=== design 1 ===
Design 1, ports around the boundary:
Pins as bars across the die edge, other pins in gray.
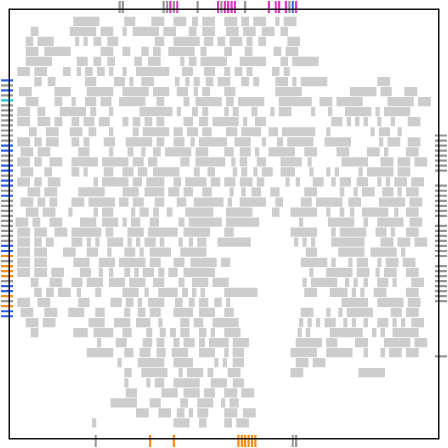

===== src/rtl/bram_ctrl_pkg.sv =====
// Shared constants and types for the BRAM-backed streaming FIFO.
// Output-stage state encoding doubles as its word count.
package bram_ctrl_pkg;

  localparam int DEF_DATA_WIDTH = 16;
  localparam int DEF_ADDR_WIDTH = 12;

  typedef enum logic [1:0] {
    EMPTY = 2'd0,
    ONE   = 2'd1,
    TWO   = 2'd2
  } out_state_e;

  function automatic int lvl_w(input int aw);
    return aw + 2;
  endfunction

endpackage


===== src/rtl/bram_fifo_ctrl_if.sv =====
// Valid/ready word stream used on both sides of the FIFO.
// The master drives valid/data, the slave drives ready.
interface bram_fifo_ctrl_if #(
  parameter int DATA_WIDTH = 16
);

  logic                  valid;
  logic                  ready;
  logic [DATA_WIDTH-1:0] data;

  modport master (
    output valid,
    output data,
    input  ready
  );

  modport slave (
    input  valid,
    input  data,
    output ready
  );

endinterface


===== src/rtl/bram_out_skid.sv =====
// Two-entry output stage absorbing the BRAM read latency.
// Entry d0 is always the head; d1 holds the second word in TWO.
module bram_out_skid
  import bram_ctrl_pkg::*;
#(
  parameter int DATA_WIDTH = DEF_DATA_WIDTH
) (
  input  logic                  clk,
  input  logic                  rst,
  input  logic                  cap,
  input  logic [DATA_WIDTH-1:0] cap_data,
  input  logic                  ready,
  output logic                  valid,
  output logic [DATA_WIDTH-1:0] data,
  output logic [1:0]            cnt,
  output logic                  pop
);

  localparam logic [1:0] ST_EMPTY = 2'(EMPTY);
  localparam logic [1:0] ST_ONE   = 2'(ONE);
  localparam logic [1:0] ST_TWO   = 2'(TWO);

  logic [1:0]            state;
  logic [DATA_WIDTH-1:0] d0;
  logic [DATA_WIDTH-1:0] d1;

  assign valid = (state != ST_EMPTY);
  assign pop   = valid && ready;
  assign data  = d0;
  assign cnt   = state;

  always_ff @(posedge clk) begin
    if (rst) begin
      state <= ST_EMPTY;
      d0    <= '0;
      d1    <= '0;
    end else begin
      case (state)
        ST_EMPTY: begin
          if (cap) begin
            d0    <= cap_data;
            state <= ST_ONE;
          end
        end
        ST_ONE: begin
          if (cap && pop) begin
            d0 <= cap_data;
          end else if (cap) begin
            d1    <= cap_data;
            state <= ST_TWO;
          end else if (pop) begin
            state <= ST_EMPTY;
          end
        end
        ST_TWO: begin
          // capture without pop cannot occur here
          if (pop) begin
            d0 <= d1;
            if (cap) d1 <= cap_data;
            else state <= ST_ONE;
          end
        end
        default: state <= ST_EMPTY;
      endcase
    end
  end

endmodule


===== src/rtl/bram_fifo_ctrl.sv =====
// Streaming FIFO controller driving a true dual-port BRAM.
// Optional BRAM_FIFO_STATS_EN adds hwm and ovf_cnt outputs.
module bram_fifo_ctrl
  import bram_ctrl_pkg::*;
#(
  parameter int DATA_WIDTH = DEF_DATA_WIDTH,
  parameter int ADDR_WIDTH = DEF_ADDR_WIDTH
) (
  input  logic                  clk,
  input  logic                  rst,
  bram_fifo_ctrl_if.slave       s,
  bram_fifo_ctrl_if.master      m,
  output logic [lvl_w(ADDR_WIDTH)-1:0] level,
  output logic                  bram_en0,
  output logic                  bram_we0,
  output logic [ADDR_WIDTH-1:0] bram_addr0,
  output logic [DATA_WIDTH-1:0] bram_d0,
  output logic                  bram_en1,
  output logic                  bram_we1,
  output logic [ADDR_WIDTH-1:0] bram_addr1,
  input  logic [DATA_WIDTH-1:0] bram_q1
`ifdef BRAM_FIFO_STATS_EN
  ,
  output logic [lvl_w(ADDR_WIDTH)-1:0] hwm,
  output logic [15:0]           ovf_cnt
`endif
);

  localparam int LW = lvl_w(ADDR_WIDTH);
  localparam logic [ADDR_WIDTH:0] DEPTH =
    {1'b1, {ADDR_WIDTH{1'b0}}};

  logic [ADDR_WIDTH-1:0] wr_ptr;
  logic [ADDR_WIDTH-1:0] rd_ptr;
  logic [ADDR_WIDTH:0]   mem_cnt;
  logic                  rd_pend;
  logic [1:0]            out_cnt;
  logic [2:0]            occ;
  logic                  push;
  logic                  pop;
  logic                  issue;
  logic                  sk_valid;
  logic [DATA_WIDTH-1:0] sk_data;

  assign s.ready = !rst && (mem_cnt != DEPTH);
  assign push    = s.valid && s.ready;

  // words already owed to the output stage after this cycle's pop
  assign occ   = {1'b0, out_cnt} + {2'b0, rd_pend}
               - {2'b0, pop};
  assign issue = !rst && (mem_cnt != '0) && (occ < 3'd2);

  assign bram_en0   = push;
  assign bram_we0   = push;
  assign bram_addr0 = rst ? '0 : wr_ptr;
  assign bram_d0    = rst ? '0 : s.data;
  assign bram_en1   = issue;
  assign bram_we1   = 1'b0;
  assign bram_addr1 = rst ? '0 : rd_ptr;

  assign level = LW'(mem_cnt) + LW'(rd_pend) + LW'(out_cnt);

  always_ff @(posedge clk) begin
    if (rst) begin
      wr_ptr  <= '0;
      rd_ptr  <= '0;
      mem_cnt <= '0;
      rd_pend <= 1'b0;
    end else begin
      wr_ptr  <= wr_ptr + ADDR_WIDTH'(push);
      rd_ptr  <= rd_ptr + ADDR_WIDTH'(issue);
      mem_cnt <= mem_cnt + (ADDR_WIDTH+1)'(push)
               - (ADDR_WIDTH+1)'(issue);
      rd_pend <= issue;
    end
  end

  bram_out_skid #(
    .DATA_WIDTH(DATA_WIDTH)
  ) u_skid (
    .clk      (clk),
    .rst      (rst),
    .cap      (rd_pend),
    .cap_data (bram_q1),
    .ready    (m.ready),
    .valid    (sk_valid),
    .data     (sk_data),
    .cnt      (out_cnt),
    .pop      (pop)
  );

  assign m.valid = sk_valid;
  assign m.data  = sk_data;

`ifdef BRAM_FIFO_STATS_EN
  always_ff @(posedge clk) begin
    if (rst) begin
      hwm     <= '0;
      ovf_cnt <= '0;
    end else begin
      if (level > hwm) hwm <= level;
      if (s.valid && !s.ready && ovf_cnt != 16'hffff)
        ovf_cnt <= ovf_cnt + 16'd1;
    end
  end
`endif

endmodule


===== src/flat_wrapper.sv =====
// flat-port wrapper written by rule: the top's interface ports become plain ports
module bram_fifo_ctrl_flat import bram_ctrl_pkg::*;
#(
  parameter int DATA_WIDTH = DEF_DATA_WIDTH,
  parameter int ADDR_WIDTH = DEF_ADDR_WIDTH
)
  (clk, rst, level, bram_en0, bram_we0, bram_addr0, bram_d0, bram_en1, bram_we1, bram_addr1, bram_q1, s_valid, s_data, s_ready, m_valid, m_data, m_ready);
  bram_fifo_ctrl_if #(.DATA_WIDTH(DATA_WIDTH)) s_i ();
  bram_fifo_ctrl_if #(.DATA_WIDTH(DATA_WIDTH)) m_i ();
  input  logic clk;
  input  logic rst;
  output logic [lvl_w(ADDR_WIDTH)-1:0] level;
  output logic bram_en0;
  output logic bram_we0;
  output logic [ADDR_WIDTH-1:0] bram_addr0;
  output logic [DATA_WIDTH-1:0] bram_d0;
  output logic bram_en1;
  output logic bram_we1;
  output logic [ADDR_WIDTH-1:0] bram_addr1;
  input  logic [DATA_WIDTH-1:0] bram_q1;
  input wire logic [$bits(s_i.valid)-1:0] s_valid;
  input wire logic [$bits(s_i.data)-1:0] s_data;
  output wire logic [$bits(s_i.ready)-1:0] s_ready;
  output wire logic [$bits(m_i.valid)-1:0] m_valid;
  output wire logic [$bits(m_i.data)-1:0] m_data;
  input wire logic [$bits(m_i.ready)-1:0] m_ready;
  assign s_i.valid = s_valid;
  assign s_i.data = s_data;
  assign s_ready = s_i.ready;
  assign m_valid = m_i.valid;
  assign m_data = m_i.data;
  assign m_i.ready = m_ready;
  bram_fifo_ctrl #(.DATA_WIDTH(DATA_WIDTH), .ADDR_WIDTH(ADDR_WIDTH)) u_core (.clk(clk), .rst(rst), .s(s_i), .m(m_i), .level(level), .bram_en0(bram_en0), .bram_we0(bram_we0), .bram_addr0(bram_addr0), .bram_d0(bram_d0), .bram_en1(bram_en1), .bram_we1(bram_we1), .bram_addr1(bram_addr1), .bram_q1(bram_q1));
endmodule

===== config.mk =====
export PLATFORM = sky130hd
export DESIGN_NAME = bram_fifo_ctrl_flat
export DESIGN_NICKNAME = d
export VERILOG_FILES = /design/src/rtl/bram_ctrl_pkg.sv /design/src/rtl/bram_fifo_ctrl_if.sv /design/src/rtl/bram_out_skid.sv /design/src/rtl/bram_fifo_ctrl.sv /design/src/flat_wrapper.sv
export SDC_FILE = /design/constraint.sdc
export NUM_CORES = 1
export LEC_CHECK = 0
export ABC_CLOCK_PERIOD_IN_PS = 3700
export CAP_MARGIN = 5
export CELL_PAD_IN_SITES_DETAIL_PLACEMENT = 1
export CELL_PAD_IN_SITES_GLOBAL_PLACEMENT = 1
export CORE_UTILIZATION = 33
export DETAILED_ROUTE_END_ITERATION = 8
export PLACE_DENSITY = 0.84
export SLEW_MARGIN = 0
export SYNTH_ARGS = -nofsm -noshare
export SYNTH_HDL_FRONTEND = slang
export SYNTH_SLANG_ARGS = --single-unit

===== constraint.sdc =====
create_clock -name clk -period 3.7 [get_ports clk]
set_input_delay 0.925 -clock clk [delete_from_list [all_inputs] [get_ports clk]]
set_output_delay 0.925 -clock clk [all_outputs]
set_load 0.005 [all_outputs]

=== design 2 ===
`config.mk`:
```
export PLATFORM = sky130hd
export DESIGN_NAME = pipeline_hazard_ctrl_flat
export DESIGN_NICKNAME = d
export VERILOG_FILES = /design/src/rtl/pipeline_hazard_ctrl_if.sv /design/src/rtl/pipeline_hazard_ctrl.sv /design/src/flat_wrapper.sv
export SDC_FILE = /design/constraint.sdc
export NUM_CORES = 1
export LEC_CHECK = 0
export CORE_MARGIN = 2
export CORE_UTILIZATION = 45
export DETAILED_ROUTE_END_ITERATION = 16
export PLACE_DENSITY = 0.85
export SETUP_SLACK_MARGIN = 0.05
export SLEW_MARGIN = 20
export SYNTH_ARGS = -nofsm -noshare
export SYNTH_HDL_FRONTEND = slang
export SYNTH_SLANG_ARGS = --single-unit
```
`constraint.sdc`:
```
create_clock -name clock -period 3.15 [get_ports clock]
set_clock_uncertainty 0.1 [all_clocks]
set_input_delay 0.4725 -clock clock [delete_from_list [all_inputs] [get_ports clock]]
set_output_delay 0.4725 -clock clock [all_outputs]
set_load 0.005 [all_outputs]
```
`src/rtl/pipeline_hazard_ctrl_if.sv`:
```
// Signal bundle between decode/EX/MEM pipeline registers and the hazard controller.
interface pipeline_hazard_ctrl_if #(
  parameter int REG_W = 5,
  parameter int CNT_W = 32
);
  logic [REG_W-1:0] id_rs;
  logic [REG_W-1:0] id_rt;
  logic             id_uses_rt;
  logic             id_is_halt;
  logic             ex_is_load;
  logic             ex_reg_write;
  logic [REG_W-1:0] ex_rd;
  logic             mem_reg_write;
  logic [REG_W-1:0] mem_rd;
  logic             ex_branch_taken;
  logic             hazard_detected;
  logic             halt_detected;
  logic             flush_if_id;
  logic             bubble_id_ex;
  logic             halted;
  logic [CNT_W-1:0] stall_count;
  logic [CNT_W-1:0] flush_count;
  logic [CNT_W-1:0] cycle_count;

  modport master (
    output id_rs, id_rt, id_uses_rt, id_is_halt, ex_is_load, ex_reg_write, ex_rd,
           mem_reg_write, mem_rd, ex_branch_taken,
    input  hazard_detected, halt_detected, flush_if_id, bubble_id_ex, halted,
           stall_count, flush_count, cycle_count
  );

  modport slave (
    input  id_rs, id_rt, id_uses_rt, id_is_halt, ex_is_load, ex_reg_write, ex_rd,
           mem_reg_write, mem_rd, ex_branch_taken,
    output hazard_detected, halt_detected, flush_if_id, bubble_id_ex, halted,
           stall_count, flush_count, cycle_count
  );
endinterface

```
`src/rtl/pipeline_hazard_ctrl.sv`:
```
// Pipeline front-end sequencer: RAW/load-use stall, branch flush, HALT drain, performance counters.
//   state    | meaning
//   S_RUN    | normal issue; stalls and flushes resolved per cycle
//   S_DRAIN  | HALT accepted; in-flight instructions retiring, drain_cnt counts down
//   S_HALTED | pipeline empty; sticky until rst
module pipeline_hazard_ctrl #(
  parameter int REG_W        = 5,
  parameter int CNT_W        = 32,
  parameter int DRAIN_CYCLES = 3,
  parameter int FORWARDING   = 1
) (
  input logic                   clock,
  input logic                   rst,
  pipeline_hazard_ctrl_if.slave hif
);
  typedef enum logic [1:0] {S_RUN, S_DRAIN, S_HALTED} state_t;

  localparam logic [3:0] DRAIN_LOAD = 4'(DRAIN_CYCLES);

  state_t           state, state_nxt;
  logic [3:0]       drain_cnt, drain_nxt;
  logic             halted_q;
  logic [CNT_W-1:0] stall_cnt, flush_cnt, cycle_cnt;

  logic [REG_W-1:0] id_rs, id_rt, ex_rd, mem_rd;
  logic             raw_ex, raw_mem, hz;
  logic             hazard_c, halt_c, flush_c, bubble_c, stall_inc, flush_inc;

  assign id_rs  = hif.id_rs;
  assign id_rt  = hif.id_rt;
  assign ex_rd  = hif.ex_rd;
  assign mem_rd = hif.mem_rd;

  always_comb begin
    raw_ex  = hif.ex_reg_write && (ex_rd != '0) &&
              ((ex_rd == id_rs) || (hif.id_uses_rt && (ex_rd == id_rt)));
    raw_mem = hif.mem_reg_write && (mem_rd != '0) &&
              ((mem_rd == id_rs) || (hif.id_uses_rt && (mem_rd == id_rt)));
    // With forwarding only a load in EX cannot supply its result in time.
    if (FORWARDING != 0) hz = raw_ex && hif.ex_is_load;
    else                 hz = raw_ex || raw_mem;
  end

  always_comb begin
    state_nxt = state;
    drain_nxt = drain_cnt;
    hazard_c  = 1'b0;
    halt_c    = 1'b0;
    flush_c   = 1'b0;
    bubble_c  = 1'b0;
    stall_inc = 1'b0;
    flush_inc = 1'b0;
    case (state)
      S_RUN: begin
        if (hif.ex_branch_taken) begin
          flush_c   = 1'b1;
          bubble_c  = 1'b1;
          flush_inc = 1'b1;
        end else if (hz) begin
          hazard_c  = 1'b1;
          bubble_c  = 1'b1;
          stall_inc = 1'b1;
        end else if (hif.id_is_halt) begin
          halt_c    = 1'b1;
          flush_c   = 1'b1;
          drain_nxt = DRAIN_LOAD;
          state_nxt = S_DRAIN;
        end
      end
      S_DRAIN: begin
        halt_c    = 1'b1;
        flush_c   = 1'b1;
        bubble_c  = 1'b1;
        drain_nxt = drain_cnt - 4'd1;
        if (drain_cnt == 4'd1) state_nxt = S_HALTED;
      end
      S_HALTED: begin
        halt_c   = 1'b1;
        flush_c  = 1'b1;
        bubble_c = 1'b1;
      end
      default: state_nxt = S_RUN;
    endcase
  end

  always_ff @(posedge clock or posedge rst) begin
    if (rst) begin
      state     <= S_RUN;
      drain_cnt <= '0;
      halted_q  <= 1'b0;
      stall_cnt <= '0;
      flush_cnt <= '0;
      cycle_cnt <= '0;
    end else begin
      state     <= state_nxt;
      drain_cnt <= drain_nxt;
      halted_q  <= (state_nxt == S_HALTED);
      if (stall_inc && (stall_cnt != '1)) stall_cnt <= stall_cnt + 1'b1;
      if (flush_inc && (flush_cnt != '1)) flush_cnt <= flush_cnt + 1'b1;
      if ((state != S_HALTED) && (cycle_cnt != '1)) cycle_cnt <= cycle_cnt + 1'b1;
    end
  end

  assign hif.hazard_detected = hazard_c;
  assign hif.halt_detected   = halt_c;
  assign hif.flush_if_id     = flush_c;
  assign hif.bubble_id_ex    = bubble_c;
  assign hif.halted          = halted_q;
  assign hif.stall_count     = stall_cnt;
  assign hif.flush_count     = flush_cnt;
  assign hif.cycle_count     = cycle_cnt;
endmodule

```
`src/flat_wrapper.sv`:
```
// flat-port wrapper written by rule: the top's interface ports become plain ports
module pipeline_hazard_ctrl_flat 
#(
  parameter int REG_W        = 5,
  parameter int CNT_W        = 32,
  parameter int DRAIN_CYCLES = 3,
  parameter int FORWARDING   = 1
)
  (clock, rst, hif_id_rs, hif_id_rt, hif_id_uses_rt, hif_id_is_halt, hif_ex_is_load, hif_ex_reg_write, hif_ex_rd, hif_mem_reg_write, hif_mem_rd, hif_ex_branch_taken, hif_hazard_detected, hif_halt_detected, hif_flush_if_id, hif_bubble_id_ex, hif_halted, hif_stall_count, hif_flush_count, hif_cycle_count);
  pipeline_hazard_ctrl_if #(.REG_W(REG_W), .CNT_W(CNT_W)) hif_i ();
  input logic clock;
  input logic rst;
  input wire logic [$bits(hif_i.id_rs)-1:0] hif_id_rs;
  input wire logic [$bits(hif_i.id_rt)-1:0] hif_id_rt;
  input wire logic [$bits(hif_i.id_uses_rt)-1:0] hif_id_uses_rt;
  input wire logic [$bits(hif_i.id_is_halt)-1:0] hif_id_is_halt;
  input wire logic [$bits(hif_i.ex_is_load)-1:0] hif_ex_is_load;
  input wire logic [$bits(hif_i.ex_reg_write)-1:0] hif_ex_reg_write;
  input wire logic [$bits(hif_i.ex_rd)-1:0] hif_ex_rd;
  input wire logic [$bits(hif_i.mem_reg_write)-1:0] hif_mem_reg_write;
  input wire logic [$bits(hif_i.mem_rd)-1:0] hif_mem_rd;
  input wire logic [$bits(hif_i.ex_branch_taken)-1:0] hif_ex_branch_taken;
  output wire logic [$bits(hif_i.hazard_detected)-1:0] hif_hazard_detected;
  output wire logic [$bits(hif_i.halt_detected)-1:0] hif_halt_detected;
  output wire logic [$bits(hif_i.flush_if_id)-1:0] hif_flush_if_id;
  output wire logic [$bits(hif_i.bubble_id_ex)-1:0] hif_bubble_id_ex;
  output wire logic [$bits(hif_i.halted)-1:0] hif_halted;
  output wire logic [$bits(hif_i.stall_count)-1:0] hif_stall_count;
  output wire logic [$bits(hif_i.flush_count)-1:0] hif_flush_count;
  output wire logic [$bits(hif_i.cycle_count)-1:0] hif_cycle_count;
  assign hif_i.id_rs = hif_id_rs;
  assign hif_i.id_rt = hif_id_rt;
  assign hif_i.id_uses_rt = hif_id_uses_rt;
  assign hif_i.id_is_halt = hif_id_is_halt;
  assign hif_i.ex_is_load = hif_ex_is_load;
  assign hif_i.ex_reg_write = hif_ex_reg_write;
  assign hif_i.ex_rd = hif_ex_rd;
  assign hif_i.mem_reg_write = hif_mem_reg_write;
  assign hif_i.mem_rd = hif_mem_rd;
  assign hif_i.ex_branch_taken = hif_ex_branch_taken;
  assign hif_hazard_detected = hif_i.hazard_detected;
  assign hif_halt_detected = hif_i.halt_detected;
  assign hif_flush_if_id = hif_i.flush_if_id;
  assign hif_bubble_id_ex = hif_i.bubble_id_ex;
  assign hif_halted = hif_i.halted;
  assign hif_stall_count = hif_i.stall_count;
  assign hif_flush_count = hif_i.flush_count;
  assign hif_cycle_count = hif_i.cycle_count;
  pipeline_hazard_ctrl #(.REG_W(REG_W), .CNT_W(CNT_W), .DRAIN_CYCLES(DRAIN_CYCLES), .FORWARDING(FORWARDING)) u_core (.clock(clock), .rst(rst), .hif(hif_i));
endmodule
```
=== design 3 ===
--- src/rtl/fb_fill_engine.sv ---
// fb_fill_engine: solid-rectangle fill into the framebuffer's CPU write port.
// One pixel per clock in raster order (x fastest). Row addresses come from an
// accumulator that adds the stride at each row wrap, so no multiplier is used.
// All outputs are registered. The next-cycle output values are computed
// combinationally and then loaded into the output registers together with
// the state, so the first write appears in the cycle right after start.
module fb_fill_engine #(
    parameter int DIM_W  = 10,
    parameter int ADDR_W = 32
) (
    input  logic              clk,
    input  logic              reset,
    input  logic              start,
    input  logic              abort,
    input  logic [ADDR_W-1:0] base_addr,
    input  logic [DIM_W-1:0]  rect_w,
    input  logic [DIM_W-1:0]  rect_h,
    input  logic [DIM_W-1:0]  stride,
    input  logic [7:0]        color,
    output logic              busy,
    output logic              done,
    output logic [ADDR_W-1:0] mem_addr,
    output logic              mem_wren,
    output logic [31:0]       mem_data,
    output logic [1:0]        dbg_state
);

    typedef enum logic [1:0] {
        S_IDLE = 2'd0,
        S_FILL = 2'd1,
        S_DONE = 2'd2
    } state_t;

    state_t r_state, w_state_nxt;

    // Latched job parameters and raster position of the pixel presented now.
    logic [DIM_W-1:0]  r_w, r_h, r_stride;
    logic [7:0]        r_color;
    logic [DIM_W-1:0]  r_x, r_y;
    logic [ADDR_W-1:0] r_row;

    logic [DIM_W-1:0]  w_w_nxt, w_h_nxt, w_stride_nxt;
    logic [7:0]        w_color_nxt;
    logic [DIM_W-1:0]  w_x_nxt, w_y_nxt;
    logic [ADDR_W-1:0] w_row_nxt;

    // Registered output images.
    logic              r_busy, r_done, r_wren;
    logic [ADDR_W-1:0] r_mem_addr;
    logic [31:0]       r_mem_data;

    logic              w_busy_nxt, w_done_nxt, w_wren_nxt;
    logic [ADDR_W-1:0] w_addr_nxt;
    logic [31:0]       w_data_nxt;

    logic              w_x_last, w_y_last;
    logic [DIM_W-1:0]  w_x_inc;
    logic [ADDR_W-1:0] w_row_stepped;

    assign w_x_last      = (r_x == r_w - 1'b1);
    assign w_y_last      = (r_y == r_h - 1'b1);
    assign w_x_inc       = r_x + 1'b1;
    assign w_row_stepped = r_row + ADDR_W'(r_stride);

    // State register.
    always_ff @(posedge clk or posedge reset) begin
        if (reset) r_state <= S_IDLE;
        else       r_state <= w_state_nxt;
    end

    // Next-state, counter and next-output logic.
    always_comb begin
        w_state_nxt  = r_state;
        w_w_nxt      = r_w;
        w_h_nxt      = r_h;
        w_stride_nxt = r_stride;
        w_color_nxt  = r_color;
        w_x_nxt      = r_x;
        w_y_nxt      = r_y;
        w_row_nxt    = r_row;
        w_busy_nxt   = 1'b0;
        w_done_nxt   = 1'b0;
        w_wren_nxt   = 1'b0;
        w_addr_nxt   = r_mem_addr;
        w_data_nxt   = r_mem_data;
        case (r_state)
            S_IDLE: begin
                // abort together with start suppresses the request
                if (start && !abort) begin
                    w_w_nxt      = rect_w;
                    w_h_nxt      = rect_h;
                    w_stride_nxt = stride;
                    w_color_nxt  = color;
                    w_x_nxt      = '0;
                    w_y_nxt      = '0;
                    w_row_nxt    = base_addr;
                    w_busy_nxt   = 1'b1;
                    if (rect_w == '0 || rect_h == '0) begin
                        w_state_nxt = S_DONE;
                        w_done_nxt  = 1'b1;
                    end else begin
                        w_state_nxt = S_FILL;
                        w_wren_nxt  = 1'b1;
                        w_addr_nxt  = base_addr;
                        w_data_nxt  = {24'b0, color};
                    end
                end
            end
            S_FILL: begin
                if (abort) begin
                    // the write shown this cycle completes; the rest is dropped
                    w_state_nxt = S_IDLE;
                end else if (w_x_last && w_y_last) begin
                    w_state_nxt = S_DONE;
                    w_done_nxt  = 1'b1;
                    w_busy_nxt  = 1'b1;
                end else begin
                    w_busy_nxt = 1'b1;
                    w_wren_nxt = 1'b1;
                    if (w_x_last) begin
                        w_x_nxt    = '0;
                        w_y_nxt    = r_y + 1'b1;
                        w_row_nxt  = w_row_stepped;
                        w_addr_nxt = w_row_stepped;
                    end else begin
                        w_x_nxt    = w_x_inc;
                        w_addr_nxt = r_row + ADDR_W'(w_x_inc);
                    end
                end
            end
            S_DONE: begin
                w_state_nxt = S_IDLE;
            end
            default: begin
                w_state_nxt = S_IDLE;
            end
        endcase
    end

    // Parameter latches, raster counters and registered outputs.
    always_ff @(posedge clk or posedge reset) begin
        if (reset) begin
            r_w        <= '0;
            r_h        <= '0;
            r_stride   <= '0;
            r_color    <= '0;
            r_x        <= '0;
            r_y        <= '0;
            r_row      <= '0;
            r_busy     <= 1'b0;
            r_done     <= 1'b0;
            r_wren     <= 1'b0;
            r_mem_addr <= '0;
            r_mem_data <= '0;
        end else begin
            r_w        <= w_w_nxt;
            r_h        <= w_h_nxt;
            r_stride   <= w_stride_nxt;
            r_color    <= w_color_nxt;
            r_x        <= w_x_nxt;
            r_y        <= w_y_nxt;
            r_row      <= w_row_nxt;
            r_busy     <= w_busy_nxt;
            r_done     <= w_done_nxt;
            r_wren     <= w_wren_nxt;
            r_mem_addr <= w_addr_nxt;
            r_mem_data <= w_data_nxt;
        end
    end

    assign busy      = r_busy;
    assign done      = r_done;
    assign mem_wren  = r_wren;
    assign mem_addr  = r_mem_addr;
    assign mem_data  = r_mem_data;
    assign dbg_state = r_state;

endmodule

--- config.mk ---
export PLATFORM = sky130hd
export DESIGN_NAME = fb_fill_engine
export DESIGN_NICKNAME = d
export VERILOG_FILES = /design/src/rtl/fb_fill_engine.sv
export SDC_FILE = /design/constraint.sdc
export NUM_CORES = 1
export LEC_CHECK = 0
export CAP_MARGIN = 20
export CORE_UTILIZATION = 55
export DETAILED_ROUTE_END_ITERATION = 8
export GPL_TIMING_DRIVEN = 1
export PLACE_DENSITY = 0.82
export SYNTH_ARGS = -nofsm -noshare
export SYNTH_HDL_FRONTEND = slang
export SYNTH_SLANG_ARGS = --single-unit
--- constraint.sdc ---
create_clock -name clk -period 14.3 [get_ports clk]
set_input_delay 4.29 -clock clk [delete_from_list [all_inputs] [get_ports clk]]
set_output_delay 4.29 -clock clk [all_outputs]
set_load 0.01 [all_outputs]

==> gallery <==
Clock network drawn from the DEF.
panel A
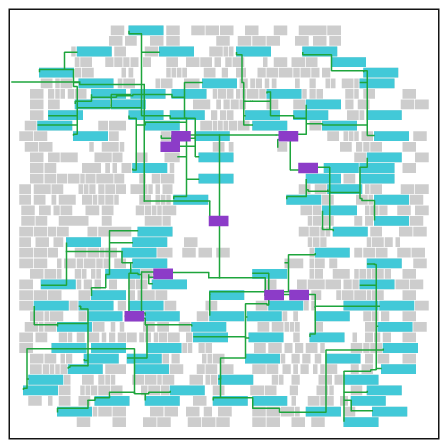
panel B
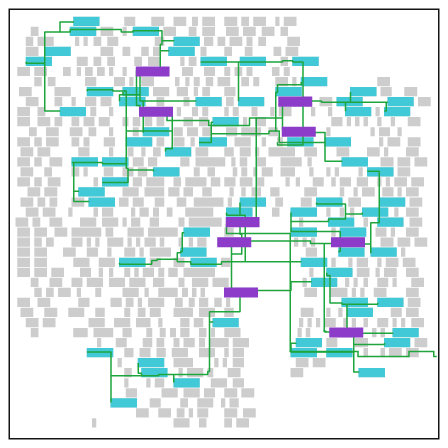
panel C
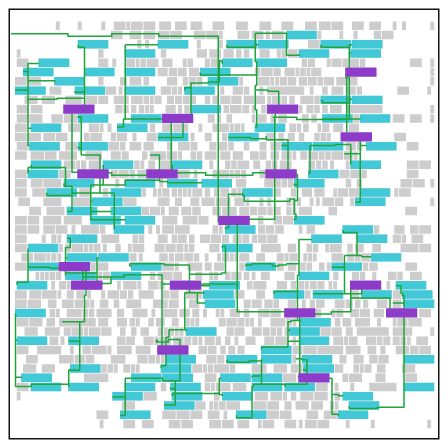
Panel B comes from design 1.
Panel C comes from design 3.
Panel A comes from design 2.

Design 1, cell outlines without signal wires:
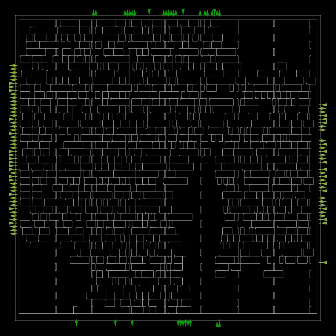
fill count: 1509
Non-Filler Instances: 787
utilization after layout: 0.4741
tap cells: 172
site row count: 41

## Picture notes: 'ports around the boundary' of design 1
- `bram_d0`: blue (pins 16; direction output; edge 15 left, 1 top)
- `level`: orange (pins 14; direction output; edge 8 bottom, 6 left)
- `bram_en0`: cyan (pins 1; direction output; edge left)
- `bram_addr1`: magenta (pins 12; direction output; edge top)
- all pins by edge: 48 left, 31 right, 22 top, 11 bottom

==> reports/results.tsv, design 1 <==
metric	value	unit
R2R setup slack	0.12	ns
global-route wire length before repair	19110	µm
CTS buffer count	9	
H-Tree Depth	3	
Critical path origin	m_ready	
CP startpoint kind	input port	
sequential power share	0.270	
area share of the leading cell type in the synthesized netlist	0.3364	
met3 Use GR	0.04236	
PortBufs	110	
# clk buffers	11	
sequential cell area share	0.2411	
die area	0.01344	mm²
post-cts gate resize count	14	
post-layout period usage	0.9854	
status	finished, final reports clean	
area grow syn2layout	39.66	%
RSZ-0062 raised after global routing	yes	
LEAKAGE	0.002478	µW
Synthesis Warnings	0	
Worst Hold Slack	0.4805	ns
logic share of the area	0.4488	
Top cell excl fill/tap	clkdlybuf4s50_1	
CTS tree	done	
Flop Count	72	
arrival time of the worst setup path	3.86	ns
Post-Layout Inst Area	0.005983	mm²
FF-to-FF path depth	14	
Pre-Place Util	0.3395	
mux frac, synth	0.04848	
Mapped Avg Cell Area	8.725	µm²
CP Data Required Time	3.92	ns
Fin Setup TNS	0	ns
Layout Nets	681	
top sig layer	met4	
Synth Area in Compound Gates	0.1072	
chip width	115.9	µm
Design 2, nets reached from selected ports:
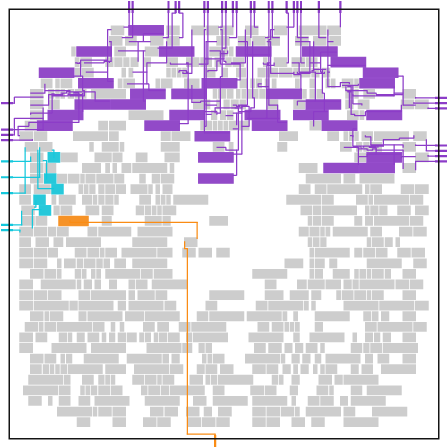
- `hif_ex_reg_write`: orange (bits 1; direction input; edge bottom; end cells 1; buffers 1; wire 95.4 µm)
- `hif_cycle_count`: purple (bits 32; direction output; edge 21 top, 7 right, 4 left; end cells 32; buffers 32; wire 1160 µm)
- `hif_id_rs`: cyan (bits 5; direction input; edge left; end cells 5; buffers 5; wire 76.1 µm)

Design 2, ports around the boundary:
Pins as bars across the die edge, other pins in gray.
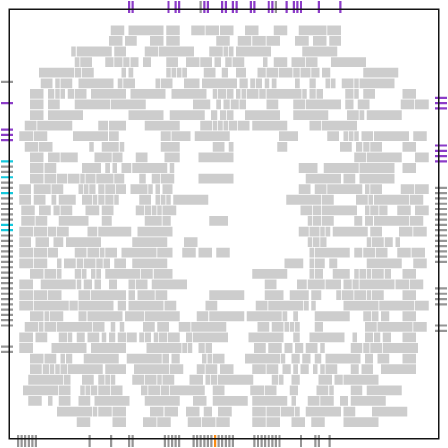
- `hif_id_rs`: cyan (pins 5; direction input; edge left)
- `hif_cycle_count`: purple (pins 32; direction output; edge 21 top, 7 right, 4 left)
- `hif_ex_reg_write`: orange (pins 1; direction input; edge bottom)
- all pins by edge: 39 left, 39 bottom, 28 right, 23 top

==> reports/results.tsv, design 2 <==
metric	value	unit
via count	4065	
GR Overflow Total	0	
Critical-path top delay cell	clkdlybuf4s50_1	
mux frac, synth	0.006688	
nonclk inv count	18	
status	finished, final reports clean	
Seq power	1320	µW
CTS clock-pin slew for the worst setup and hold paths	0.11	ns
sequential cell area share	0.3831	
CTS buffer count	9	
CP Data Required Time	2.58	ns
Area after DPL	0.006497	mm²
Worst Hold Slack	0.3895	ns
XOR-XNOR Cells, Area Fraction	0.1751	
Async S/R FF share, synth	1.000	
H-Tree Depth	3	
Initial DRT Pass Iterations	4	
Final setup viols	0	
Layout Nets	667	
Slew Viols, Final	0	
Hold Path Class	reg2reg	
WL final	11340	µm
sequential power share	0.596	
Hold Fails Final Rpt	0	
post-layout period usage	0.9486	
M1 WL	4995	µm
post-layout min period	2.988	ns
power share of the combinational group	0.039	
r2r endpoint	u_core.hif.flush_count[25]	
crit-path most repeated cell	buf_4	
launching point of the worst reg2reg path	u_core.hif.flush_count[9]	
Design 3, cell outlines without signal wires:
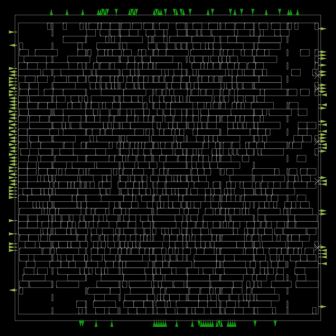
Non-Filler Instances: 1204
tap cells: 184

==> reports/results.tsv, design 3 <==
metric	value	unit
failing checks	DRC	
top sig layer	met4	
status	finished, violations left	
DRC viols	5	
CTS buffer count	17	
post-layout period usage	0.5339	
Worst Hold Slack	0.5048	ns
die area	0.01579	mm²
hold endpoint	mem_data[1]	
sequential power share	0.346	
launching point of the worst reg2reg path	r_h[0]	
post-cts gate resize count	0	
CTS sink count	127	
crit-path max cell delay	0.82	ns
register area	0.003178	mm²
Hold Buf Count CTS	0	
power share of the combinational group	0.367	
via count	7501	
top cells by area	dfrtp_1, nand2_1, xnor2_1	
H-Tree Depth	4	
# clk buffers	22	
Fin Setup TNS	0	ns

=== design 4 ===
`config.mk`:
```
export PLATFORM = sky130hd
export DESIGN_NAME = ex_muldiv
export DESIGN_NICKNAME = d
export VERILOG_FILES = /design/src/rtl/ex_muldiv.sv
export SDC_FILE = /design/constraint.sdc
export NUM_CORES = 1
export LEC_CHECK = 0
export CELL_PAD_IN_SITES_DETAIL_PLACEMENT = 0
export CELL_PAD_IN_SITES_GLOBAL_PLACEMENT = 1
export CORE_MARGIN = 2
export CORE_UTILIZATION = 43
export CTS_CLUSTER_SIZE = 28
export DETAILED_ROUTE_END_ITERATION = 8
export PLACE_DENSITY = 0.93
export SKIP_LAST_GASP = 1
export SLEW_MARGIN = 20
export SYNTH_ARGS = -nofsm -noshare
export SYNTH_HDL_FRONTEND = slang
export SYNTH_SLANG_ARGS = --single-unit
```
`constraint.sdc`:
```
create_clock -name clk -period 7.4 [get_ports clk]
set_input_delay 2.22 -clock clk [delete_from_list [all_inputs] [get_ports clk]]
set_output_delay 2.22 -clock clk [all_outputs]
set_load 0.02 [all_outputs]
```
`src/rtl/ex_muldiv.sv`:
```
// ex_muldiv: iterative MULT/MULTU/DIV/DIVU unit for the EX stage.
// One bit per cycle: shift-add multiply or restoring divide on operand
// magnitudes, followed by a sign-fixup cycle that writes HI/LO.
module ex_muldiv #(
  parameter int WIDTH = 32
) (
  input  logic             clk,
  input  logic             reset,
  input  logic             start,
  input  logic [1:0]       op,
  input  logic [WIDTH-1:0] src_a,
  input  logic [WIDTH-1:0] src_b,
  input  logic             flush,
  input  logic             hi_we,
  input  logic             lo_we,
  input  logic [WIDTH-1:0] wdata,
  output logic             busy,
  output logic             done,
  output logic [WIDTH-1:0] hi,
  output logic [WIDTH-1:0] lo
);

  localparam int CW = $clog2(WIDTH);

  typedef enum logic [1:0] {IDLE, CALC, FIXUP} state_t;

  state_t             state, state_nxt;
  logic               load, step, commit, mt_ok;
  logic               is_div_q, sign_q, sign_r;
  logic [CW-1:0]      cnt;
  logic [WIDTH-1:0]   opnd_q;      // multiplicand (mul) or divisor (div)
  logic [2*WIDTH-1:0] acc;         // product, or {remainder, dividend/quotient}

  logic               sgn;
  logic [WIDTH-1:0]   a_abs, b_abs;
  logic [WIDTH:0]     msum, dshift, ddiff;
  logic [2*WIDTH-1:0] mul_nxt, div_nxt, prod;
  logic [WIDTH-1:0]   quo, remf;

  // Magnitude of a two's-complement value; INT_MIN maps to itself as unsigned.
  function automatic logic [WIDTH-1:0] mag(input logic signed [WIDTH-1:0] x);
    logic signed [WIDTH-1:0] r;
    r = x[WIDTH-1] ? -x : x;
    return r;
  endfunction

  // Conditional two's-complement negation, single width.
  function automatic logic [WIDTH-1:0] neg_w(input logic [WIDTH-1:0] x, input logic en);
    return en ? -x : x;
  endfunction

  // Conditional two's-complement negation, double width.
  function automatic logic [2*WIDTH-1:0] neg_2w(input logic [2*WIDTH-1:0] x, input logic en);
    return en ? -x : x;
  endfunction

  assign busy = (state != IDLE);

  // State register.
  always_ff @(posedge clk or posedge reset) begin
    if (reset) state <= IDLE;
    else       state <= state_nxt;
  end

  // Next-state and control decode; flush always wins over start.
  always_comb begin
    state_nxt = state;
    load      = 1'b0;
    step      = 1'b0;
    commit    = 1'b0;
    case (state)
      IDLE: begin
        if (start && !flush) begin
          load      = 1'b1;
          state_nxt = CALC;
        end
      end
      CALC: begin
        if (flush) begin
          state_nxt = IDLE;
        end else begin
          step = 1'b1;
          if (cnt == CW'(WIDTH-1)) state_nxt = FIXUP;
        end
      end
      FIXUP: begin
        state_nxt = IDLE;
        commit    = !flush;
      end
      default: state_nxt = IDLE;
    endcase
    mt_ok = (state == IDLE) && !start;
  end

  // Operand conditioning, one iteration step of each algorithm, and fixup values.
  always_comb begin
    sgn     = ~op[0];
    a_abs   = sgn ? mag(src_a) : src_a;
    b_abs   = sgn ? mag(src_b) : src_b;
    msum    = {1'b0, acc[2*WIDTH-1:WIDTH]} + (acc[0] ? {1'b0, opnd_q} : {(WIDTH+1){1'b0}});
    mul_nxt = {msum, acc[WIDTH-1:1]};
    dshift  = acc[2*WIDTH-1:WIDTH-1];
    ddiff   = dshift - {1'b0, opnd_q};
    div_nxt = ddiff[WIDTH] ? {dshift[WIDTH-1:0], acc[WIDTH-2:0], 1'b0}
                           : {ddiff[WIDTH-1:0],  acc[WIDTH-2:0], 1'b1};
    prod    = neg_2w(acc, sign_q);
    // A zero divisor yields an all-ones quotient regardless of sign.
    quo     = (opnd_q == '0) ? {WIDTH{1'b1}} : neg_w(acc[WIDTH-1:0], sign_q);
    remf    = neg_w(acc[2*WIDTH-1:WIDTH], sign_r);
  end

  // Operand latch and iterative datapath.
  always_ff @(posedge clk or posedge reset) begin
    if (reset) begin
      is_div_q <= 1'b0;
      sign_q   <= 1'b0;
      sign_r   <= 1'b0;
      cnt      <= '0;
      opnd_q   <= '0;
      acc      <= '0;
    end else if (load) begin
      is_div_q <= op[1];
      sign_q   <= sgn & (src_a[WIDTH-1] ^ src_b[WIDTH-1]);
      sign_r   <= sgn & src_a[WIDTH-1];
      cnt      <= '0;
      opnd_q   <= op[1] ? b_abs : a_abs;
      acc      <= {{WIDTH{1'b0}}, (op[1] ? a_abs : b_abs)};
    end else if (step) begin
      cnt      <= cnt + CW'(1);
      acc      <= is_div_q ? div_nxt : mul_nxt;
    end
  end

  // Architectural HI/LO: operation results or MTHI/MTLO writes while idle.
  always_ff @(posedge clk or posedge reset) begin
    if (reset) begin
      hi <= '0;
      lo <= '0;
    end else if (commit) begin
      hi <= is_div_q ? remf : prod[2*WIDTH-1:WIDTH];
      lo <= is_div_q ? quo  : prod[WIDTH-1:0];
    end else if (mt_ok) begin
      if (hi_we) hi <= wdata;
      if (lo_we) lo <= wdata;
    end
  end

  // Completion pulse, one cycle after the fixup edge.
  always_ff @(posedge clk or posedge reset) begin
    if (reset) done <= 1'b0;
    else       done <= commit;
  end

endmodule

```
=== design 5 ===
**src/rtl/issue_scoreboard.sv**
```systemverilog
// Issue controller: per-register pending-write scoreboard, RAW/saturation
// stalls, and a hold on issue behind control transfers until resolution.
module issue_scoreboard #(
    parameter int WB_MAX = 3
) (
    input  logic        clock,
    input  logic        reset,
    input  logic        dec_valid,
    input  logic [0:31] dec_insn,
    input  logic        wb_valid,
    input  logic [4:0]  wb_rd,
    input  logic        branch_resolved,
    input  logic        flush,
    output logic        stall,
    output logic        issue,
    output logic [31:0] busy_mask,
    output logic        br_wait,
    output logic        wb_error
);

    typedef enum logic {RUN, BR_WAIT} state_t;

    localparam logic [1:0] MAX = WB_MAX[1:0];

    state_t     state, state_nxt;
    logic [1:0] count   [32];
    logic [1:0] cnt_nxt [32];
    logic [31:0] busy_nxt;

    logic [5:0] opcode;
    logic [4:0] rs, rt, rd, dest;
    logic       use_rs, use_rt, is_ctrl;
    logic       hazard, sat, err_set;
    logic       unused_bits;

    assign opcode = dec_insn[0:5];
    assign rs     = dec_insn[6:10];
    assign rt     = dec_insn[11:15];
    assign rd     = dec_insn[16:20];
    assign unused_bits = ^dec_insn[21:31];

    always_comb begin
        dest    = 5'd0;
        use_rs  = 1'b0;
        use_rt  = 1'b0;
        is_ctrl = 1'b0;
        unique case (opcode)
            6'b000000: begin
                dest   = rd;
                use_rs = 1'b1;
                use_rt = 1'b1;
            end
            6'b001001, 6'b001010, 6'b001101, 6'b100011: begin
                dest   = rt;
                use_rs = 1'b1;
            end
            6'b001111: dest = rt;
            6'b101011: begin
                use_rs = 1'b1;
                use_rt = 1'b1;
            end
            6'b000100, 6'b000101: begin
                use_rs  = 1'b1;
                use_rt  = 1'b1;
                is_ctrl = 1'b1;
            end
            6'b000111, 6'b000110, 6'b000001: begin
                use_rs  = 1'b1;
                is_ctrl = 1'b1;
            end
            6'b000010: is_ctrl = 1'b1;
            default: ;
        endcase
    end

    // Register 0 never holds a count, so its scoreboard entry is always 0.
    assign hazard = (use_rs && rs != 5'd0 && count[rs] != 2'd0)
                 || (use_rt && rt != 5'd0 && count[rt] != 2'd0);
    assign sat    = dest != 5'd0 && count[dest] == MAX;
    assign stall  = dec_valid & (hazard | sat | (state == BR_WAIT));
    assign issue  = dec_valid & ~stall & ~flush;

    assign err_set = wb_valid && wb_rd != 5'd0 && count[wb_rd] == 2'd0;

    always_comb begin
        cnt_nxt[0]  = 2'd0;
        busy_nxt    = '0;
        for (int r = 1; r < 32; r++) begin
            logic inc, dec;
            inc = issue && dest == 5'(r);
            dec = wb_valid && wb_rd == 5'(r) && count[r] != 2'd0;
            cnt_nxt[r] = count[r];
            if (inc && !dec)
                cnt_nxt[r] = count[r] + 2'd1;
            else if (dec && !inc)
                cnt_nxt[r] = count[r] - 2'd1;
            busy_nxt[r] = cnt_nxt[r] != 2'd0;
        end
    end

    always_comb begin
        state_nxt = state;
        if (flush)
            state_nxt = RUN;
        else if (state == RUN && issue && is_ctrl)
            state_nxt = BR_WAIT;
        else if (state == BR_WAIT && branch_resolved)
            state_nxt = RUN;
    end

    always_ff @(posedge clock) begin
        if (reset) begin
            state     <= RUN;
            busy_mask <= '0;
            wb_error  <= 1'b0;
            for (int r = 0; r < 32; r++)
                count[r] <= 2'd0;
        end else begin
            state     <= state_nxt;
            busy_mask <= busy_nxt;
            wb_error  <= wb_error | err_set;
            for (int r = 0; r < 32; r++)
                count[r] <= cnt_nxt[r];
        end
    end

    assign br_wait = (state == BR_WAIT);

endmodule
```
**config.mk**
```make
export PLATFORM = sky130hd
export DESIGN_NAME = issue_scoreboard
export DESIGN_NICKNAME = d
export VERILOG_FILES = /design/src/rtl/issue_scoreboard.sv
export SDC_FILE = /design/constraint.sdc
export NUM_CORES = 1
export LEC_CHECK = 0
export ABC_AREA = 1
export CORE_MARGIN = 3
export CORE_UTILIZATION = 30
export DETAILED_ROUTE_END_ITERATION = 8
export PLACE_DENSITY = 0.54
export SLEW_MARGIN = 20
export SYNTH_ARGS = -nofsm -noshare
export SYNTH_HDL_FRONTEND = slang
export SYNTH_SLANG_ARGS = --single-unit
```
**constraint.sdc**
```tcl
create_clock -name clock -period 2.7 [get_ports clock]
set_clock_uncertainty 0.2 [all_clocks]
set_input_delay 0.405 -clock clock [delete_from_list [all_inputs] [get_ports clock]]
set_output_delay 0.405 -clock clock [all_outputs]
set_load 0.03 [all_outputs]
```
=== design 6 ===
File: config.mk
export PLATFORM = sky130hd
export DESIGN_NAME = debouncer_bank
export DESIGN_NICKNAME = d
export VERILOG_FILES = /design/src/rtl/debouncer_bank.sv
export SDC_FILE = /design/constraint.sdc
export NUM_CORES = 1
export LEC_CHECK = 0
export ABC_CLOCK_PERIOD_IN_PS = 2300
export CORE_MARGIN = 1.5
export CORE_UTILIZATION = 50
export DETAILED_ROUTE_END_ITERATION = 16
export GPL_ROUTABILITY_DRIVEN = 0
export PLACE_DENSITY = 0.76
export SLEW_MARGIN = 20
export SYNTH_ARGS = -nofsm -noshare
export SYNTH_HDL_FRONTEND = slang
export SYNTH_SLANG_ARGS = --single-unit
File: constraint.sdc
create_clock -name i_clk -period 2.3 [get_ports i_clk]
set_input_delay 0.575 -clock i_clk [delete_from_list [all_inputs] [get_ports i_clk]]
set_output_delay 0.575 -clock i_clk [all_outputs]
set_load 0.01 [all_outputs]
File: src/rtl/debouncer_bank.sv
// debouncer_bank: N-channel button conditioner. Each channel synchronises its raw
// pin, applies polarity, debounces with a saturating counter, and emits registered
// 1-cycle press/release strobes plus optional long-press and auto-repeat strobes.
//
// Ports:
//   i_clk          system clock, all logic on posedge
//   i_rst          synchronous active-high reset
//   i_btn_in[N]    raw asynchronous pins, bit i = channel i
//   o_btn_state[N] debounced level, 1 = pressed
//   o_btn_down[N]  1-cycle strobe on debounced press
//   o_btn_up[N]    1-cycle strobe on debounced release
//   o_btn_hold[N]  1-cycle strobe HOLD_CYCLES after press, once per press
//   o_btn_repeat[N] 1-cycle auto-repeat strobe while held past the hold point
//   o_any_down     OR of o_btn_down across channels
module debouncer_bank #(
    parameter int unsigned N             = 4,
    parameter int unsigned CNT_W         = 16,
    parameter int unsigned ACTIVE_LOW    = 1,
    parameter int unsigned HOLD_CYCLES   = 0,
    parameter int unsigned REPEAT_CYCLES = 0
) (
    input  logic         i_clk,
    input  logic         i_rst,
    input  logic [N-1:0] i_btn_in,
    output logic [N-1:0] o_btn_state,
    output logic [N-1:0] o_btn_down,
    output logic [N-1:0] o_btn_up,
    output logic [N-1:0] o_btn_hold,
    output logic [N-1:0] o_btn_repeat,
    output logic         o_any_down
);

    localparam logic [N-1:0]     POL_MASK = (ACTIVE_LOW != 0) ? {N{1'b1}} : {N{1'b0}};
    localparam logic [CNT_W-1:0] CNT_MAX  = {CNT_W{1'b1}};

    logic [N-1:0]     r_s0;
    logic [N-1:0]     r_s1;
    logic [N-1:0]     r_state;
    logic [N-1:0]     r_down;
    logic [N-1:0]     r_up;
    logic             r_any_down;
    logic [CNT_W-1:0] r_cnt [N];
    logic [N-1:0]     w_toggle;

    // A channel flips when its counter saturates while s1 still disagrees with state.
    always_comb begin
        w_toggle = '0;
        for (int i = 0; i < N; i++) begin
            w_toggle[i] = (r_s1[i] != r_state[i]) && (r_cnt[i] == CNT_MAX);
        end
    end

    // Synchroniser, debounce counters, debounced state and edge strobes.
    always_ff @(posedge i_clk) begin
        if (i_rst) begin
            r_s0       <= '0;
            r_s1       <= '0;
            r_state    <= '0;
            r_down     <= '0;
            r_up       <= '0;
            r_any_down <= 1'b0;
            for (int i = 0; i < N; i++) begin
                r_cnt[i] <= '0;
            end
        end else begin
            r_s0       <= i_btn_in ^ POL_MASK;
            r_s1       <= r_s0;
            r_state    <= r_state ^ w_toggle;
            r_down     <= w_toggle & ~r_state;
            r_up       <= w_toggle & r_state;
            r_any_down <= |(w_toggle & ~r_state);
            // Counter wraps to 0 naturally on the toggle cycle.
            for (int i = 0; i < N; i++) begin
                if (r_s1[i] == r_state[i]) begin
                    r_cnt[i] <= '0;
                end else begin
                    r_cnt[i] <= r_cnt[i] + CNT_W'(1);
                end
            end
        end
    end

    assign o_btn_state = r_state;
    assign o_btn_down  = r_down;
    assign o_btn_up    = r_up;
    assign o_any_down  = r_any_down;

    if (HOLD_CYCLES > 0) begin : g_hold
        localparam int unsigned HCNT_W = $clog2(HOLD_CYCLES + 1);

        logic [HCNT_W-1:0] r_hcnt [N];
        logic [N-1:0]      r_hold;
        logic [N-1:0]      w_stay;
        logic [N-1:0]      w_hold_due;
        logic [N-1:0]      w_hold_sat;

        // w_stay: pressed now and not releasing on this edge (release wins over hold/repeat).
        always_comb begin
            w_stay     = r_state & ~w_toggle;
            w_hold_due = '0;
            w_hold_sat = '0;
            for (int i = 0; i < N; i++) begin
                w_hold_due[i] = w_stay[i] && (r_hcnt[i] == HCNT_W'(HOLD_CYCLES - 1));
                w_hold_sat[i] = (r_hcnt[i] == HCNT_W'(HOLD_CYCLES));
            end
        end

        // Hold counter runs from the cycle after the press edge and saturates.
        always_ff @(posedge i_clk) begin
            if (i_rst) begin
                r_hold <= '0;
                for (int i = 0; i < N; i++) begin
                    r_hcnt[i] <= '0;
                end
            end else begin
                r_hold <= w_hold_due;
                for (int i = 0; i < N; i++) begin
                    if (!w_stay[i]) begin
                        r_hcnt[i] <= '0;
                    end else if (!w_hold_sat[i]) begin
                        r_hcnt[i] <= r_hcnt[i] + HCNT_W'(1);
                    end
                end
            end
        end

        assign o_btn_hold = r_hold;

        if (REPEAT_CYCLES > 0) begin : g_repeat
            localparam int unsigned RCNT_W = $clog2(REPEAT_CYCLES + 1);

            logic [RCNT_W-1:0] r_rcnt [N];
            logic [N-1:0]      r_repeat;
            logic [N-1:0]      w_rep_wrap;

            always_comb begin
                w_rep_wrap = '0;
                for (int i = 0; i < N; i++) begin
                    w_rep_wrap[i] = (r_rcnt[i] == RCNT_W'(REPEAT_CYCLES - 1));
                end
            end

            // Repeat phase counter only runs once the hold point has been passed.
            always_ff @(posedge i_clk) begin
                if (i_rst) begin
                    r_repeat <= '0;
                    for (int i = 0; i < N; i++) begin
                        r_rcnt[i] <= '0;
                    end
                end else begin
                    r_repeat <= w_hold_due | (w_stay & w_hold_sat & w_rep_wrap);
                    for (int i = 0; i < N; i++) begin
                        if (!w_stay[i] || !w_hold_sat[i] || w_rep_wrap[i]) begin
                            r_rcnt[i] <= '0;
                        end else begin
                            r_rcnt[i] <= r_rcnt[i] + RCNT_W'(1);
                        end
                    end
                end
            end

            assign o_btn_repeat = r_repeat;
        end else begin : g_no_repeat
            assign o_btn_repeat = '0;
        end
    end else begin : g_no_hold
        assign o_btn_hold   = '0;
        assign o_btn_repeat = '0;
    end

endmodule

=== design 7 ===
$ cat src/rtl/serial_sub_pkg.sv
// Shared types and constants for the bit-serial subtractor.
package serial_sub_pkg;

  typedef enum logic [1:0] {
    IDLE  = 2'd0,
    SHIFT = 2'd1,
    DONE  = 2'd2
  } sub_state_t;

  localparam int SUB_WIDTH_DEFAULT = 4;

endpackage

$ cat src/rtl/full_subtractor.sv
// One-bit full subtractor: d = ai - bi - bin, with borrow out.
module full_subtractor (
  input  logic ai,
  input  logic bi,
  input  logic bin,
  output logic d,
  output logic bout
);

  assign d    = ai ^ bi ^ bin;
  assign bout = (~ai & bi) | (~(ai ^ bi) & bin);

endmodule

$ cat src/rtl/serial_subtractor.sv
// Bit-serial unsigned subtractor: one bit per cycle, LSB first, WIDTH+2 cycle period.
module serial_subtractor
  import serial_sub_pkg::*;
#(
  parameter int WIDTH = SUB_WIDTH_DEFAULT
) (
  input  logic             clk,
  input  logic             rst,
  input  logic             start,
  input  logic [WIDTH-1:0] a,
  input  logic [WIDTH-1:0] b,
  output logic             busy,
  output logic             done,
  output logic [WIDTH-1:0] q,
  output logic             borrow,
  output logic             zero
);

  localparam int CW = $clog2(WIDTH + 1);

  sub_state_t       state, state_nxt;
  logic [CW-1:0]    cnt;
  logic             bin_r;
  logic [WIDTH-1:0] a_sh, b_sh, d_sh;
  logic [WIDTH-1:0] d_nxt;
  logic             diff, bout;
  logic             last_bit;

  full_subtractor u_fs (
    .ai  (a_sh[0]),
    .bi  (b_sh[0]),
    .bin (bin_r),
    .d   (diff),
    .bout(bout)
  );

  assign last_bit = (cnt == CW'(WIDTH - 1));
  // Difference bits enter from the MSB so the word is LSB-aligned after WIDTH shifts.
  assign d_nxt    = {diff, d_sh[WIDTH-1:1]};

  always_comb begin
    state_nxt = state;
    busy      = 1'b0;
    case (state)
      IDLE:  if (start) state_nxt = SHIFT;
      SHIFT: begin
        busy = 1'b1;
        if (last_bit) state_nxt = DONE;
      end
      DONE:  state_nxt = IDLE;
      default: state_nxt = IDLE;
    endcase
  end

  always_ff @(posedge clk) begin
    if (rst) begin
      state  <= IDLE;
      cnt    <= '0;
      bin_r  <= 1'b0;
      done   <= 1'b0;
      q      <= '0;
      borrow <= 1'b0;
      zero   <= 1'b0;
    end else begin
      state <= state_nxt;
      // done trails the DONE state by one edge, giving the documented latency.
      done  <= (state == DONE);
      case (state)
        IDLE: if (start) begin
          cnt   <= '0;
          bin_r <= 1'b0;
        end
        SHIFT: begin
          cnt   <= cnt + CW'(1);
          bin_r <= bout;
          if (last_bit) begin
            q      <= d_nxt;
            borrow <= bout;
            zero   <= (d_nxt == '0);
          end
        end
        default: ;
      endcase
    end
  end

  always_ff @(posedge clk) begin
    if (state == IDLE && start) begin
      a_sh <= a;
      b_sh <= b;
    end else if (state == SHIFT) begin
      a_sh <= a_sh >> 1;
      b_sh <= b_sh >> 1;
      d_sh <= d_nxt;
    end
  end

endmodule

$ cat config.mk
export PLATFORM = sky130hd
export DESIGN_NAME = serial_subtractor
export DESIGN_NICKNAME = d
export VERILOG_FILES = /design/src/rtl/serial_sub_pkg.sv /design/src/rtl/full_subtractor.sv /design/src/rtl/serial_subtractor.sv
export SDC_FILE = /design/constraint.sdc
export NUM_CORES = 1
export LEC_CHECK = 0
export CORE_MARGIN = 5
export CORE_UTILIZATION = 49
export DETAILED_ROUTE_END_ITERATION = 12
export PLACE_DENSITY_LB_ADDON = 0.08
export SYNTH_ARGS = -nofsm -noshare
export SYNTH_HDL_FRONTEND = slang
export SYNTH_HIERARCHICAL = 1
export SYNTH_SLANG_ARGS = --single-unit
$ cat constraint.sdc
create_clock -name clk -period 1.9 [get_ports clk]
set_input_delay 0.19 -clock clk [delete_from_list [all_inputs] [get_ports clk]]
set_output_delay 0.19 -clock clk [all_outputs]
set_load 0.05 [all_outputs]
=== design 8 ===
--- config.mk ---
export PLATFORM = sky130hd
export DESIGN_NAME = chan_scan_mux
export DESIGN_NICKNAME = d
export VERILOG_FILES = /design/src/rtl/chan_scan_mux.sv
export SDC_FILE = /design/constraint.sdc
export NUM_CORES = 1
export LEC_CHECK = 0
export CORE_MARGIN = 5
export CORE_UTILIZATION = 34
export CTS_CLUSTER_DIAMETER = 60
export DETAILED_ROUTE_END_ITERATION = 6
export DONT_BUFFER_PORTS = 1
export GPL_TIMING_DRIVEN = 0
export HOLD_SLACK_MARGIN = 0.02
export PLACE_DENSITY = 0.56
export SETUP_SLACK_MARGIN = 0.1
export SLEW_MARGIN = 25
export SYNTH_ARGS = -nofsm -noshare
export SYNTH_HDL_FRONTEND = slang
export SYNTH_SLANG_ARGS = --single-unit
--- constraint.sdc ---
create_clock -name clk -period 3.8 [get_ports clk]
set_input_delay 0.57 -clock clk [delete_from_list [all_inputs] [get_ports clk]]
set_output_delay 0.57 -clock clk [all_outputs]
set_load 0.1 [all_outputs]
--- src/rtl/chan_scan_mux.sv ---
// N-channel registered selector: manual select by sel, or round-robin scan with DWELL cycles per channel.
// Latency: one cycle from din/sel to dout/dout_ch/valid/sel_err; wrap is registered alongside dout.
// Backpressure: none; en=0 freezes pointer, dwell count and data, and forces valid/wrap low.
module chan_scan_mux #(
  parameter int WIDTH = 8,
  parameter int N     = 6,
  parameter int SELW  = 3,
  parameter int DWELL = 4
) (
  input  logic                 clk,
  input  logic                 rst_n,
  input  logic [N*WIDTH-1:0]   din,
  input  logic [SELW-1:0]      sel,
  input  logic                 mode,
  input  logic                 en,
  output logic [WIDTH-1:0]     dout,
  output logic [SELW-1:0]      dout_ch,
  output logic                 valid,
  output logic                 sel_err,
  output logic                 wrap
);

  localparam int              CNTW     = (DWELL > 1) ? $clog2(DWELL) : 1;
  localparam logic [SELW:0]   N_EXT    = (SELW+1)'(N);
  localparam logic [SELW-1:0] PTR_LAST = SELW'(N - 1);
  localparam logic [CNTW-1:0] CNT_LAST = CNTW'(DWELL - 1);

  typedef enum logic {
    MANUAL = 1'b0,
    SCAN   = 1'b1
  } state_t;

  state_t            state_q, state_d;
  logic [SELW-1:0]   ptr_q, ptr_d;
  logic [CNTW-1:0]   cnt_q, cnt_d;
  logic [WIDTH-1:0]  dout_d;
  logic [SELW-1:0]   dout_ch_d;
  logic              valid_d, sel_err_d, wrap_d;

  logic [WIDTH-1:0]  sel_dat;
  logic [WIDTH-1:0]  scan_dat;
  logic              sel_ok;

  // Channel muxes: out-of-range indices fall through to zero.
  always_comb begin
    sel_dat  = '0;
    scan_dat = '0;
    for (int i = 0; i < N; i++) begin
      if (sel == SELW'(i))   sel_dat  = din[i*WIDTH +: WIDTH];
      if (ptr_q == SELW'(i)) scan_dat = din[i*WIDTH +: WIDTH];
    end
  end

  assign sel_ok = ({1'b0, sel} < N_EXT);

  // Next-state and next-output logic; valid and wrap are pulses, everything else holds by default.
  always_comb begin
    state_d   = state_q;
    ptr_d     = ptr_q;
    cnt_d     = cnt_q;
    dout_d    = dout;
    dout_ch_d = dout_ch;
    valid_d   = 1'b0;
    sel_err_d = sel_err;
    wrap_d    = 1'b0;
    if (en) begin
      if (!mode) begin
        // Manual clears the scan position so the next scan starts at channel 0 with a full dwell.
        state_d   = MANUAL;
        ptr_d     = '0;
        cnt_d     = '0;
        dout_ch_d = sel;
        if (sel_ok) begin
          dout_d    = sel_dat;
          valid_d   = 1'b1;
          sel_err_d = 1'b0;
        end else begin
          dout_d    = '0;
          valid_d   = 1'b0;
          sel_err_d = 1'b1;
        end
      end else begin
        state_d   = SCAN;
        dout_d    = scan_dat;
        dout_ch_d = ptr_q;
        valid_d   = 1'b1;
        sel_err_d = 1'b0;
        if (cnt_q == CNT_LAST) begin
          cnt_d = '0;
          if (ptr_q == PTR_LAST) begin
            ptr_d  = '0;
            wrap_d = 1'b1;
          end else begin
            ptr_d = ptr_q + 1'b1;
          end
        end else begin
          cnt_d = cnt_q + 1'b1;
        end
      end
    end
  end

  // State and output registers with synchronous active-low reset.
  always_ff @(posedge clk) begin
    if (!rst_n) begin
      state_q <= MANUAL;
      ptr_q   <= '0;
      cnt_q   <= '0;
      dout    <= '0;
      dout_ch <= '0;
      valid   <= 1'b0;
      sel_err <= 1'b0;
      wrap    <= 1'b0;
    end else begin
      state_q <= state_d;
      ptr_q   <= ptr_d;
      cnt_q   <= cnt_d;
      dout    <= dout_d;
      dout_ch <= dout_ch_d;
      valid   <= valid_d;
      sel_err <= sel_err_d;
      wrap    <= wrap_d;
    end
  end

endmodule

Design 5, clock network drawn from the DEF:
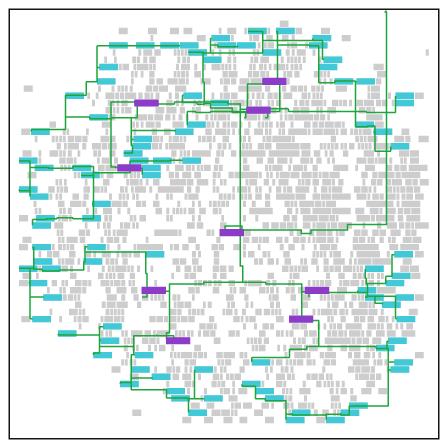
- flip-flops: cyan (count 95)
- clock wires: green (length 1620 µm)
- clock drivers: purple (count 9)
- flops lie: all over the die
- routed clock nets: 10

==> reports/results.tsv, design 5 <==
metric	value	unit
Critical-path top delay cell	nor2_4	
CP startpoint kind	input port	
Regs by FF count	count x62, busy_mask x31	
Adder Area Share	0.05340	
post-layout min period	3.043	ns
XOR-XNOR Cells, Area Fraction	0	
yosys stat area	0.007263	mm²
Layout Nets	1599	
top cells by area	dfxtp_1, nand2_1, inv_1	
failing checks	setup timing	
Max IR drop VDD	0.2569	mV
clock share of power	0.307	
Setup crit end kind	output pin	
Final setup viols	95	
Top delay family on crit path	simple AND/OR/NAND/NOR gates	
Root Driver	clkbuf_16	
most frequent cells in the layout	nand2_1, inv_1, buf_4	
area grow syn2layout	57.71	%
number of global-route vias before repair	8431	
H-Tree Depth	3	
Critical path origin	dec_insn[1]	
PnR worst setup slack	-0.3430	ns
Synthesized Nets	1346	
Fin Setup TNS	-20.52	ns
status	finished, violations left	
Post-synth EDFFs	0	
Design 4, cell outlines without signal wires:
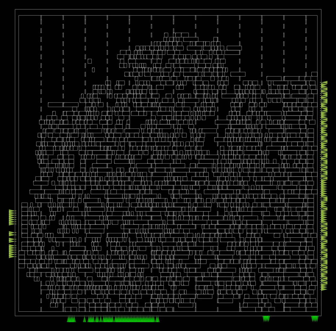
fill count: 3363
core area: 0.03454 mm²

Design 4, clock network drawn from the DEF:
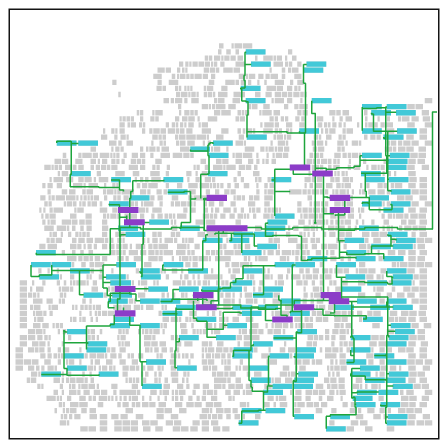
- flip-flops: cyan (count 171)
- clock wires: green (length 2470 µm)
- clock drivers: purple (count 17)
- routed clock nets: 18

==> reports/results.tsv, design 4 <==
metric	value	unit
most common cell in the synthesized netlist	nand2_1	
placed cell count	2420	
Slew Viols, Final	0	
sequential cell area share	0.2416	
status	finished, final reports clean	
top sig layer	met4	
Synth Area in Compound Gates	0.2565	
Worst Hold Slack	0.5255	ns
Post-Layout Inst Area	0.01772	mm²
initial DRC count	1591	
# IOs	170	
bufs w/o clock	189	
largest net degree at the start of global routing	103	
PnR worst setup slack	2.496	ns
Synthesized Nets	2071	
Power Total	6132	µW
cell accounting for the most synthesized area	dfrtp_1	
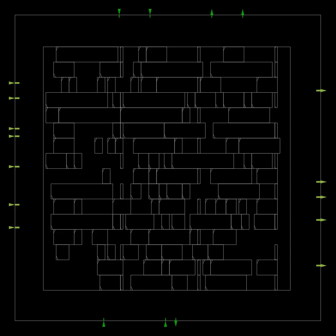
Design 7: cell outlines without signal wires
site row count: 16
utilization after layout: 0.6322
core area: 0.001922 mm²

==> reports/results.tsv, design 7 <==
metric	value	unit
logic share of the area	0.2873	
non-clk buf share	0.1586	
Top cell excl fill/tap	nand2_1	
area grow syn2layout	24.33	%
sequential power share	0.641	
top cells by area	edfxtp_1, dfxtp_1, nand2_1	
crit-path max cell delay	0.80	ns
Slew @ Worst Pin	0.5335	ns
fmax	598.8	MHz
Root Driver	clkbuf_4	
most common cell in the synthesized netlist	nand2_1	
# IOs	19	
Power Dens Cells	770.6	mW/mm²
crit path buf inv count	1	
CTS clock-pin slew for the worst setup and hold paths	0.12	ns
post-layout period usage	0.8790	
register area	590.6	µm²
# diodes	0	
hold endpoint	zero	
clock latency (worst-skew pair)	0.31	ns
Area after DPL	0.001189	mm²
Post-Layout Inst Area	0.001215	mm²
clk cell area share	0.02163	
Slew Viols, Final	0	
GRT Max-Usage Layer	met2	
FF-to-FF path depth	4	
Synth Area in Compound Gates	0.04609	
via count	683	
maxcap violations	0	
Hold Buf Count CTS	0	
CTS buffer count	3	
sequential cell area share	0.4861	
WP depth	1	
CTS sink count	24	
Setup CP Type	reg2out	
Die Ht	54.66	µm
Cell Type Count	25	
clock share of power	0.238	
Seq share, synth	0.6044	
Final setup viols	0	
Top logic family	simple AND/OR/NAND/NOR gates	
Hold Fails Final Rpt	0	
status	finished, final reports clean	
r2r endpoint	zero	
Async S/R FF share, synth	0	
yosys stat area	977.2	µm²
RSZ-0062 raised after global routing	no	
Worst Setup EP	q[2]	
Place WS	0.2681	ns
GR Overflow Total	0	
combinational gate area	349.1	µm²
M1 WL	695	µm
Synthesized Nets	104	
Non-Filler Instances	139	
Synthesized registers	24	
fill count	173	
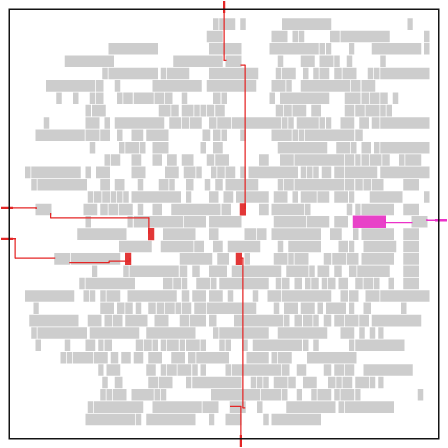
Design 6: nets reached from selected ports
- `i_btn_in`: red (bits 4; direction input; edge 2 left, 1 bottom, 1 top; end cells 4; buffers 4; wire 146 µm)
- `o_any_down`: magenta (bits 1; direction output; edge right; end cells 1; buffers 1; wire 8.90 µm)

==> reports/results.tsv, design 6 <==
metric	value	unit
Switch Pwr	631.3	µW
RSZ-0062 raised after global routing	no	
Post-DP HPWL	4750	µm
crit path buf inv count	1	
Top cell excl fill/tap	conb_1	
initial DRC count	99	
Slew Viols, Final	0	
chip width	94.23	µm
Comb gates	349	
fmax	516.4	MHz
Synth Cell Area	0.004161	mm²
Power Total	2874	µW
PnR worst setup slack	0.3633	ns
WP depth	1	
CTS tree	done	
initial antenna violation count	0	
internal power	2243	µW
WL final	6559	µm
register area	0.002342	mm²
synth cell count leaders	edfxtp_1, nor2_1, xnor2_1	
Adder Area Share	0.01203	
Log Warnings	26	
met2 wire len	3032	µm
Critical-path top delay cell	clkdlybuf4s50_1	
combinational logic power	125	µW
most frequent cells in the layout	conb_1, edfxtp_1, nor2_1	
Biggest consumer	sequential cells	
cell accounting for the most synthesized area	edfxtp_1	
combinational gate area	0.001928	mm²
Max FO, Critical Path	5	
CP Data Required Time	1.73	ns
fill count	697	
Initial DRT Pass Iterations	4	
# IOs	27	
Mapped Cells	396	
Top reg by flops	r_cnt	
# diodes	0	
largest net degree at the start of global routing	18	
sequential power share	0.610	
post-layout min period	1.937	ns
Cell Type Count	39	
hold path depth	1	
via count	2876	
Pre-Place Util	0.5116	
WL met3	238	µm
yosys stat cell total	396	
status	finished, final reports clean	
most common cell in the synthesized netlist	edfxtp_1	
Fin Setup TNS	0	ns
Hold Fails Final Rpt	0	
clock latency (worst-skew pair)	0.35	ns
Design 8, cell outlines without signal wires:
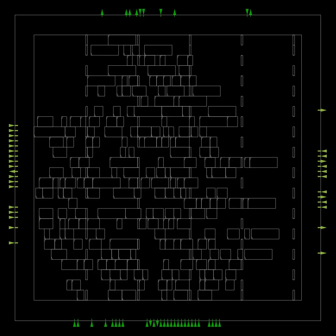
Flop Count: 19
tap cells: 70
fill count: 544

==> reports/results.tsv, design 8 <==
metric	value	unit
initial DRC count	82	
crit-path max cell delay	0.40	ns
power share of the combinational group	0.174	
Adder Area Share	0.01441	
fmax	418.5	MHz
gpl congestion	0.8275	
critical path cell sequence	buf_4 > buf_6 > buf_2 > and2_1 > ha_1 > clkbuf_1 > nor2_2 > a221oi_1 > o311ai_1	
initial antenna violation count	0	
site row count	26	
status	finished, final reports clean	
via/cell ratio	5.742	
Non-Filler Instances	302	
PnR worst setup slack	1.410	ns
H-Tree Depth	1	
Area after DPL	0.001824	mm²
Seq power	279	µW
combinational logic power	88.9	µW
WL met3	540	µm
sequential power share	0.545	
RSZ-0062 raised after global routing	no	
most common cell in the synthesized netlist	nor2_1	
Largest register FFs	8	
crit path buf inv count	4	
Worst Setup EP	dout[4]	

==> notes/layouts.md <==
Pictures saved along the way, in no particular order.

Metal layers overlaid.
(a)
The bar under the picture is 50 µm long.
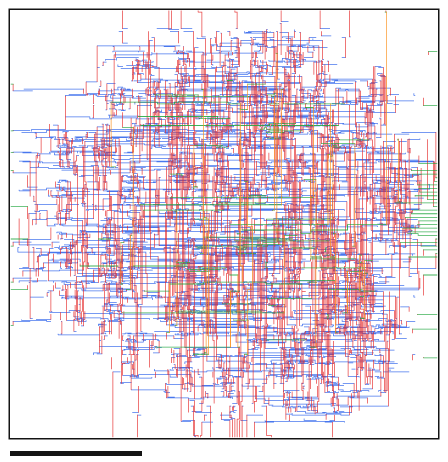
(b)
The bar under the picture is 20 µm long.
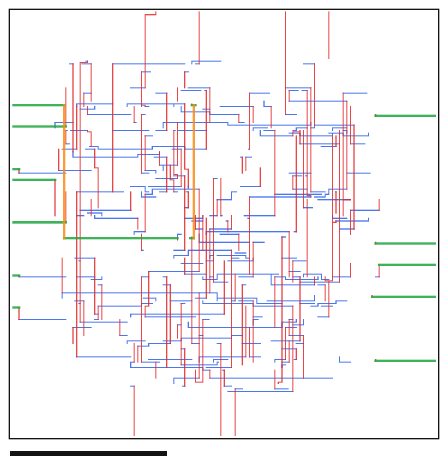
(c)
The bar under the picture is 50 µm long.
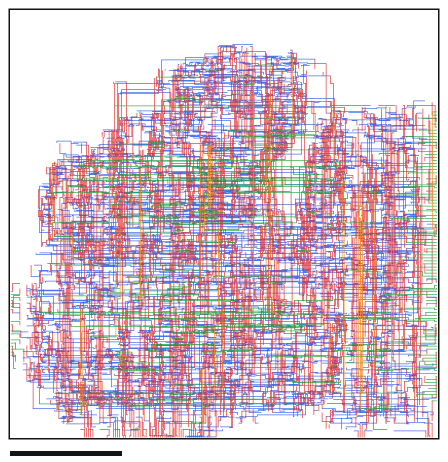
(d)
The bar under the picture is 20 µm long.
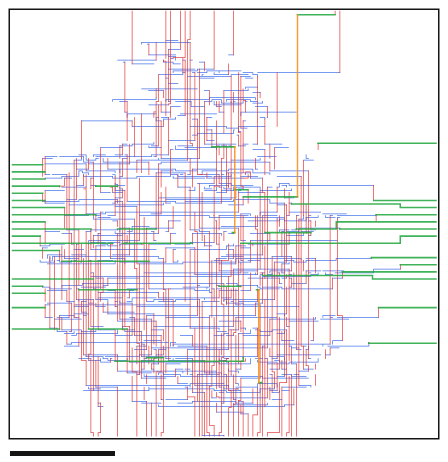
(e)
The bar under the picture is 20 µm long.
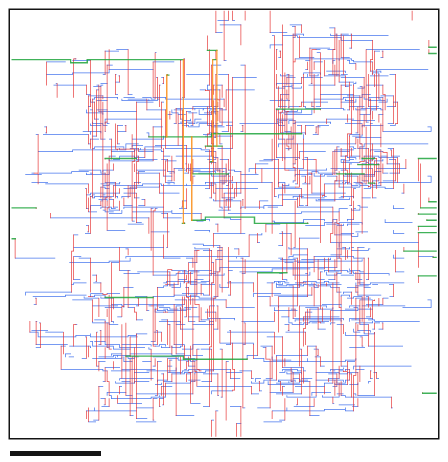
The one with the largest die is (c).
- (a) = design 5
- (e) = design 6
- (c) = design 4
- (b) = design 7
- (d) = design 8

Key to (e):
- metal 2: red (wire length 3030 µm)
- metal 1: blue (wire length 3180 µm)
- metal 4: orange (wire length 112 µm)
- metal 3: green (wire length 238 µm)


=== design 9 ===
Design 9, nets reached from selected ports:
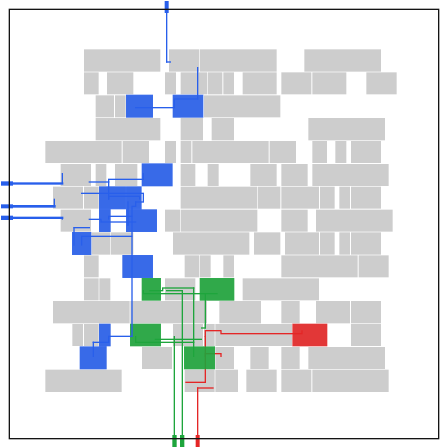

===== src/rtl/gray_pkg.sv =====
// Shared definitions for the binary/Gray conversion pipeline: beat modes and
// width-generic code conversion helpers.
package gray_pkg;

  typedef enum logic [1:0] {
    MODE_B2G   = 2'b00,
    MODE_G2B   = 2'b01,
    MODE_COUNT = 2'b10,
    MODE_LOAD  = 2'b11
  } mode_e;

  localparam int unsigned GRAY_MAX_W = 64;
  typedef logic [GRAY_MAX_W-1:0] gray_word_t;

  // Operands are zero-extended into the wide word; leading zeros do not
  // disturb either conversion, so callers simply truncate the result.
  function automatic gray_word_t bin2gray(input gray_word_t b);
    return b ^ (b >> 1);
  endfunction

  function automatic gray_word_t gray2bin(input gray_word_t g);
    gray_word_t b;
    b = g;
    for (int unsigned i = 1; i < GRAY_MAX_W; i++) begin
      b = b ^ (g >> i);
    end
    return b;
  endfunction

endpackage


===== src/rtl/pipe_reg.sv =====
// Generic single-entry valid/ready register stage; accepts whenever it is
// empty or its content is leaving in the same cycle.
module pipe_reg #(
  parameter int unsigned W = 8
) (
  input  logic         clk,
  input  logic         rst_n,
  input  logic         in_valid,
  output logic         in_ready,
  input  logic [W-1:0] in_data,
  output logic         out_valid,
  input  logic         out_ready,
  output logic [W-1:0] out_data
);

  assign in_ready = !out_valid || out_ready;

  always_ff @(posedge clk or negedge rst_n) begin
    if (!rst_n) begin
      out_valid <= 1'b0;
      out_data  <= '0;
    end else if (in_ready) begin
      out_valid <= in_valid;
      if (in_valid) begin
        out_data <= in_data;
      end
    end
  end

endmodule


===== src/rtl/gray_conv_pipe.sv =====
// Two-stage binary/Gray conversion engine with a loadable Gray-sequence
// counter; mode decode and counter live here, staging is in pipe_reg.
module gray_conv_pipe
  import gray_pkg::*;
#(
  parameter int unsigned WIDTH = 4
) (
  input  logic             clk,
  input  logic             rst_n,
  input  logic             in_valid,
  output logic             in_ready,
  input  logic [1:0]       in_mode,
  input  logic [WIDTH-1:0] in_data,
  output logic             out_valid,
  input  logic             out_ready,
  output logic [WIDTH-1:0] out_data,
  output logic [1:0]       out_mode,
  output logic             out_wrap
);

  localparam int unsigned PW = WIDTH + 3;

  logic [WIDTH-1:0] cnt;
  mode_e            mode;
  logic             accept;
  logic [WIDTH-1:0] operand;
  logic             wrap;
  logic [PW-1:0]    a_in, a_q, b_in, b_q;
  logic             a_valid, b_ready;
  logic [1:0]       a_mode;
  logic [WIDTH-1:0] a_op, a_res;
  logic             a_wrap;

  assign accept = in_valid && in_ready;

  // COUNT snapshots cnt at accept time so backpressure cannot reorder values.
  always_comb begin
    mode    = mode_e'(in_mode);
    operand = in_data;
    wrap    = 1'b0;
    if (mode == MODE_COUNT) begin
      operand = cnt;
      wrap    = (cnt == '1);
    end
  end

  always_ff @(posedge clk or negedge rst_n) begin
    if (!rst_n) begin
      cnt <= '0;
    end else if (accept) begin
      if (mode == MODE_COUNT) begin
        cnt <= cnt + WIDTH'(1);
      end else if (mode == MODE_LOAD) begin
        cnt <= in_data + WIDTH'(1);
      end
    end
  end

  assign a_in = {in_mode, operand, wrap};

  pipe_reg #(.W(PW)) u_stage_a (
    .clk       (clk),
    .rst_n     (rst_n),
    .in_valid  (in_valid),
    .in_ready  (in_ready),
    .in_data   (a_in),
    .out_valid (a_valid),
    .out_ready (b_ready),
    .out_data  (a_q)
  );

  assign a_mode = a_q[PW-1 -: 2];
  assign a_op   = a_q[WIDTH:1];
  assign a_wrap = a_q[0];

  always_comb begin
    a_res = WIDTH'(bin2gray(gray_word_t'(a_op)));
    if (mode_e'(a_mode) == MODE_G2B) begin
      a_res = WIDTH'(gray2bin(gray_word_t'(a_op)));
    end
  end

  assign b_in = {a_mode, a_res, a_wrap};

  pipe_reg #(.W(PW)) u_stage_b (
    .clk       (clk),
    .rst_n     (rst_n),
    .in_valid  (a_valid),
    .in_ready  (b_ready),
    .in_data   (b_in),
    .out_valid (out_valid),
    .out_ready (out_ready),
    .out_data  (b_q)
  );

  assign out_mode = b_q[PW-1 -: 2];
  assign out_data = b_q[WIDTH:1];
  assign out_wrap = b_q[0];

endmodule


===== config.mk =====
export PLATFORM = sky130hd
export DESIGN_NAME = gray_conv_pipe
export DESIGN_NICKNAME = d
export VERILOG_FILES = /design/src/rtl/gray_pkg.sv /design/src/rtl/pipe_reg.sv /design/src/rtl/gray_conv_pipe.sv
export SDC_FILE = /design/constraint.sdc
export NUM_CORES = 1
export LEC_CHECK = 0
export CAP_MARGIN = 20
export CORE_MARGIN = 4
export CORE_UTILIZATION = 53
export DETAILED_ROUTE_END_ITERATION = 8
export PLACE_DENSITY = 0.77
export SYNTH_ARGS = -nofsm -noshare
export SYNTH_HDL_FRONTEND = slang
export SYNTH_SLANG_ARGS = --single-unit

===== constraint.sdc =====
create_clock -name clk -period 2.9 [get_ports clk]
set_input_delay 0.435 -clock clk [delete_from_list [all_inputs] [get_ports clk]]
set_output_delay 0.435 -clock clk [all_outputs]
set_load 0.02 [all_outputs]

=== design 10 ===
===== src/rtl/life_pkg.sv =====
// Shared types and width helpers for the cell-grid readout path.
package life_pkg;

    typedef enum logic {
        IDLE = 1'b0,
        SEND = 1'b1
    } state_t;

    localparam int GRID_W    = 8;
    localparam int GRID_H    = 8;
    localparam int ROW_IDX_W = $clog2(GRID_H);
    localparam int POP_W     = $clog2(GRID_W * GRID_H + 1);

    // A single-row grid still needs a one-bit row index port.
    function automatic int row_idx_width(input int h);
        return (h > 1) ? $clog2(h) : 1;
    endfunction

    function automatic int pop_width(input int cells);
        return $clog2(cells + 1);
    endfunction

endpackage


===== src/rtl/row_popcount.sv =====
// Combinational population count of one row word.
module row_popcount #(
    parameter int W = 8,
    localparam int CW = $clog2(W + 1)
) (
    input  logic [W-1:0]  bits,
    output logic [CW-1:0] count
);

    always_comb begin
        count = '0;
        for (int i = 0; i < W; i++) begin
            count = count + CW'(bits[i]);
        end
    end

endmodule


===== src/rtl/grid_readout.sv =====
// Snapshots the cell grid on each generation tick and streams it out row by row,
// tracking the generation count and the population of the last drained frame.
module grid_readout
    import life_pkg::*;
#(
    parameter int W     = 8,
    parameter int H     = 8,
    parameter int GEN_W = 16,
    localparam int RW   = row_idx_width(H),
    localparam int PW   = pop_width(W * H),
    localparam int CW   = $clog2(W + 1)
) (
    input  logic             clk,
    input  logic             _rst,
    input  logic [W*H-1:0]   grid,
    input  logic             gen_tick,
    input  logic             out_ready,
    output logic             out_valid,
    output logic [W-1:0]     out_data,
    output logic [RW-1:0]    out_row,
    output logic             out_last,
    output logic             busy,
    output logic             frame_done,
    output logic [GEN_W-1:0] gen_count,
    output logic [PW-1:0]    pop_count,
    output logic             overrun
);

    state_t state;
    state_t state_next;

    logic [W*H-1:0] snap;
    logic [RW-1:0]  row;
    logic [PW-1:0]  acc;
    logic [CW-1:0]  row_pop;
    logic           xfer;
    logic           last_xfer;
    logic           capture;
    logic           row_is_last;

    assign row_is_last = (row == RW'(H - 1));
    assign xfer        = (state == SEND) && out_ready;
    assign last_xfer   = xfer && row_is_last;
    // A tick landing on the final transfer starts the next frame with no idle gap.
    assign capture     = gen_tick && ((state == IDLE) || last_xfer);

    assign out_data  = snap[int'(row) * W +: W];
    assign out_row   = row;
    assign out_valid = (state == SEND);
    assign busy      = (state == SEND);
    assign out_last  = (state == SEND) && row_is_last;

    row_popcount #(.W(W)) u_row_popcount (
        .bits  (out_data),
        .count (row_pop)
    );

    always_ff @(posedge clk) begin
        if (!_rst) begin
            state <= IDLE;
        end else begin
            state <= state_next;
        end
    end

    always_comb begin
        state_next = state;
        case (state)
            IDLE: if (gen_tick) state_next = SEND;
            SEND: if (last_xfer && !gen_tick) state_next = IDLE;
            default: state_next = IDLE;
        endcase
    end

    always_ff @(posedge clk) begin
        if (!_rst) begin
            snap       <= '0;
            row        <= '0;
            acc        <= '0;
            gen_count  <= '0;
            pop_count  <= '0;
            frame_done <= 1'b0;
            overrun    <= 1'b0;
        end else begin
            frame_done <= last_xfer;
            if (last_xfer) begin
                pop_count <= acc + PW'(row_pop);
            end
            if (capture) begin
                snap      <= grid;
                row       <= '0;
                acc       <= '0;
                gen_count <= gen_count + GEN_W'(1);
            end else if (xfer) begin
                acc <= acc + PW'(row_pop);
                if (!row_is_last) begin
                    row <= row + RW'(1);
                end
            end
            if (gen_tick && (state == SEND) && !last_xfer) begin
                overrun <= 1'b1;
            end
        end
    end

endmodule


===== config.mk =====
export PLATFORM = sky130hd
export DESIGN_NAME = grid_readout
export DESIGN_NICKNAME = d
export VERILOG_FILES = /design/src/rtl/life_pkg.sv /design/src/rtl/row_popcount.sv /design/src/rtl/grid_readout.sv
export SDC_FILE = /design/constraint.sdc
export NUM_CORES = 1
export LEC_CHECK = 0
export ABC_AREA = 1
export ABC_CLOCK_PERIOD_IN_PS = 4460
export CORE_MARGIN = 10
export CORE_UTILIZATION = 40
export DETAILED_ROUTE_END_ITERATION = 6
export GPL_ROUTABILITY_DRIVEN = 0
export PLACE_DENSITY = 0.72
export SLEW_MARGIN = 20
export SYNTH_ARGS = -nofsm -noshare
export SYNTH_HDL_FRONTEND = slang
export SYNTH_SLANG_ARGS = --single-unit
export TNS_END_PERCENT = 10

===== constraint.sdc =====
create_clock -name clk -period 4.46 [get_ports clk]
set_input_delay 1.338 -clock clk [delete_from_list [all_inputs] [get_ports clk]]
set_output_delay 1.338 -clock clk [all_outputs]
set_load 0.005 [all_outputs]

=== design 11 ===
File: src/rtl/dmem_port_arbiter_if.sv
// dmem_port_arbiter_if
//   Bundles every bus signal around the data-memory port arbiter: the two
//   load lanes, the store-buffer head, the registered RAM command, the RAM
//   read data and the drain status.
//
//   Handshake rules: a requester (ld_reqX, sb_valid) raises its request
//   together with stable address/data and holds it unchanged until the
//   matching grant (ld_gntX, sb_pop) is seen. A transfer happens in exactly
//   the cycle where request and grant are both 1. The grant is
//   combinational, and at most one of ld_gnt1, ld_gnt2 and sb_pop is high
//   in any cycle.
//
//   Modports:
//     slave  - the arbiter's view (requests in, grants/RAM command out)
//     master - the surrounding pipeline, store buffer and RAM
interface dmem_port_arbiter_if #(
    parameter int AW = 32,
    parameter int DW = 32
);
    logic          ld_req1;
    logic [AW-1:0] ld_addr1;
    logic          ld_req2;
    logic [AW-1:0] ld_addr2;
    logic          ld_gnt1;
    logic          ld_gnt2;
    logic          ld_valid1;
    logic          ld_valid2;
    logic [DW-1:0] ld_rdata;
    logic          sb_valid;
    logic [AW-1:0] sb_addr;
    logic [DW-1:0] sb_data;
    logic          sb_full;
    logic          sb_pop;
    logic          mem_re;
    logic          mem_we;
    logic [AW-1:0] mem_addr;
    logic [DW-1:0] mem_wdata;
    logic [DW-1:0] mem_rdata;
    logic          mode_drain;

    modport slave (
        input  ld_req1, ld_addr1, ld_req2, ld_addr2,
        input  sb_valid, sb_addr, sb_data, sb_full, mem_rdata,
        output ld_gnt1, ld_gnt2, ld_valid1, ld_valid2, ld_rdata, sb_pop,
        output mem_re, mem_we, mem_addr, mem_wdata, mode_drain
    );

    modport master (
        output ld_req1, ld_addr1, ld_req2, ld_addr2,
        output sb_valid, sb_addr, sb_data, sb_full, mem_rdata,
        input  ld_gnt1, ld_gnt2, ld_valid1, ld_valid2, ld_rdata, sb_pop,
        input  mem_re, mem_we, mem_addr, mem_wdata, mode_drain
    );
endinterface

File: src/rtl/dmem_port_arbiter.sv
// dmem_port_arbiter
//   Shares one synchronous-read data-RAM port between two load lanes and
//   the store-buffer drain. In NORMAL mode loads win (round-robin when both
//   lanes request) and stores use idle cycles. When a committed store has
//   been denied for STARVE_MAX consecutive cycles, or the store buffer is
//   full, the arbiter switches to DRAIN mode, which serves only stores
//   until at least DRAIN_MIN have retired (and the buffer is no longer
//   full) or the buffer runs empty.
//
//   Ports:
//     clk  - rising-edge clock
//     rst  - asynchronous, active-low reset
//     bus  - dmem_port_arbiter_if.slave (load lanes, store head, RAM
//            command, read data, mode_drain status)
//
//   Timing: a grant in cycle N drives the registered RAM command in N+1.
//   A load granted in N returns ld_validX/ld_rdata in N+2.
//
//   Optional feature, macro ARB_PERF_CNT_EN: adds the 32-bit wrapping
//   counters perf_ld_cnt (load grants), perf_st_cnt (store pops) and
//   perf_drain_cnt (NORMAL->DRAIN entries) as extra output ports.
module dmem_port_arbiter #(
    parameter int AW         = 32,
    parameter int DW         = 32,
    parameter int STARVE_MAX = 4,
    parameter int DRAIN_MIN  = 2
) (
    input  logic               clk,
    input  logic               rst,
    dmem_port_arbiter_if.slave bus
`ifdef ARB_PERF_CNT_EN
    ,
    output logic [31:0]        perf_ld_cnt,
    output logic [31:0]        perf_st_cnt,
    output logic [31:0]        perf_drain_cnt
`endif
);

    typedef enum logic {
        ST_NORMAL = 1'b0,
        ST_DRAIN  = 1'b1
    } state_e;

    localparam logic [3:0] STARVE_MAX_C = 4'(STARVE_MAX);
    localparam logic [2:0] DRAIN_MIN_C  = 3'(DRAIN_MIN);

    state_e        state_q, state_d;
    logic          rr_q, rr_d;
    logic [3:0]    starve_q, starve_d;
    logic [2:0]    drain_q, drain_d;
    logic          mem_re_q, mem_re_d;
    logic          mem_we_q, mem_we_d;
    logic [AW-1:0] mem_addr_q, mem_addr_d;
    logic [DW-1:0] mem_wdata_q, mem_wdata_d;
    // Lane tag travels with the read command (stage 1) and then becomes
    // the read-data valid (stage 2), matching the RAM's one-cycle latency.
    logic          tag1_q, tag1_d;
    logic          tag2_q, tag2_d;
    logic          vld1_q, vld1_d;
    logic          vld2_q, vld2_d;

    logic          gnt1;
    logic          gnt2;
    logic          pop;

    always_comb begin
        state_d  = state_q;
        rr_d     = rr_q;
        starve_d = starve_q;
        drain_d  = drain_q;
        gnt1     = 1'b0;
        gnt2     = 1'b0;
        pop      = 1'b0;

        if (state_q == ST_NORMAL) begin
            if (bus.ld_req1 && bus.ld_req2) begin
                gnt1 = !rr_q;
                gnt2 = rr_q;
                rr_d = !rr_q;
            end else if (bus.ld_req1) begin
                gnt1 = 1'b1;
            end else if (bus.ld_req2) begin
                gnt2 = 1'b1;
            end else begin
                pop = bus.sb_valid;
            end
        end else begin
            pop = bus.sb_valid;
        end

        if (!bus.sb_valid || pop) begin
            starve_d = 4'd0;
        end else if (starve_q != STARVE_MAX_C) begin
            starve_d = starve_q + 4'd1;
        end

        if (pop && (drain_q != 3'd7)) begin
            drain_d = drain_q + 3'd1;
        end

        // Entry uses the next starve value so DRAIN starts right after the
        // STARVE_MAX-th denied cycle; exit uses the registered drain count.
        if (state_q == ST_NORMAL) begin
            if (bus.sb_full || (starve_d == STARVE_MAX_C)) begin
                state_d = ST_DRAIN;
                drain_d = 3'd0;
            end
        end else begin
            if (!bus.sb_valid || ((drain_q >= DRAIN_MIN_C) && !bus.sb_full)) begin
                state_d  = ST_NORMAL;
                starve_d = 4'd0;
            end
        end
    end

    always_comb begin
        mem_re_d    = gnt1 || gnt2;
        mem_we_d    = pop;
        mem_addr_d  = '0;
        mem_wdata_d = '0;
        if (gnt1) begin
            mem_addr_d = bus.ld_addr1;
        end else if (gnt2) begin
            mem_addr_d = bus.ld_addr2;
        end else if (pop) begin
            mem_addr_d  = bus.sb_addr;
            mem_wdata_d = bus.sb_data;
        end
        tag1_d = gnt1;
        tag2_d = gnt2;
        vld1_d = tag1_q;
        vld2_d = tag2_q;
    end

    always_ff @(posedge clk or negedge rst) begin
        if (!rst) begin
            state_q     <= ST_NORMAL;
            rr_q        <= 1'b0;
            starve_q    <= 4'd0;
            drain_q     <= 3'd0;
            mem_re_q    <= 1'b0;
            mem_we_q    <= 1'b0;
            mem_addr_q  <= '0;
            mem_wdata_q <= '0;
            tag1_q      <= 1'b0;
            tag2_q      <= 1'b0;
            vld1_q      <= 1'b0;
            vld2_q      <= 1'b0;
        end else begin
            state_q     <= state_d;
            rr_q        <= rr_d;
            starve_q    <= starve_d;
            drain_q     <= drain_d;
            mem_re_q    <= mem_re_d;
            mem_we_q    <= mem_we_d;
            mem_addr_q  <= mem_addr_d;
            mem_wdata_q <= mem_wdata_d;
            tag1_q      <= tag1_d;
            tag2_q      <= tag2_d;
            vld1_q      <= vld1_d;
            vld2_q      <= vld2_d;
        end
    end

    assign bus.ld_gnt1    = gnt1;
    assign bus.ld_gnt2    = gnt2;
    assign bus.sb_pop     = pop;
    assign bus.mem_re     = mem_re_q;
    assign bus.mem_we     = mem_we_q;
    assign bus.mem_addr   = mem_addr_q;
    assign bus.mem_wdata  = mem_wdata_q;
    assign bus.ld_valid1  = vld1_q;
    assign bus.ld_valid2  = vld2_q;
    // Read data is forced to zero outside its valid cycle.
    assign bus.ld_rdata   = (vld1_q || vld2_q) ? bus.mem_rdata : '0;
    assign bus.mode_drain = (state_q == ST_DRAIN);

`ifdef ARB_PERF_CNT_EN
    logic [31:0] perf_ld_q, perf_ld_d;
    logic [31:0] perf_st_q, perf_st_d;
    logic [31:0] perf_dr_q, perf_dr_d;

    always_comb begin
        perf_ld_d = perf_ld_q;
        perf_st_d = perf_st_q;
        perf_dr_d = perf_dr_q;
        if (gnt1 || gnt2) begin
            perf_ld_d = perf_ld_q + 32'd1;
        end
        if (pop) begin
            perf_st_d = perf_st_q + 32'd1;
        end
        if ((state_q == ST_NORMAL) && (state_d == ST_DRAIN)) begin
            perf_dr_d = perf_dr_q + 32'd1;
        end
    end

    always_ff @(posedge clk or negedge rst) begin
        if (!rst) begin
            perf_ld_q <= 32'd0;
            perf_st_q <= 32'd0;
            perf_dr_q <= 32'd0;
        end else begin
            perf_ld_q <= perf_ld_d;
            perf_st_q <= perf_st_d;
            perf_dr_q <= perf_dr_d;
        end
    end

    assign perf_ld_cnt    = perf_ld_q;
    assign perf_st_cnt    = perf_st_q;
    assign perf_drain_cnt = perf_dr_q;
`endif

endmodule

File: src/flat_wrapper.sv
// flat-port wrapper written by rule: the top's interface ports become plain ports
module dmem_port_arbiter_flat 
#(
    parameter int AW         = 32,
    parameter int DW         = 32,
    parameter int STARVE_MAX = 4,
    parameter int DRAIN_MIN  = 2
)
  (clk, rst, bus_ld_req1, bus_ld_addr1, bus_ld_req2, bus_ld_addr2, bus_sb_valid, bus_sb_addr, bus_sb_data, bus_sb_full, bus_mem_rdata, bus_ld_gnt1, bus_ld_gnt2, bus_ld_valid1, bus_ld_valid2, bus_ld_rdata, bus_sb_pop, bus_mem_re, bus_mem_we, bus_mem_addr, bus_mem_wdata, bus_mode_drain);
  dmem_port_arbiter_if #(.AW(AW), .DW(DW)) bus_i ();
  input  logic clk;
  input  logic rst;
  input wire logic [$bits(bus_i.ld_req1)-1:0] bus_ld_req1;
  input wire logic [$bits(bus_i.ld_addr1)-1:0] bus_ld_addr1;
  input wire logic [$bits(bus_i.ld_req2)-1:0] bus_ld_req2;
  input wire logic [$bits(bus_i.ld_addr2)-1:0] bus_ld_addr2;
  input wire logic [$bits(bus_i.sb_valid)-1:0] bus_sb_valid;
  input wire logic [$bits(bus_i.sb_addr)-1:0] bus_sb_addr;
  input wire logic [$bits(bus_i.sb_data)-1:0] bus_sb_data;
  input wire logic [$bits(bus_i.sb_full)-1:0] bus_sb_full;
  input wire logic [$bits(bus_i.mem_rdata)-1:0] bus_mem_rdata;
  output wire logic [$bits(bus_i.ld_gnt1)-1:0] bus_ld_gnt1;
  output wire logic [$bits(bus_i.ld_gnt2)-1:0] bus_ld_gnt2;
  output wire logic [$bits(bus_i.ld_valid1)-1:0] bus_ld_valid1;
  output wire logic [$bits(bus_i.ld_valid2)-1:0] bus_ld_valid2;
  output wire logic [$bits(bus_i.ld_rdata)-1:0] bus_ld_rdata;
  output wire logic [$bits(bus_i.sb_pop)-1:0] bus_sb_pop;
  output wire logic [$bits(bus_i.mem_re)-1:0] bus_mem_re;
  output wire logic [$bits(bus_i.mem_we)-1:0] bus_mem_we;
  output wire logic [$bits(bus_i.mem_addr)-1:0] bus_mem_addr;
  output wire logic [$bits(bus_i.mem_wdata)-1:0] bus_mem_wdata;
  output wire logic [$bits(bus_i.mode_drain)-1:0] bus_mode_drain;
  assign bus_i.ld_req1 = bus_ld_req1;
  assign bus_i.ld_addr1 = bus_ld_addr1;
  assign bus_i.ld_req2 = bus_ld_req2;
  assign bus_i.ld_addr2 = bus_ld_addr2;
  assign bus_i.sb_valid = bus_sb_valid;
  assign bus_i.sb_addr = bus_sb_addr;
  assign bus_i.sb_data = bus_sb_data;
  assign bus_i.sb_full = bus_sb_full;
  assign bus_i.mem_rdata = bus_mem_rdata;
  assign bus_ld_gnt1 = bus_i.ld_gnt1;
  assign bus_ld_gnt2 = bus_i.ld_gnt2;
  assign bus_ld_valid1 = bus_i.ld_valid1;
  assign bus_ld_valid2 = bus_i.ld_valid2;
  assign bus_ld_rdata = bus_i.ld_rdata;
  assign bus_sb_pop = bus_i.sb_pop;
  assign bus_mem_re = bus_i.mem_re;
  assign bus_mem_we = bus_i.mem_we;
  assign bus_mem_addr = bus_i.mem_addr;
  assign bus_mem_wdata = bus_i.mem_wdata;
  assign bus_mode_drain = bus_i.mode_drain;
  dmem_port_arbiter #(.AW(AW), .DW(DW), .STARVE_MAX(STARVE_MAX), .DRAIN_MIN(DRAIN_MIN)) u_core (.clk(clk), .rst(rst), .bus(bus_i));
endmodule
File: config.mk
export PLATFORM = sky130hd
export DESIGN_NAME = dmem_port_arbiter_flat
export DESIGN_NICKNAME = d
export VERILOG_FILES = /design/src/rtl/dmem_port_arbiter_if.sv /design/src/rtl/dmem_port_arbiter.sv /design/src/flat_wrapper.sv
export SDC_FILE = /design/constraint.sdc
export NUM_CORES = 1
export LEC_CHECK = 0
export ABC_CLOCK_PERIOD_IN_PS = 4300
export CAP_MARGIN = 30
export CELL_PAD_IN_SITES_DETAIL_PLACEMENT = 1
export CELL_PAD_IN_SITES_GLOBAL_PLACEMENT = 1
export CORE_ASPECT_RATIO = 0.6
export CORE_MARGIN = 1.5
export CORE_UTILIZATION = 25
export DETAILED_ROUTE_END_ITERATION = 6
export PLACE_DENSITY_LB_ADDON = 0.08
export RECOVER_POWER = 50
export SYNTH_ARGS = -nofsm -noshare
export SYNTH_HDL_FRONTEND = slang
export SYNTH_SLANG_ARGS = --single-unit
File: constraint.sdc
create_clock -name clk -period 4.3 [get_ports clk]
set_input_delay 0.86 -clock clk [delete_from_list [all_inputs] [get_ports clk]]
set_output_delay 0.86 -clock clk [all_outputs]
set_load 0.05 [all_outputs]
Design 11, cell outlines without signal wires:
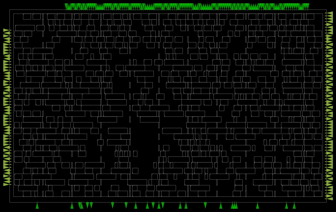
Flop Count: 79
tap cells: 170
site row count: 32

==> reports/results.tsv, design 11 <==
metric	value	unit
status	finished, violations left	
failing checks	capacitance limit, slew limit	
Cell Type Count	32	
met3 Use GR	0.07910	
switching share of total power	0.4368	
share of cells above drive strength 1	0.04579	
GRT Max-Usage Layer	met2	
largest net degree at the start of global routing	59	
Power Total	3352	µW
via count	3223	
PnR worst setup slack	0.7910	ns
Final setup viols	0	
# diodes	0	
GR Overflow Total	0	
Initial DRT Pass Iterations	6	
Setup CP Type	in2out	
Non-Filler Instances	716	
Async S/R FF share, synth	1.000	
Seq power	952	µW
area grow syn2layout	94.89	%
maxcap violations	2	
Max IR drop VDD	0.2288	mV
synth cell count leaders	dfrtp_1, inv_1, and3_1, nor2b_1, a222oi_1	
WP depth	3	
Worst Hold Slack	0.3482	ns
Hold Fails Final Rpt	0	
gpl congestion	0.7647	
Synth Area in Compound Gates	0.1309	
Log Warnings	28	
Synthesis Warnings	0	
Mapped Avg Cell Area	11.92	µm²
H-Tree Depth	3	
nonclk inv count	39	
sequential cell area share	0.3094	
Synth Cell Area	0.003278	mm²
Slew Viols, Final	68	
Hold Path Class	reg2reg	
Slew @ Worst Pin	1.757	ns
Place WS	0.8069	ns
Synthesized registers	79	
CTS tree	done	
mux frac, synth	0.006107	
crit path buf inv count	2	
Synthesized Nets	446	
number of global-route vias before repair	3347	
Post-synth EDFFs	0	
most frequent cells in the layout	clkdlybuf4s50_1, dfrtp_1, inv_1	
initial DRC count	227	
Pre-Place Util	0.2559	
die area	0.01383	mm²
top sig layer	met4	
Critical-path top delay cell	clkdlybuf4s50_1	
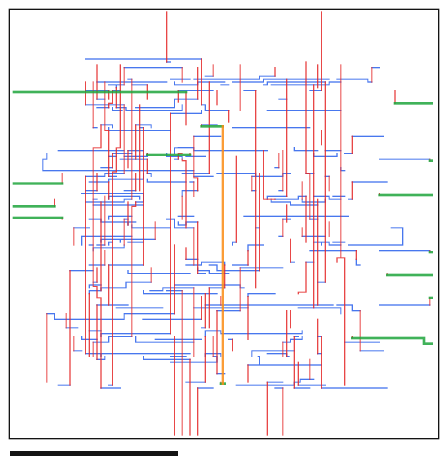
Design 9: metal layers overlaid
The bar under the picture is 20 µm long.
- metal 4: orange (wire length 30.6 µm)
- metal 3: green (wire length 71.3 µm)
- metal 2: red (wire length 787 µm)
- metal 1: blue (wire length 739 µm)

Design 9, ports around the boundary:
Pins as bars across the die edge, other pins in gray.
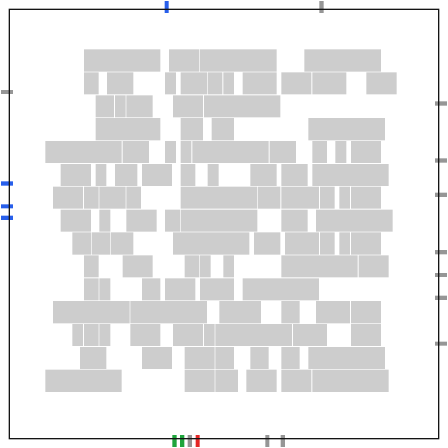
- `in_data`: blue (pins 4; direction input; edge 3 left, 1 top)
- `in_ready`: red (pins 1; direction output; edge bottom)
- `in_mode`: green (pins 2; direction input; edge bottom)
- all pins by edge: 7 right, 6 bottom, 4 left, 2 top

About 'nets reached from selected ports' of design 9:
- `in_mode`: green (bits 2; direction input; edge bottom; end cells 4; buffers 2; wire 71.2 µm)
- `in_data`: blue (bits 4; direction input; edge 3 left, 1 top; end cells 11; buffers 4; wire 107 µm)
- `in_ready`: red (bits 1; direction output; edge bottom; end cells 1; buffers 1; wire 30.6 µm)

==> reports/results.tsv, design 9 <==
metric	value	unit
M1 WL	738	µm
worst hold start	u_stage_b.out_data[3]	
yosys stat cell total	88	
non-clk buf share	0.1492	
Hold Buf Count CTS	0	
ys flop type	dfrtp_1	
Log Warnings	26	
Setup Skew	0.002281	ns
Synth Area in Simple Gates	0.1874	
die area	0.002589	mm²
Flop Count	20	
internal power	538.2	µW
met1 usage in global routing	0.1932	
post-layout period usage	0.7305	
WL met3	71	µm
R2R setup slack	1.58	ns
crit-path max cell delay	0.62	ns
fmax	472.1	MHz
met3 Use GR	0.02915	
synth cell count leaders	dfrtp_1, nand2_1, o21ai_1	
H-Tree Depth	1	
met2 capacity usage during global routing	0.2543	
Total GRT Usage	0.1529	
Synthesized Nets	98	
Die Ht	50.89	µm
Max FO, Critical Path	4	
Max IR drop VDD	0.3901	mV
Adder Area Share	0	
gpl congestion	0.7132	
Power Total	782.6	µW
combinational gate area	455.4	µm²
area grow syn2layout	23.88	%
Layout Nets	119	
Top delay family on crit path	buffers and inverters	
# diodes	0	
bufs w/o clock	18	
GRT Max-Usage Layer	met2	
top cells by area	dfrtp_1, nand2_1, xnor2_1	
yosys stat area	974.7	µm²
clock latency (worst-skew pair)	0.30	ns
Cell Type Count	31	
Root Driver	clkbuf_4	
Top cell excl fill/tap	dfrtp_1	
Longest Clk Path Bufs	2	
Synth Cell Area	974.7	µm²
Comb gates	65	
Area after DPL	0.001171	mm²
Critical path origin	out_ready	
tap cells	25	
largest net degree at the start of global routing	21	
Seq power	388	µW
r2r endpoint	u_stage_a.out_data[5]	
status	finished, final reports clean	
site row count	15	
Design 10, clock network drawn from the DEF:
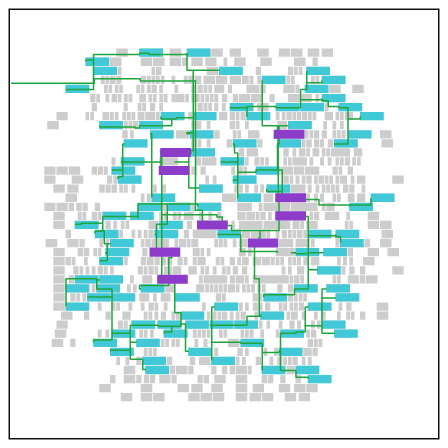
- clock drivers: purple (count 9)
- clock wires: green (length 1110 µm)
- flip-flops: cyan (count 100)
- routed clock nets: 10

==> reports/results.tsv, design 10 <==
metric	value	unit
Max IR drop VDD	0.1940	mV
RSZ-0062 raised after global routing	no	
FF-to-FF path depth	21	
Worst Hold Slack	0.4694	ns
Synthesis Warnings	0	
post-layout period usage	0.9395	
Root Driver	clkbuf_16	
Routed wire per std cell	14.45	µm
Pre-Place Util	0.4099	
combinational gate area	0.002379	mm²
area grow syn2layout	33.59	%
Seq share, synth	0.4259	
logic share of the area	0.3788	
Non-Filler Instances	930	
arrival time of the worst setup path	4.43	ns
Longest Clk Path Bufs	2	
r2r endpoint	pop_count[4]	
combinational logic power	367	µW
post-layout min period	4.190	ns
CTS tree	done	
WL met3	759	µm
Cell Type Count	30	
M1 WL	5804	µm
switching share of total power	0.2773	
CTS clock-pin slew for the worst setup and hold paths	0.07	ns
Synthesized Nets	768	
met2 capacity usage during global routing	0.2785	
launching point of the worst reg2reg path	out_row[1]	
ys flop type	dfxtp_1	
Power Dens Cells	347.4	mW/mm²
most common cell in the synthesized netlist	nor2_1	
Seq power	981	µW
Synth Area in Compound Gates	0.1554	
Max FO, Critical Path	10	
Post-Layout Inst Area	0.006280	mm²
internal power	1577	µW
Total GRT Usage	0.1574	
LEAKAGE	0.002651	µW
Slew Viols, Final	0	
yosys stat cell total	685	
met3 Use GR	0.02957	
via count	4702	
Layout Nets	865	
Top cell excl fill/tap	nor2_1	
CP startpoint kind	flop	
bufs w/o clock	124	
PortBufs	106	
R2R setup slack	0.27	ns
sequential power share	0.450	
tap cells	143	
status	finished, final reports clean	
Hold Buf Count CTS	0	
Power Total	2182	µW
area share of the leading cell type in the synthesized netlist	0.4259	
synth cell count leaders	nor2_1, nand2_1, dfxtp_1	
largest net degree at the start of global routing	69	
power share of the combinational group	0.168	
Mapped Avg Cell Area	6.862	µm²
crit-path max cell delay	0.50	ns
Fin Setup TNS	0	ns
Place WS	-0.01967	ns
Setup Skew	0.01216	ns
CTS sink count	100	
Adder Area Share	0.04791	
largest class	multi-input combinational cells	
Hold Path Class	reg2reg	
Top reg by flops	snap	
yosys stat area	0.004701	mm²
DRC viols	0	
initial antenna violation count	0	

=== design 12 ===
Design 12, metal layers overlaid:
The bar under the picture is 10 µm long.
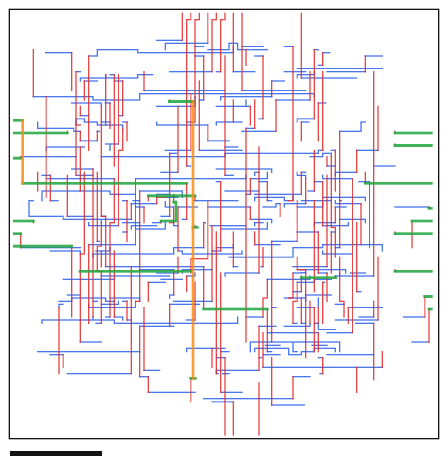

**src/rtl/asynch_fifo_wr_ctrl.sv**
```systemverilog
// Write-side pointer and flag controller of an asynchronous FIFO.
// Owns the binary write pointer and drives the memory write port.
// Publishes a registered Gray write pointer toward the read domain.
// Derives full, almost-full, level, overflow and peak status from the
// read pointer, which arrives already synchronised into this clock domain.
module asynch_fifo_wr_ctrl #(
    parameter int unsigned PTR_SIZE  = 4,
    parameter int unsigned AF_THRESH = 6
) (
    input  logic                i_wclk,
    input  logic                i_wrst_n,
    input  logic                i_winc,
    input  logic [PTR_SIZE-1:0] i_wq2_gray_rptr,
    input  logic                i_wclr,
    output logic [PTR_SIZE-2:0] o_waddr,
    output logic                o_wen,
    output logic [PTR_SIZE-1:0] o_gray_wr_ptr,
    output logic                o_wfull,
    output logic                o_walmost_full,
    output logic [PTR_SIZE-1:0] o_wlevel,
    output logic                o_woverflow,
    output logic [PTR_SIZE-1:0] o_wpeak
);

    // Full when the write pointer sits exactly one lap ahead of the read pointer.
    // In Gray code a one-lap offset flips the top two bits.
    localparam logic [PTR_SIZE-1:0] FullMask = PTR_SIZE'(3) << (PTR_SIZE - 2);
    localparam logic [PTR_SIZE-1:0] AfThresh = PTR_SIZE'(AF_THRESH);

    logic [PTR_SIZE-1:0] r_bn_wptr;
    logic [PTR_SIZE-1:0] r_gray_wptr;
    logic                r_overflow;
    logic [PTR_SIZE-1:0] r_peak;

    logic [PTR_SIZE-1:0] w_bn_next;
    logic [PTR_SIZE-1:0] w_gray_next;
    logic [PTR_SIZE-1:0] w_rbin;
    logic [PTR_SIZE-1:0] w_level;
    logic                w_full;
    logic                w_wen;

    // Convert the synchronised Gray read pointer to binary (XOR prefix from MSB).
    always_comb begin
        w_rbin = '0;
        w_rbin[PTR_SIZE-1] = i_wq2_gray_rptr[PTR_SIZE-1];
        for (int i = PTR_SIZE - 2; i >= 0; i--) begin
            w_rbin[i] = w_rbin[i+1] ^ i_wq2_gray_rptr[i];
        end
    end

    // Flags, level and next pointer values, all combinational from current state.
    always_comb begin
        w_full      = (r_gray_wptr == (i_wq2_gray_rptr ^ FullMask));
        w_wen       = i_winc & ~w_full;
        w_level     = r_bn_wptr - w_rbin;
        w_bn_next   = w_wen ? (r_bn_wptr + 1'b1) : r_bn_wptr;
        w_gray_next = w_bn_next ^ (w_bn_next >> 1);
    end

    // Binary and Gray pointers advance together so the Gray copy never glitches.
    always_ff @(posedge i_wclk) begin
        if (!i_wrst_n) begin
            r_bn_wptr   <= '0;
            r_gray_wptr <= '0;
        end else begin
            r_bn_wptr   <= w_bn_next;
            r_gray_wptr <= w_gray_next;
        end
    end

    // Sticky overflow: a rejected write sets it, and setting beats a same-cycle clear.
    always_ff @(posedge i_wclk) begin
        if (!i_wrst_n) begin
            r_overflow <= 1'b0;
        end else if (i_winc && w_full) begin
            r_overflow <= 1'b1;
        end else if (i_wclr) begin
            r_overflow <= 1'b0;
        end
    end

    // Peak tracker: clear restarts it from the present level.
    always_ff @(posedge i_wclk) begin
        if (!i_wrst_n) begin
            r_peak <= '0;
        end else if (i_wclr) begin
            r_peak <= w_level;
        end else if (w_level > r_peak) begin
            r_peak <= w_level;
        end
    end

    // Output assignments.
    always_comb begin
        o_waddr        = r_bn_wptr[PTR_SIZE-2:0];
        o_wen          = w_wen;
        o_gray_wr_ptr  = r_gray_wptr;
        o_wfull        = w_full;
        o_walmost_full = (w_level >= AfThresh);
        o_wlevel       = w_level;
        o_woverflow    = r_overflow;
        o_wpeak        = r_peak;
    end

endmodule

```
**config.mk**
```make
export PLATFORM = sky130hd
export DESIGN_NAME = asynch_fifo_wr_ctrl
export DESIGN_NICKNAME = d
export VERILOG_FILES = /design/src/rtl/asynch_fifo_wr_ctrl.sv
export SDC_FILE = /design/constraint.sdc
export NUM_CORES = 1
export LEC_CHECK = 0
export CORE_MARGIN = 2
export CORE_UTILIZATION = 49
export DETAILED_ROUTE_END_ITERATION = 6
export GPL_ROUTABILITY_DRIVEN = 0
export HOLD_SLACK_MARGIN = 0.1
export PLACE_DENSITY = 0.83
export SLEW_MARGIN = 20
export SYNTH_ARGS = -nofsm -noshare
export SYNTH_HDL_FRONTEND = slang
export SYNTH_SLANG_ARGS = --single-unit
```
**constraint.sdc**
```tcl
create_clock -name i_wclk -period 5.1 [get_ports i_wclk]
set_input_delay 1.02 -clock i_wclk [delete_from_list [all_inputs] [get_ports i_wclk]]
set_output_delay 1.02 -clock i_wclk [all_outputs]
set_load 0.02 [all_outputs]
```
=== design 13 ===
===== src/rtl/mac_pkg.sv =====
// Shared definitions for the multiply-accumulate result block:
// FSM state encoding and default word widths.
package mac_pkg;

    localparam int MAC_BITWIDTH  = 32;
    localparam int MAC_ACC_WIDTH = 40;
    localparam int MAC_LEN_WIDTH = 8;

    typedef enum logic [1:0] {
        ST_IDLE  = 2'd0,
        ST_ACCUM = 2'd1,
        ST_BIAS  = 2'd2,
        ST_OUT   = 2'd3
    } state_e;

endpackage


===== src/rtl/sat_relu.sv =====
// Clamps a wide signed accumulator to a BITWIDTH signed word, flags clamping,
// then optionally zeroes negative results (ReLU). Purely combinational.
module sat_relu #(
    parameter int BITWIDTH  = 32,
    parameter int ACC_WIDTH = 40
) (
    input  logic [ACC_WIDTH-1:0] acc_i,
    input  logic                 relu_en_i,
    output logic [BITWIDTH-1:0]  result_o,
    output logic                 ovf_o
);

    localparam int HI = ACC_WIDTH - BITWIDTH + 1;

    logic [HI-1:0]       upper_s;
    logic                fits_s;
    logic [BITWIDTH-1:0] sat_s;

    // The value fits iff every bit from the result sign upwards is identical.
    assign upper_s = acc_i[ACC_WIDTH-1 -: HI];
    assign fits_s  = (upper_s == {HI{1'b0}}) || (upper_s == {HI{1'b1}});

    // Saturate toward the sign of the accumulator when it does not fit
    always_comb begin
        sat_s = acc_i[BITWIDTH-1:0];
        ovf_o = 1'b0;
        if (!fits_s) begin
            ovf_o = 1'b1;
            if (acc_i[ACC_WIDTH-1]) begin
                sat_s = {1'b1, {(BITWIDTH-1){1'b0}}};
            end else begin
                sat_s = {1'b0, {(BITWIDTH-1){1'b1}}};
            end
        end else begin
            sat_s = acc_i[BITWIDTH-1:0];
        end
    end

    // ReLU after saturation; the overflow flag is left untouched
    always_comb begin
        result_o = sat_s;
        if (relu_en_i && sat_s[BITWIDTH-1]) begin
            result_o = {BITWIDTH{1'b0}};
        end else begin
            result_o = sat_s;
        end
    end

endmodule


===== src/rtl/mac_accum.sv =====
// Dot-product accumulator: sums len signed products, adds a bias, then
// presents a saturated (optionally ReLU'd) result through a valid/ready port.
module mac_accum #(
    parameter int BITWIDTH  = mac_pkg::MAC_BITWIDTH,
    parameter int ACC_WIDTH = mac_pkg::MAC_ACC_WIDTH,
    parameter int LEN_WIDTH = mac_pkg::MAC_LEN_WIDTH
) (
    input  logic                 clk_i,
    input  logic                 rst_n_i,
    input  logic                 start_i,
    input  logic [LEN_WIDTH-1:0] len_i,
    input  logic [BITWIDTH-1:0]  bias_i,
    input  logic                 relu_en_i,
    input  logic                 prod_valid_i,
    input  logic [BITWIDTH-1:0]  prod_i,
    output logic                 prod_ready_o,
    output logic                 result_valid_o,
    input  logic                 result_ready_i,
    output logic [BITWIDTH-1:0]  result_o,
    output logic                 ovf_o,
    output logic                 busy_o
);

    import mac_pkg::*;

    localparam int EXT = ACC_WIDTH - BITWIDTH;

    state_e               state_q, state_d;
    logic [ACC_WIDTH-1:0] acc_q, acc_d;
    logic [LEN_WIDTH-1:0] cnt_q, cnt_d;
    logic [LEN_WIDTH-1:0] len_q, len_d;
    logic [BITWIDTH-1:0]  bias_q, bias_d;
    logic                 relu_q, relu_d;
    logic [BITWIDTH-1:0]  result_q, result_d;
    logic                 ovf_q, ovf_d;
    logic                 result_valid_q, result_valid_d;
    logic                 prod_ready_q, prod_ready_d;
    logic                 busy_q, busy_d;

    logic [ACC_WIDTH-1:0] prod_sum_s;
    logic [ACC_WIDTH-1:0] bias_sum_s;
    logic [LEN_WIDTH-1:0] cnt_inc_s;
    logic [BITWIDTH-1:0]  sat_result_s;
    logic                 sat_ovf_s;

    assign prod_sum_s = acc_q + {{EXT{prod_i[BITWIDTH-1]}}, prod_i};
    assign bias_sum_s = acc_q + {{EXT{bias_q[BITWIDTH-1]}}, bias_q};
    assign cnt_inc_s  = cnt_q + {{(LEN_WIDTH-1){1'b0}}, 1'b1};

    // The result is taken from the biased sum so it is ready on entry to OUT.
    sat_relu #(
        .BITWIDTH  (BITWIDTH),
        .ACC_WIDTH (ACC_WIDTH)
    ) u_sat_relu (
        .acc_i     (bias_sum_s),
        .relu_en_i (relu_q),
        .result_o  (sat_result_s),
        .ovf_o     (sat_ovf_s)
    );

    // Next-state and datapath update for the job sequencer
    always_comb begin
        state_d        = state_q;
        acc_d          = acc_q;
        cnt_d          = cnt_q;
        len_d          = len_q;
        bias_d         = bias_q;
        relu_d         = relu_q;
        result_d       = result_q;
        ovf_d          = ovf_q;
        result_valid_d = result_valid_q;
        case (state_q)
            ST_IDLE: begin
                if (start_i) begin
                    len_d   = len_i;
                    bias_d  = bias_i;
                    relu_d  = relu_en_i;
                    acc_d   = {ACC_WIDTH{1'b0}};
                    cnt_d   = {LEN_WIDTH{1'b0}};
                    state_d = (len_i != {LEN_WIDTH{1'b0}}) ? ST_ACCUM : ST_BIAS;
                end else begin
                    state_d = ST_IDLE;
                end
            end
            ST_ACCUM: begin
                if (prod_valid_i && prod_ready_q) begin
                    acc_d = prod_sum_s;
                    cnt_d = cnt_inc_s;
                    if (cnt_inc_s == len_q) begin
                        state_d = ST_BIAS;
                    end else begin
                        state_d = ST_ACCUM;
                    end
                end else begin
                    state_d = ST_ACCUM;
                end
            end
            ST_BIAS: begin
                acc_d          = bias_sum_s;
                result_d       = sat_result_s;
                ovf_d          = sat_ovf_s;
                result_valid_d = 1'b1;
                state_d        = ST_OUT;
            end
            ST_OUT: begin
                if (result_ready_i) begin
                    result_valid_d = 1'b0;
                    state_d        = ST_IDLE;
                end else begin
                    state_d = ST_OUT;
                end
            end
            default: begin
                result_valid_d = 1'b0;
                state_d        = ST_IDLE;
            end
        endcase
        prod_ready_d = (state_d == ST_ACCUM);
        busy_d       = (state_d != ST_IDLE);
    end

    // State and output registers; reset drops any job in flight
    always_ff @(posedge clk_i or negedge rst_n_i) begin
        if (!rst_n_i) begin
            state_q        <= ST_IDLE;
            acc_q          <= {ACC_WIDTH{1'b0}};
            cnt_q          <= {LEN_WIDTH{1'b0}};
            len_q          <= {LEN_WIDTH{1'b0}};
            bias_q         <= {BITWIDTH{1'b0}};
            relu_q         <= 1'b0;
            result_q       <= {BITWIDTH{1'b0}};
            ovf_q          <= 1'b0;
            result_valid_q <= 1'b0;
            prod_ready_q   <= 1'b0;
            busy_q         <= 1'b0;
        end else begin
            state_q        <= state_d;
            acc_q          <= acc_d;
            cnt_q          <= cnt_d;
            len_q          <= len_d;
            bias_q         <= bias_d;
            relu_q         <= relu_d;
            result_q       <= result_d;
            ovf_q          <= ovf_d;
            result_valid_q <= result_valid_d;
            prod_ready_q   <= prod_ready_d;
            busy_q         <= busy_d;
        end
    end

    assign prod_ready_o   = prod_ready_q;
    assign result_valid_o = result_valid_q;
    assign result_o       = result_q;
    assign ovf_o          = ovf_q;
    assign busy_o         = busy_q;

endmodule

===== config.mk =====
export PLATFORM = sky130hd
export DESIGN_NAME = mac_accum
export DESIGN_NICKNAME = d
export VERILOG_FILES = /design/src/rtl/mac_pkg.sv /design/src/rtl/sat_relu.sv /design/src/rtl/mac_accum.sv
export SDC_FILE = /design/constraint.sdc
export NUM_CORES = 1
export LEC_CHECK = 0
export ABC_AREA = 1
export ABC_CLOCK_PERIOD_IN_PS = 4100
export CORE_MARGIN = 5
export CORE_UTILIZATION = 25
export CTS_BUF_LIST = sky130_fd_sc_hd__clkbuf_8 sky130_fd_sc_hd__clkbuf_16
export DETAILED_ROUTE_END_ITERATION = 10
export GPL_TIMING_DRIVEN = 1
export PLACE_DENSITY_LB_ADDON = 0.2
export SYNTH_ARGS = -nofsm -noshare
export SYNTH_HDL_FRONTEND = slang
export SYNTH_SLANG_ARGS = --single-unit

===== constraint.sdc =====
create_clock -name clk_i -period 4.1 [get_ports clk_i]
set_input_delay 0.41 -clock clk_i [delete_from_list [all_inputs] [get_ports clk_i]]
set_output_delay 0.41 -clock clk_i [all_outputs]
set_load 0.01 [all_outputs]

Design 13, ports around the boundary:
Pins as bars across the die edge, other pins in gray.
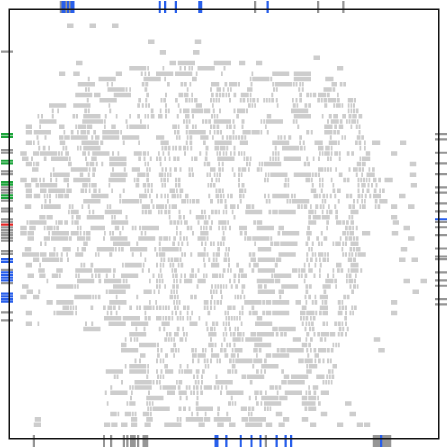
- `len_i`: green (pins 8; direction input; edge left)
- `result_o`: blue (pins 32; direction output; edge 11 top, 10 bottom, 10 left, 1 right)
- `result_valid_o`: red (pins 1; direction output; edge left)
- all pins by edge: 44 left, 32 bottom, 21 right, 17 top

Design 13, cell outlines without signal wires:
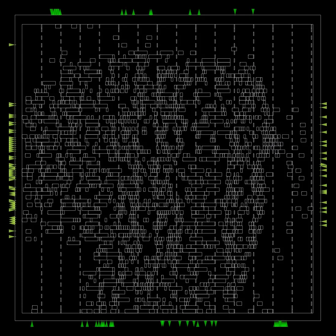
utilization after layout: 0.3088
Non-Filler Instances: 2403
Flop Count: 127
site row count: 76
tap cells: 585

==> reports/results.tsv, design 13 <==
metric	value	unit
critical path cell sequence	ha_1 > nand2_1 > nor2_1 > inv_1 > o21ai_0 > a21oi_1 > nand2_1 > nand2_1 > nand2_1 > nand2_1 > nor2_1 > nand3_2 > nand3_2 > buf_4 > nand3_1 > nand2_1	
Largest register FFs	40	
Slew @ Worst Pin	0.6381	ns
WL final	40930	µm
Routed wire per std cell	17.03	µm
Max FO, Critical Path	21	
# clk buffers	18	
cell accounting for the most synthesized area	dfrtp_1	
Switch Pwr	5204	µW
sequential cell area share	0.2389	
largest class	multi-input combinational cells	
Hold Path Class	reg2reg	
global-route wire length before repair	63400	µm
status	finished, final reports clean	
arrival time of the worst setup path	3.84	ns
Design 12, ports around the boundary:
Pins as bars across the die edge, other pins in gray.
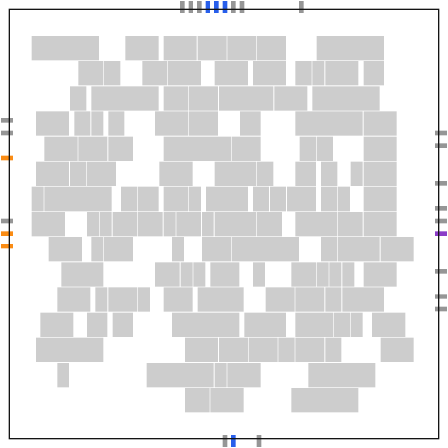
- `o_walmost_full`: purple (pins 1; direction output; edge right)
- `o_waddr`: orange (pins 3; direction output; edge left)
- `i_wq2_gray_rptr`: blue (pins 4; direction input; edge 3 top, 1 bottom)
- all pins by edge: 9 right, 9 top, 6 left, 3 bottom

Design 12, clock network drawn from the DEF:
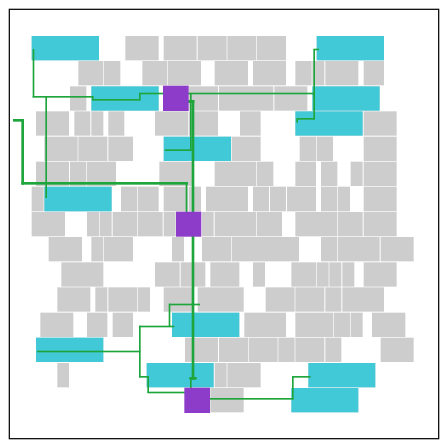
- clock wires: green (length 180 µm)
- flip-flops: cyan (count 12)
- clock drivers: purple (count 3)
- routed clock nets: 4

Notes on 'metal layers overlaid' of design 12 above:
- metal 1: blue (wire length 799 µm)
- metal 2: red (wire length 892 µm)
- metal 4: orange (wire length 36.7 µm)
- metal 3: green (wire length 94.5 µm)

==> reports/results.tsv, design 12 <==
metric	value	unit
Synthesis Warnings	0	
share of cells above drive strength 1	0.09091	
nonclk inv count	12	
tap cells	25	
met3 Use GR	0.02745	
most common cell in the synthesized netlist	dfxtp_1	
ys flop type	dfxtp_1	
Post-Layout Inst Area	0.001196	mm²
Synthesized Nets	120	
Flop Count	12	
non-clk buf share	0.2238	
post-cts gate resize count	0	
yosys stat cell total	103	
Mapped Cells	103	
status	finished, final reports clean	
FF-to-FF path depth	8	
post-layout period usage	0.9507	
Mapped Avg Cell Area	8.503	µm²
H-Tree Depth	1	
Async S/R FF share, synth	0	
clock latency (worst-skew pair)	0.28	ns
crit path buf inv count	2	
WL met3	94	µm
Slew Viols, Final	0	
Setup Skew	0.006726	ns
Max FO, Critical Path	4	

==> screenshots <==
Nets reached from selected ports.
image #1
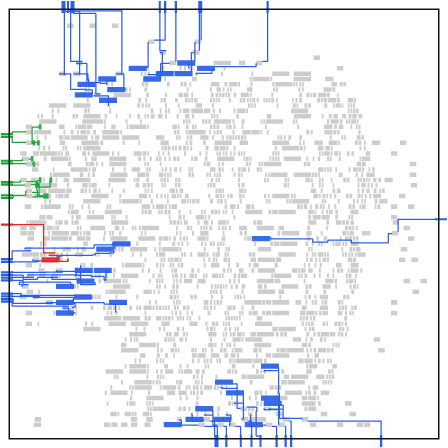
image #2
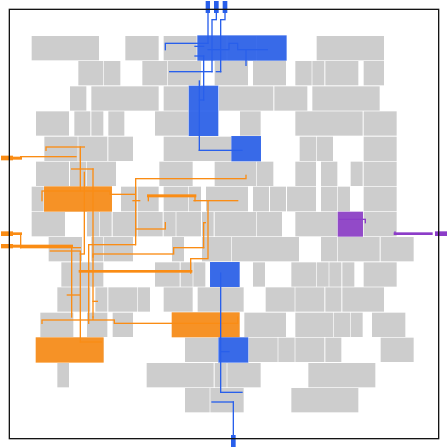
- most cells: image #1
design 13 -> image #1
design 12 -> image #2

Key to image #1:
- `result_valid_o`: red (bits 1; direction output; edge left; end cells 1; buffers 1; wire 52.3 µm)
- `result_o`: blue (bits 32; direction output; edge 11 top, 10 bottom, 10 left, 1 right; end cells 32; buffers 32; wire 1570 µm)
- `len_i`: green (bits 8; direction input; edge left; end cells 10; buffers 8; wire 135 µm)



## Gallery

Cell outlines without signal wires.
picture 1
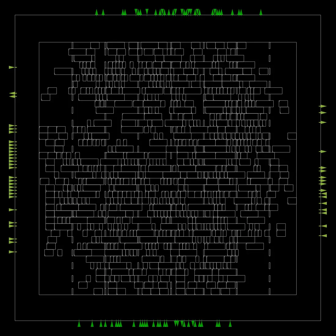
picture 2
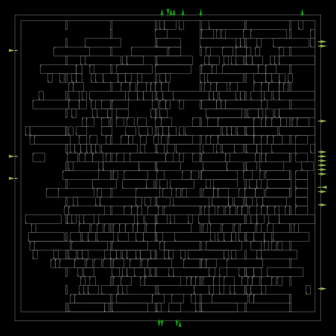
picture 3
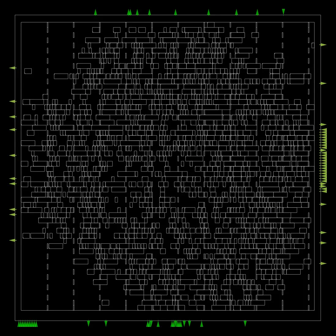
picture 4
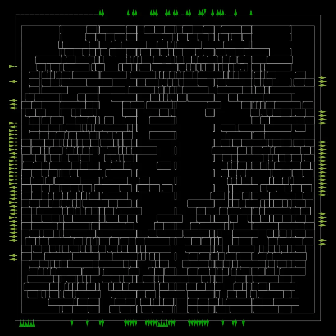
picture 5
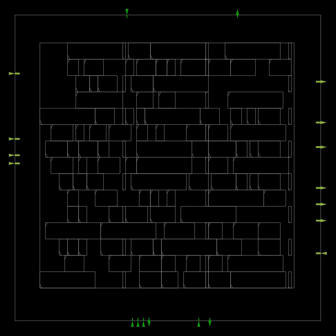
picture 6
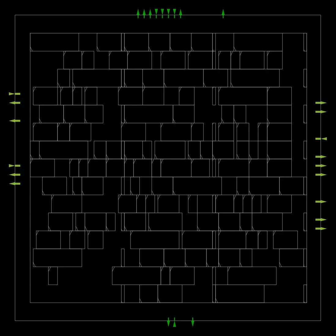
design 5: picture 3
design 10: picture 1
design 12: picture 6
design 2: picture 4
design 9: picture 5
design 6: picture 2


==> screenshots <==
Clock network drawn from the DEF.
shot_01.png
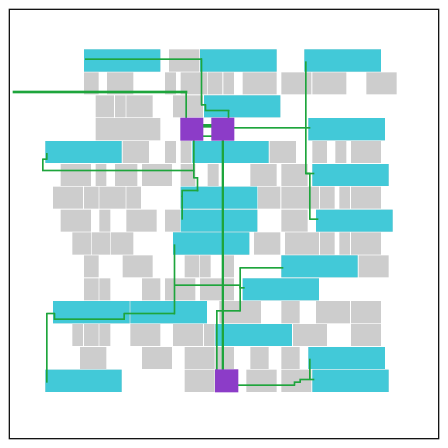
shot_02.png
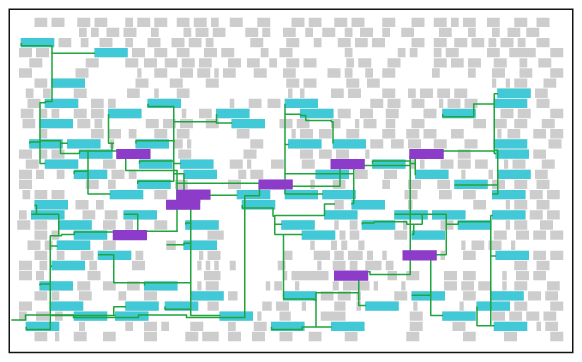
shot_03.png
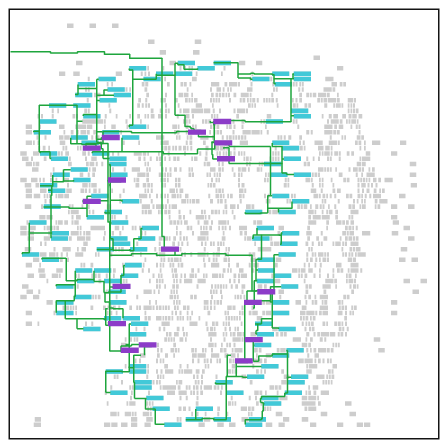
shot_04.png
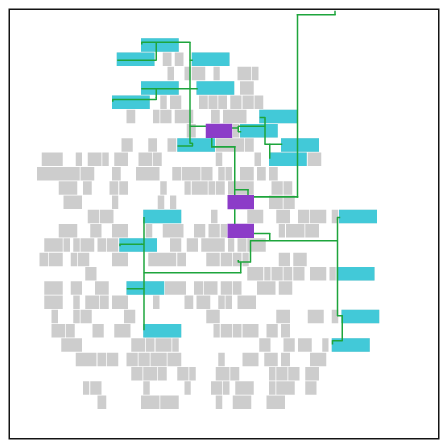
shot_05.png
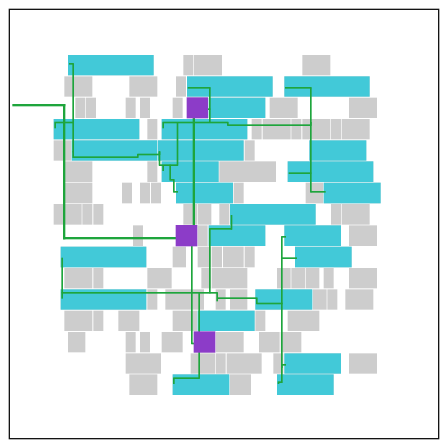
shot_06.png
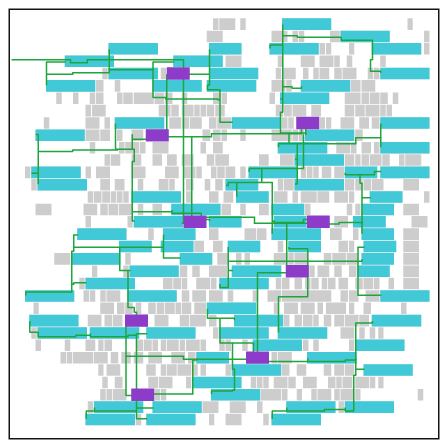
For design 11, see shot_02.png.
For design 6, see shot_06.png.
For design 8, see shot_04.png.
For design 9, see shot_01.png.
For design 7, see shot_05.png.
For design 13, see shot_03.png.

Key to shot_03.png:
- clock wires: green (length 2180 µm)
- clock drivers: purple (count 17)
- flip-flops: cyan (count 127)
- routed clock nets: 18

Power figures rest on the tool's default switching activity, not on a simulated workload.
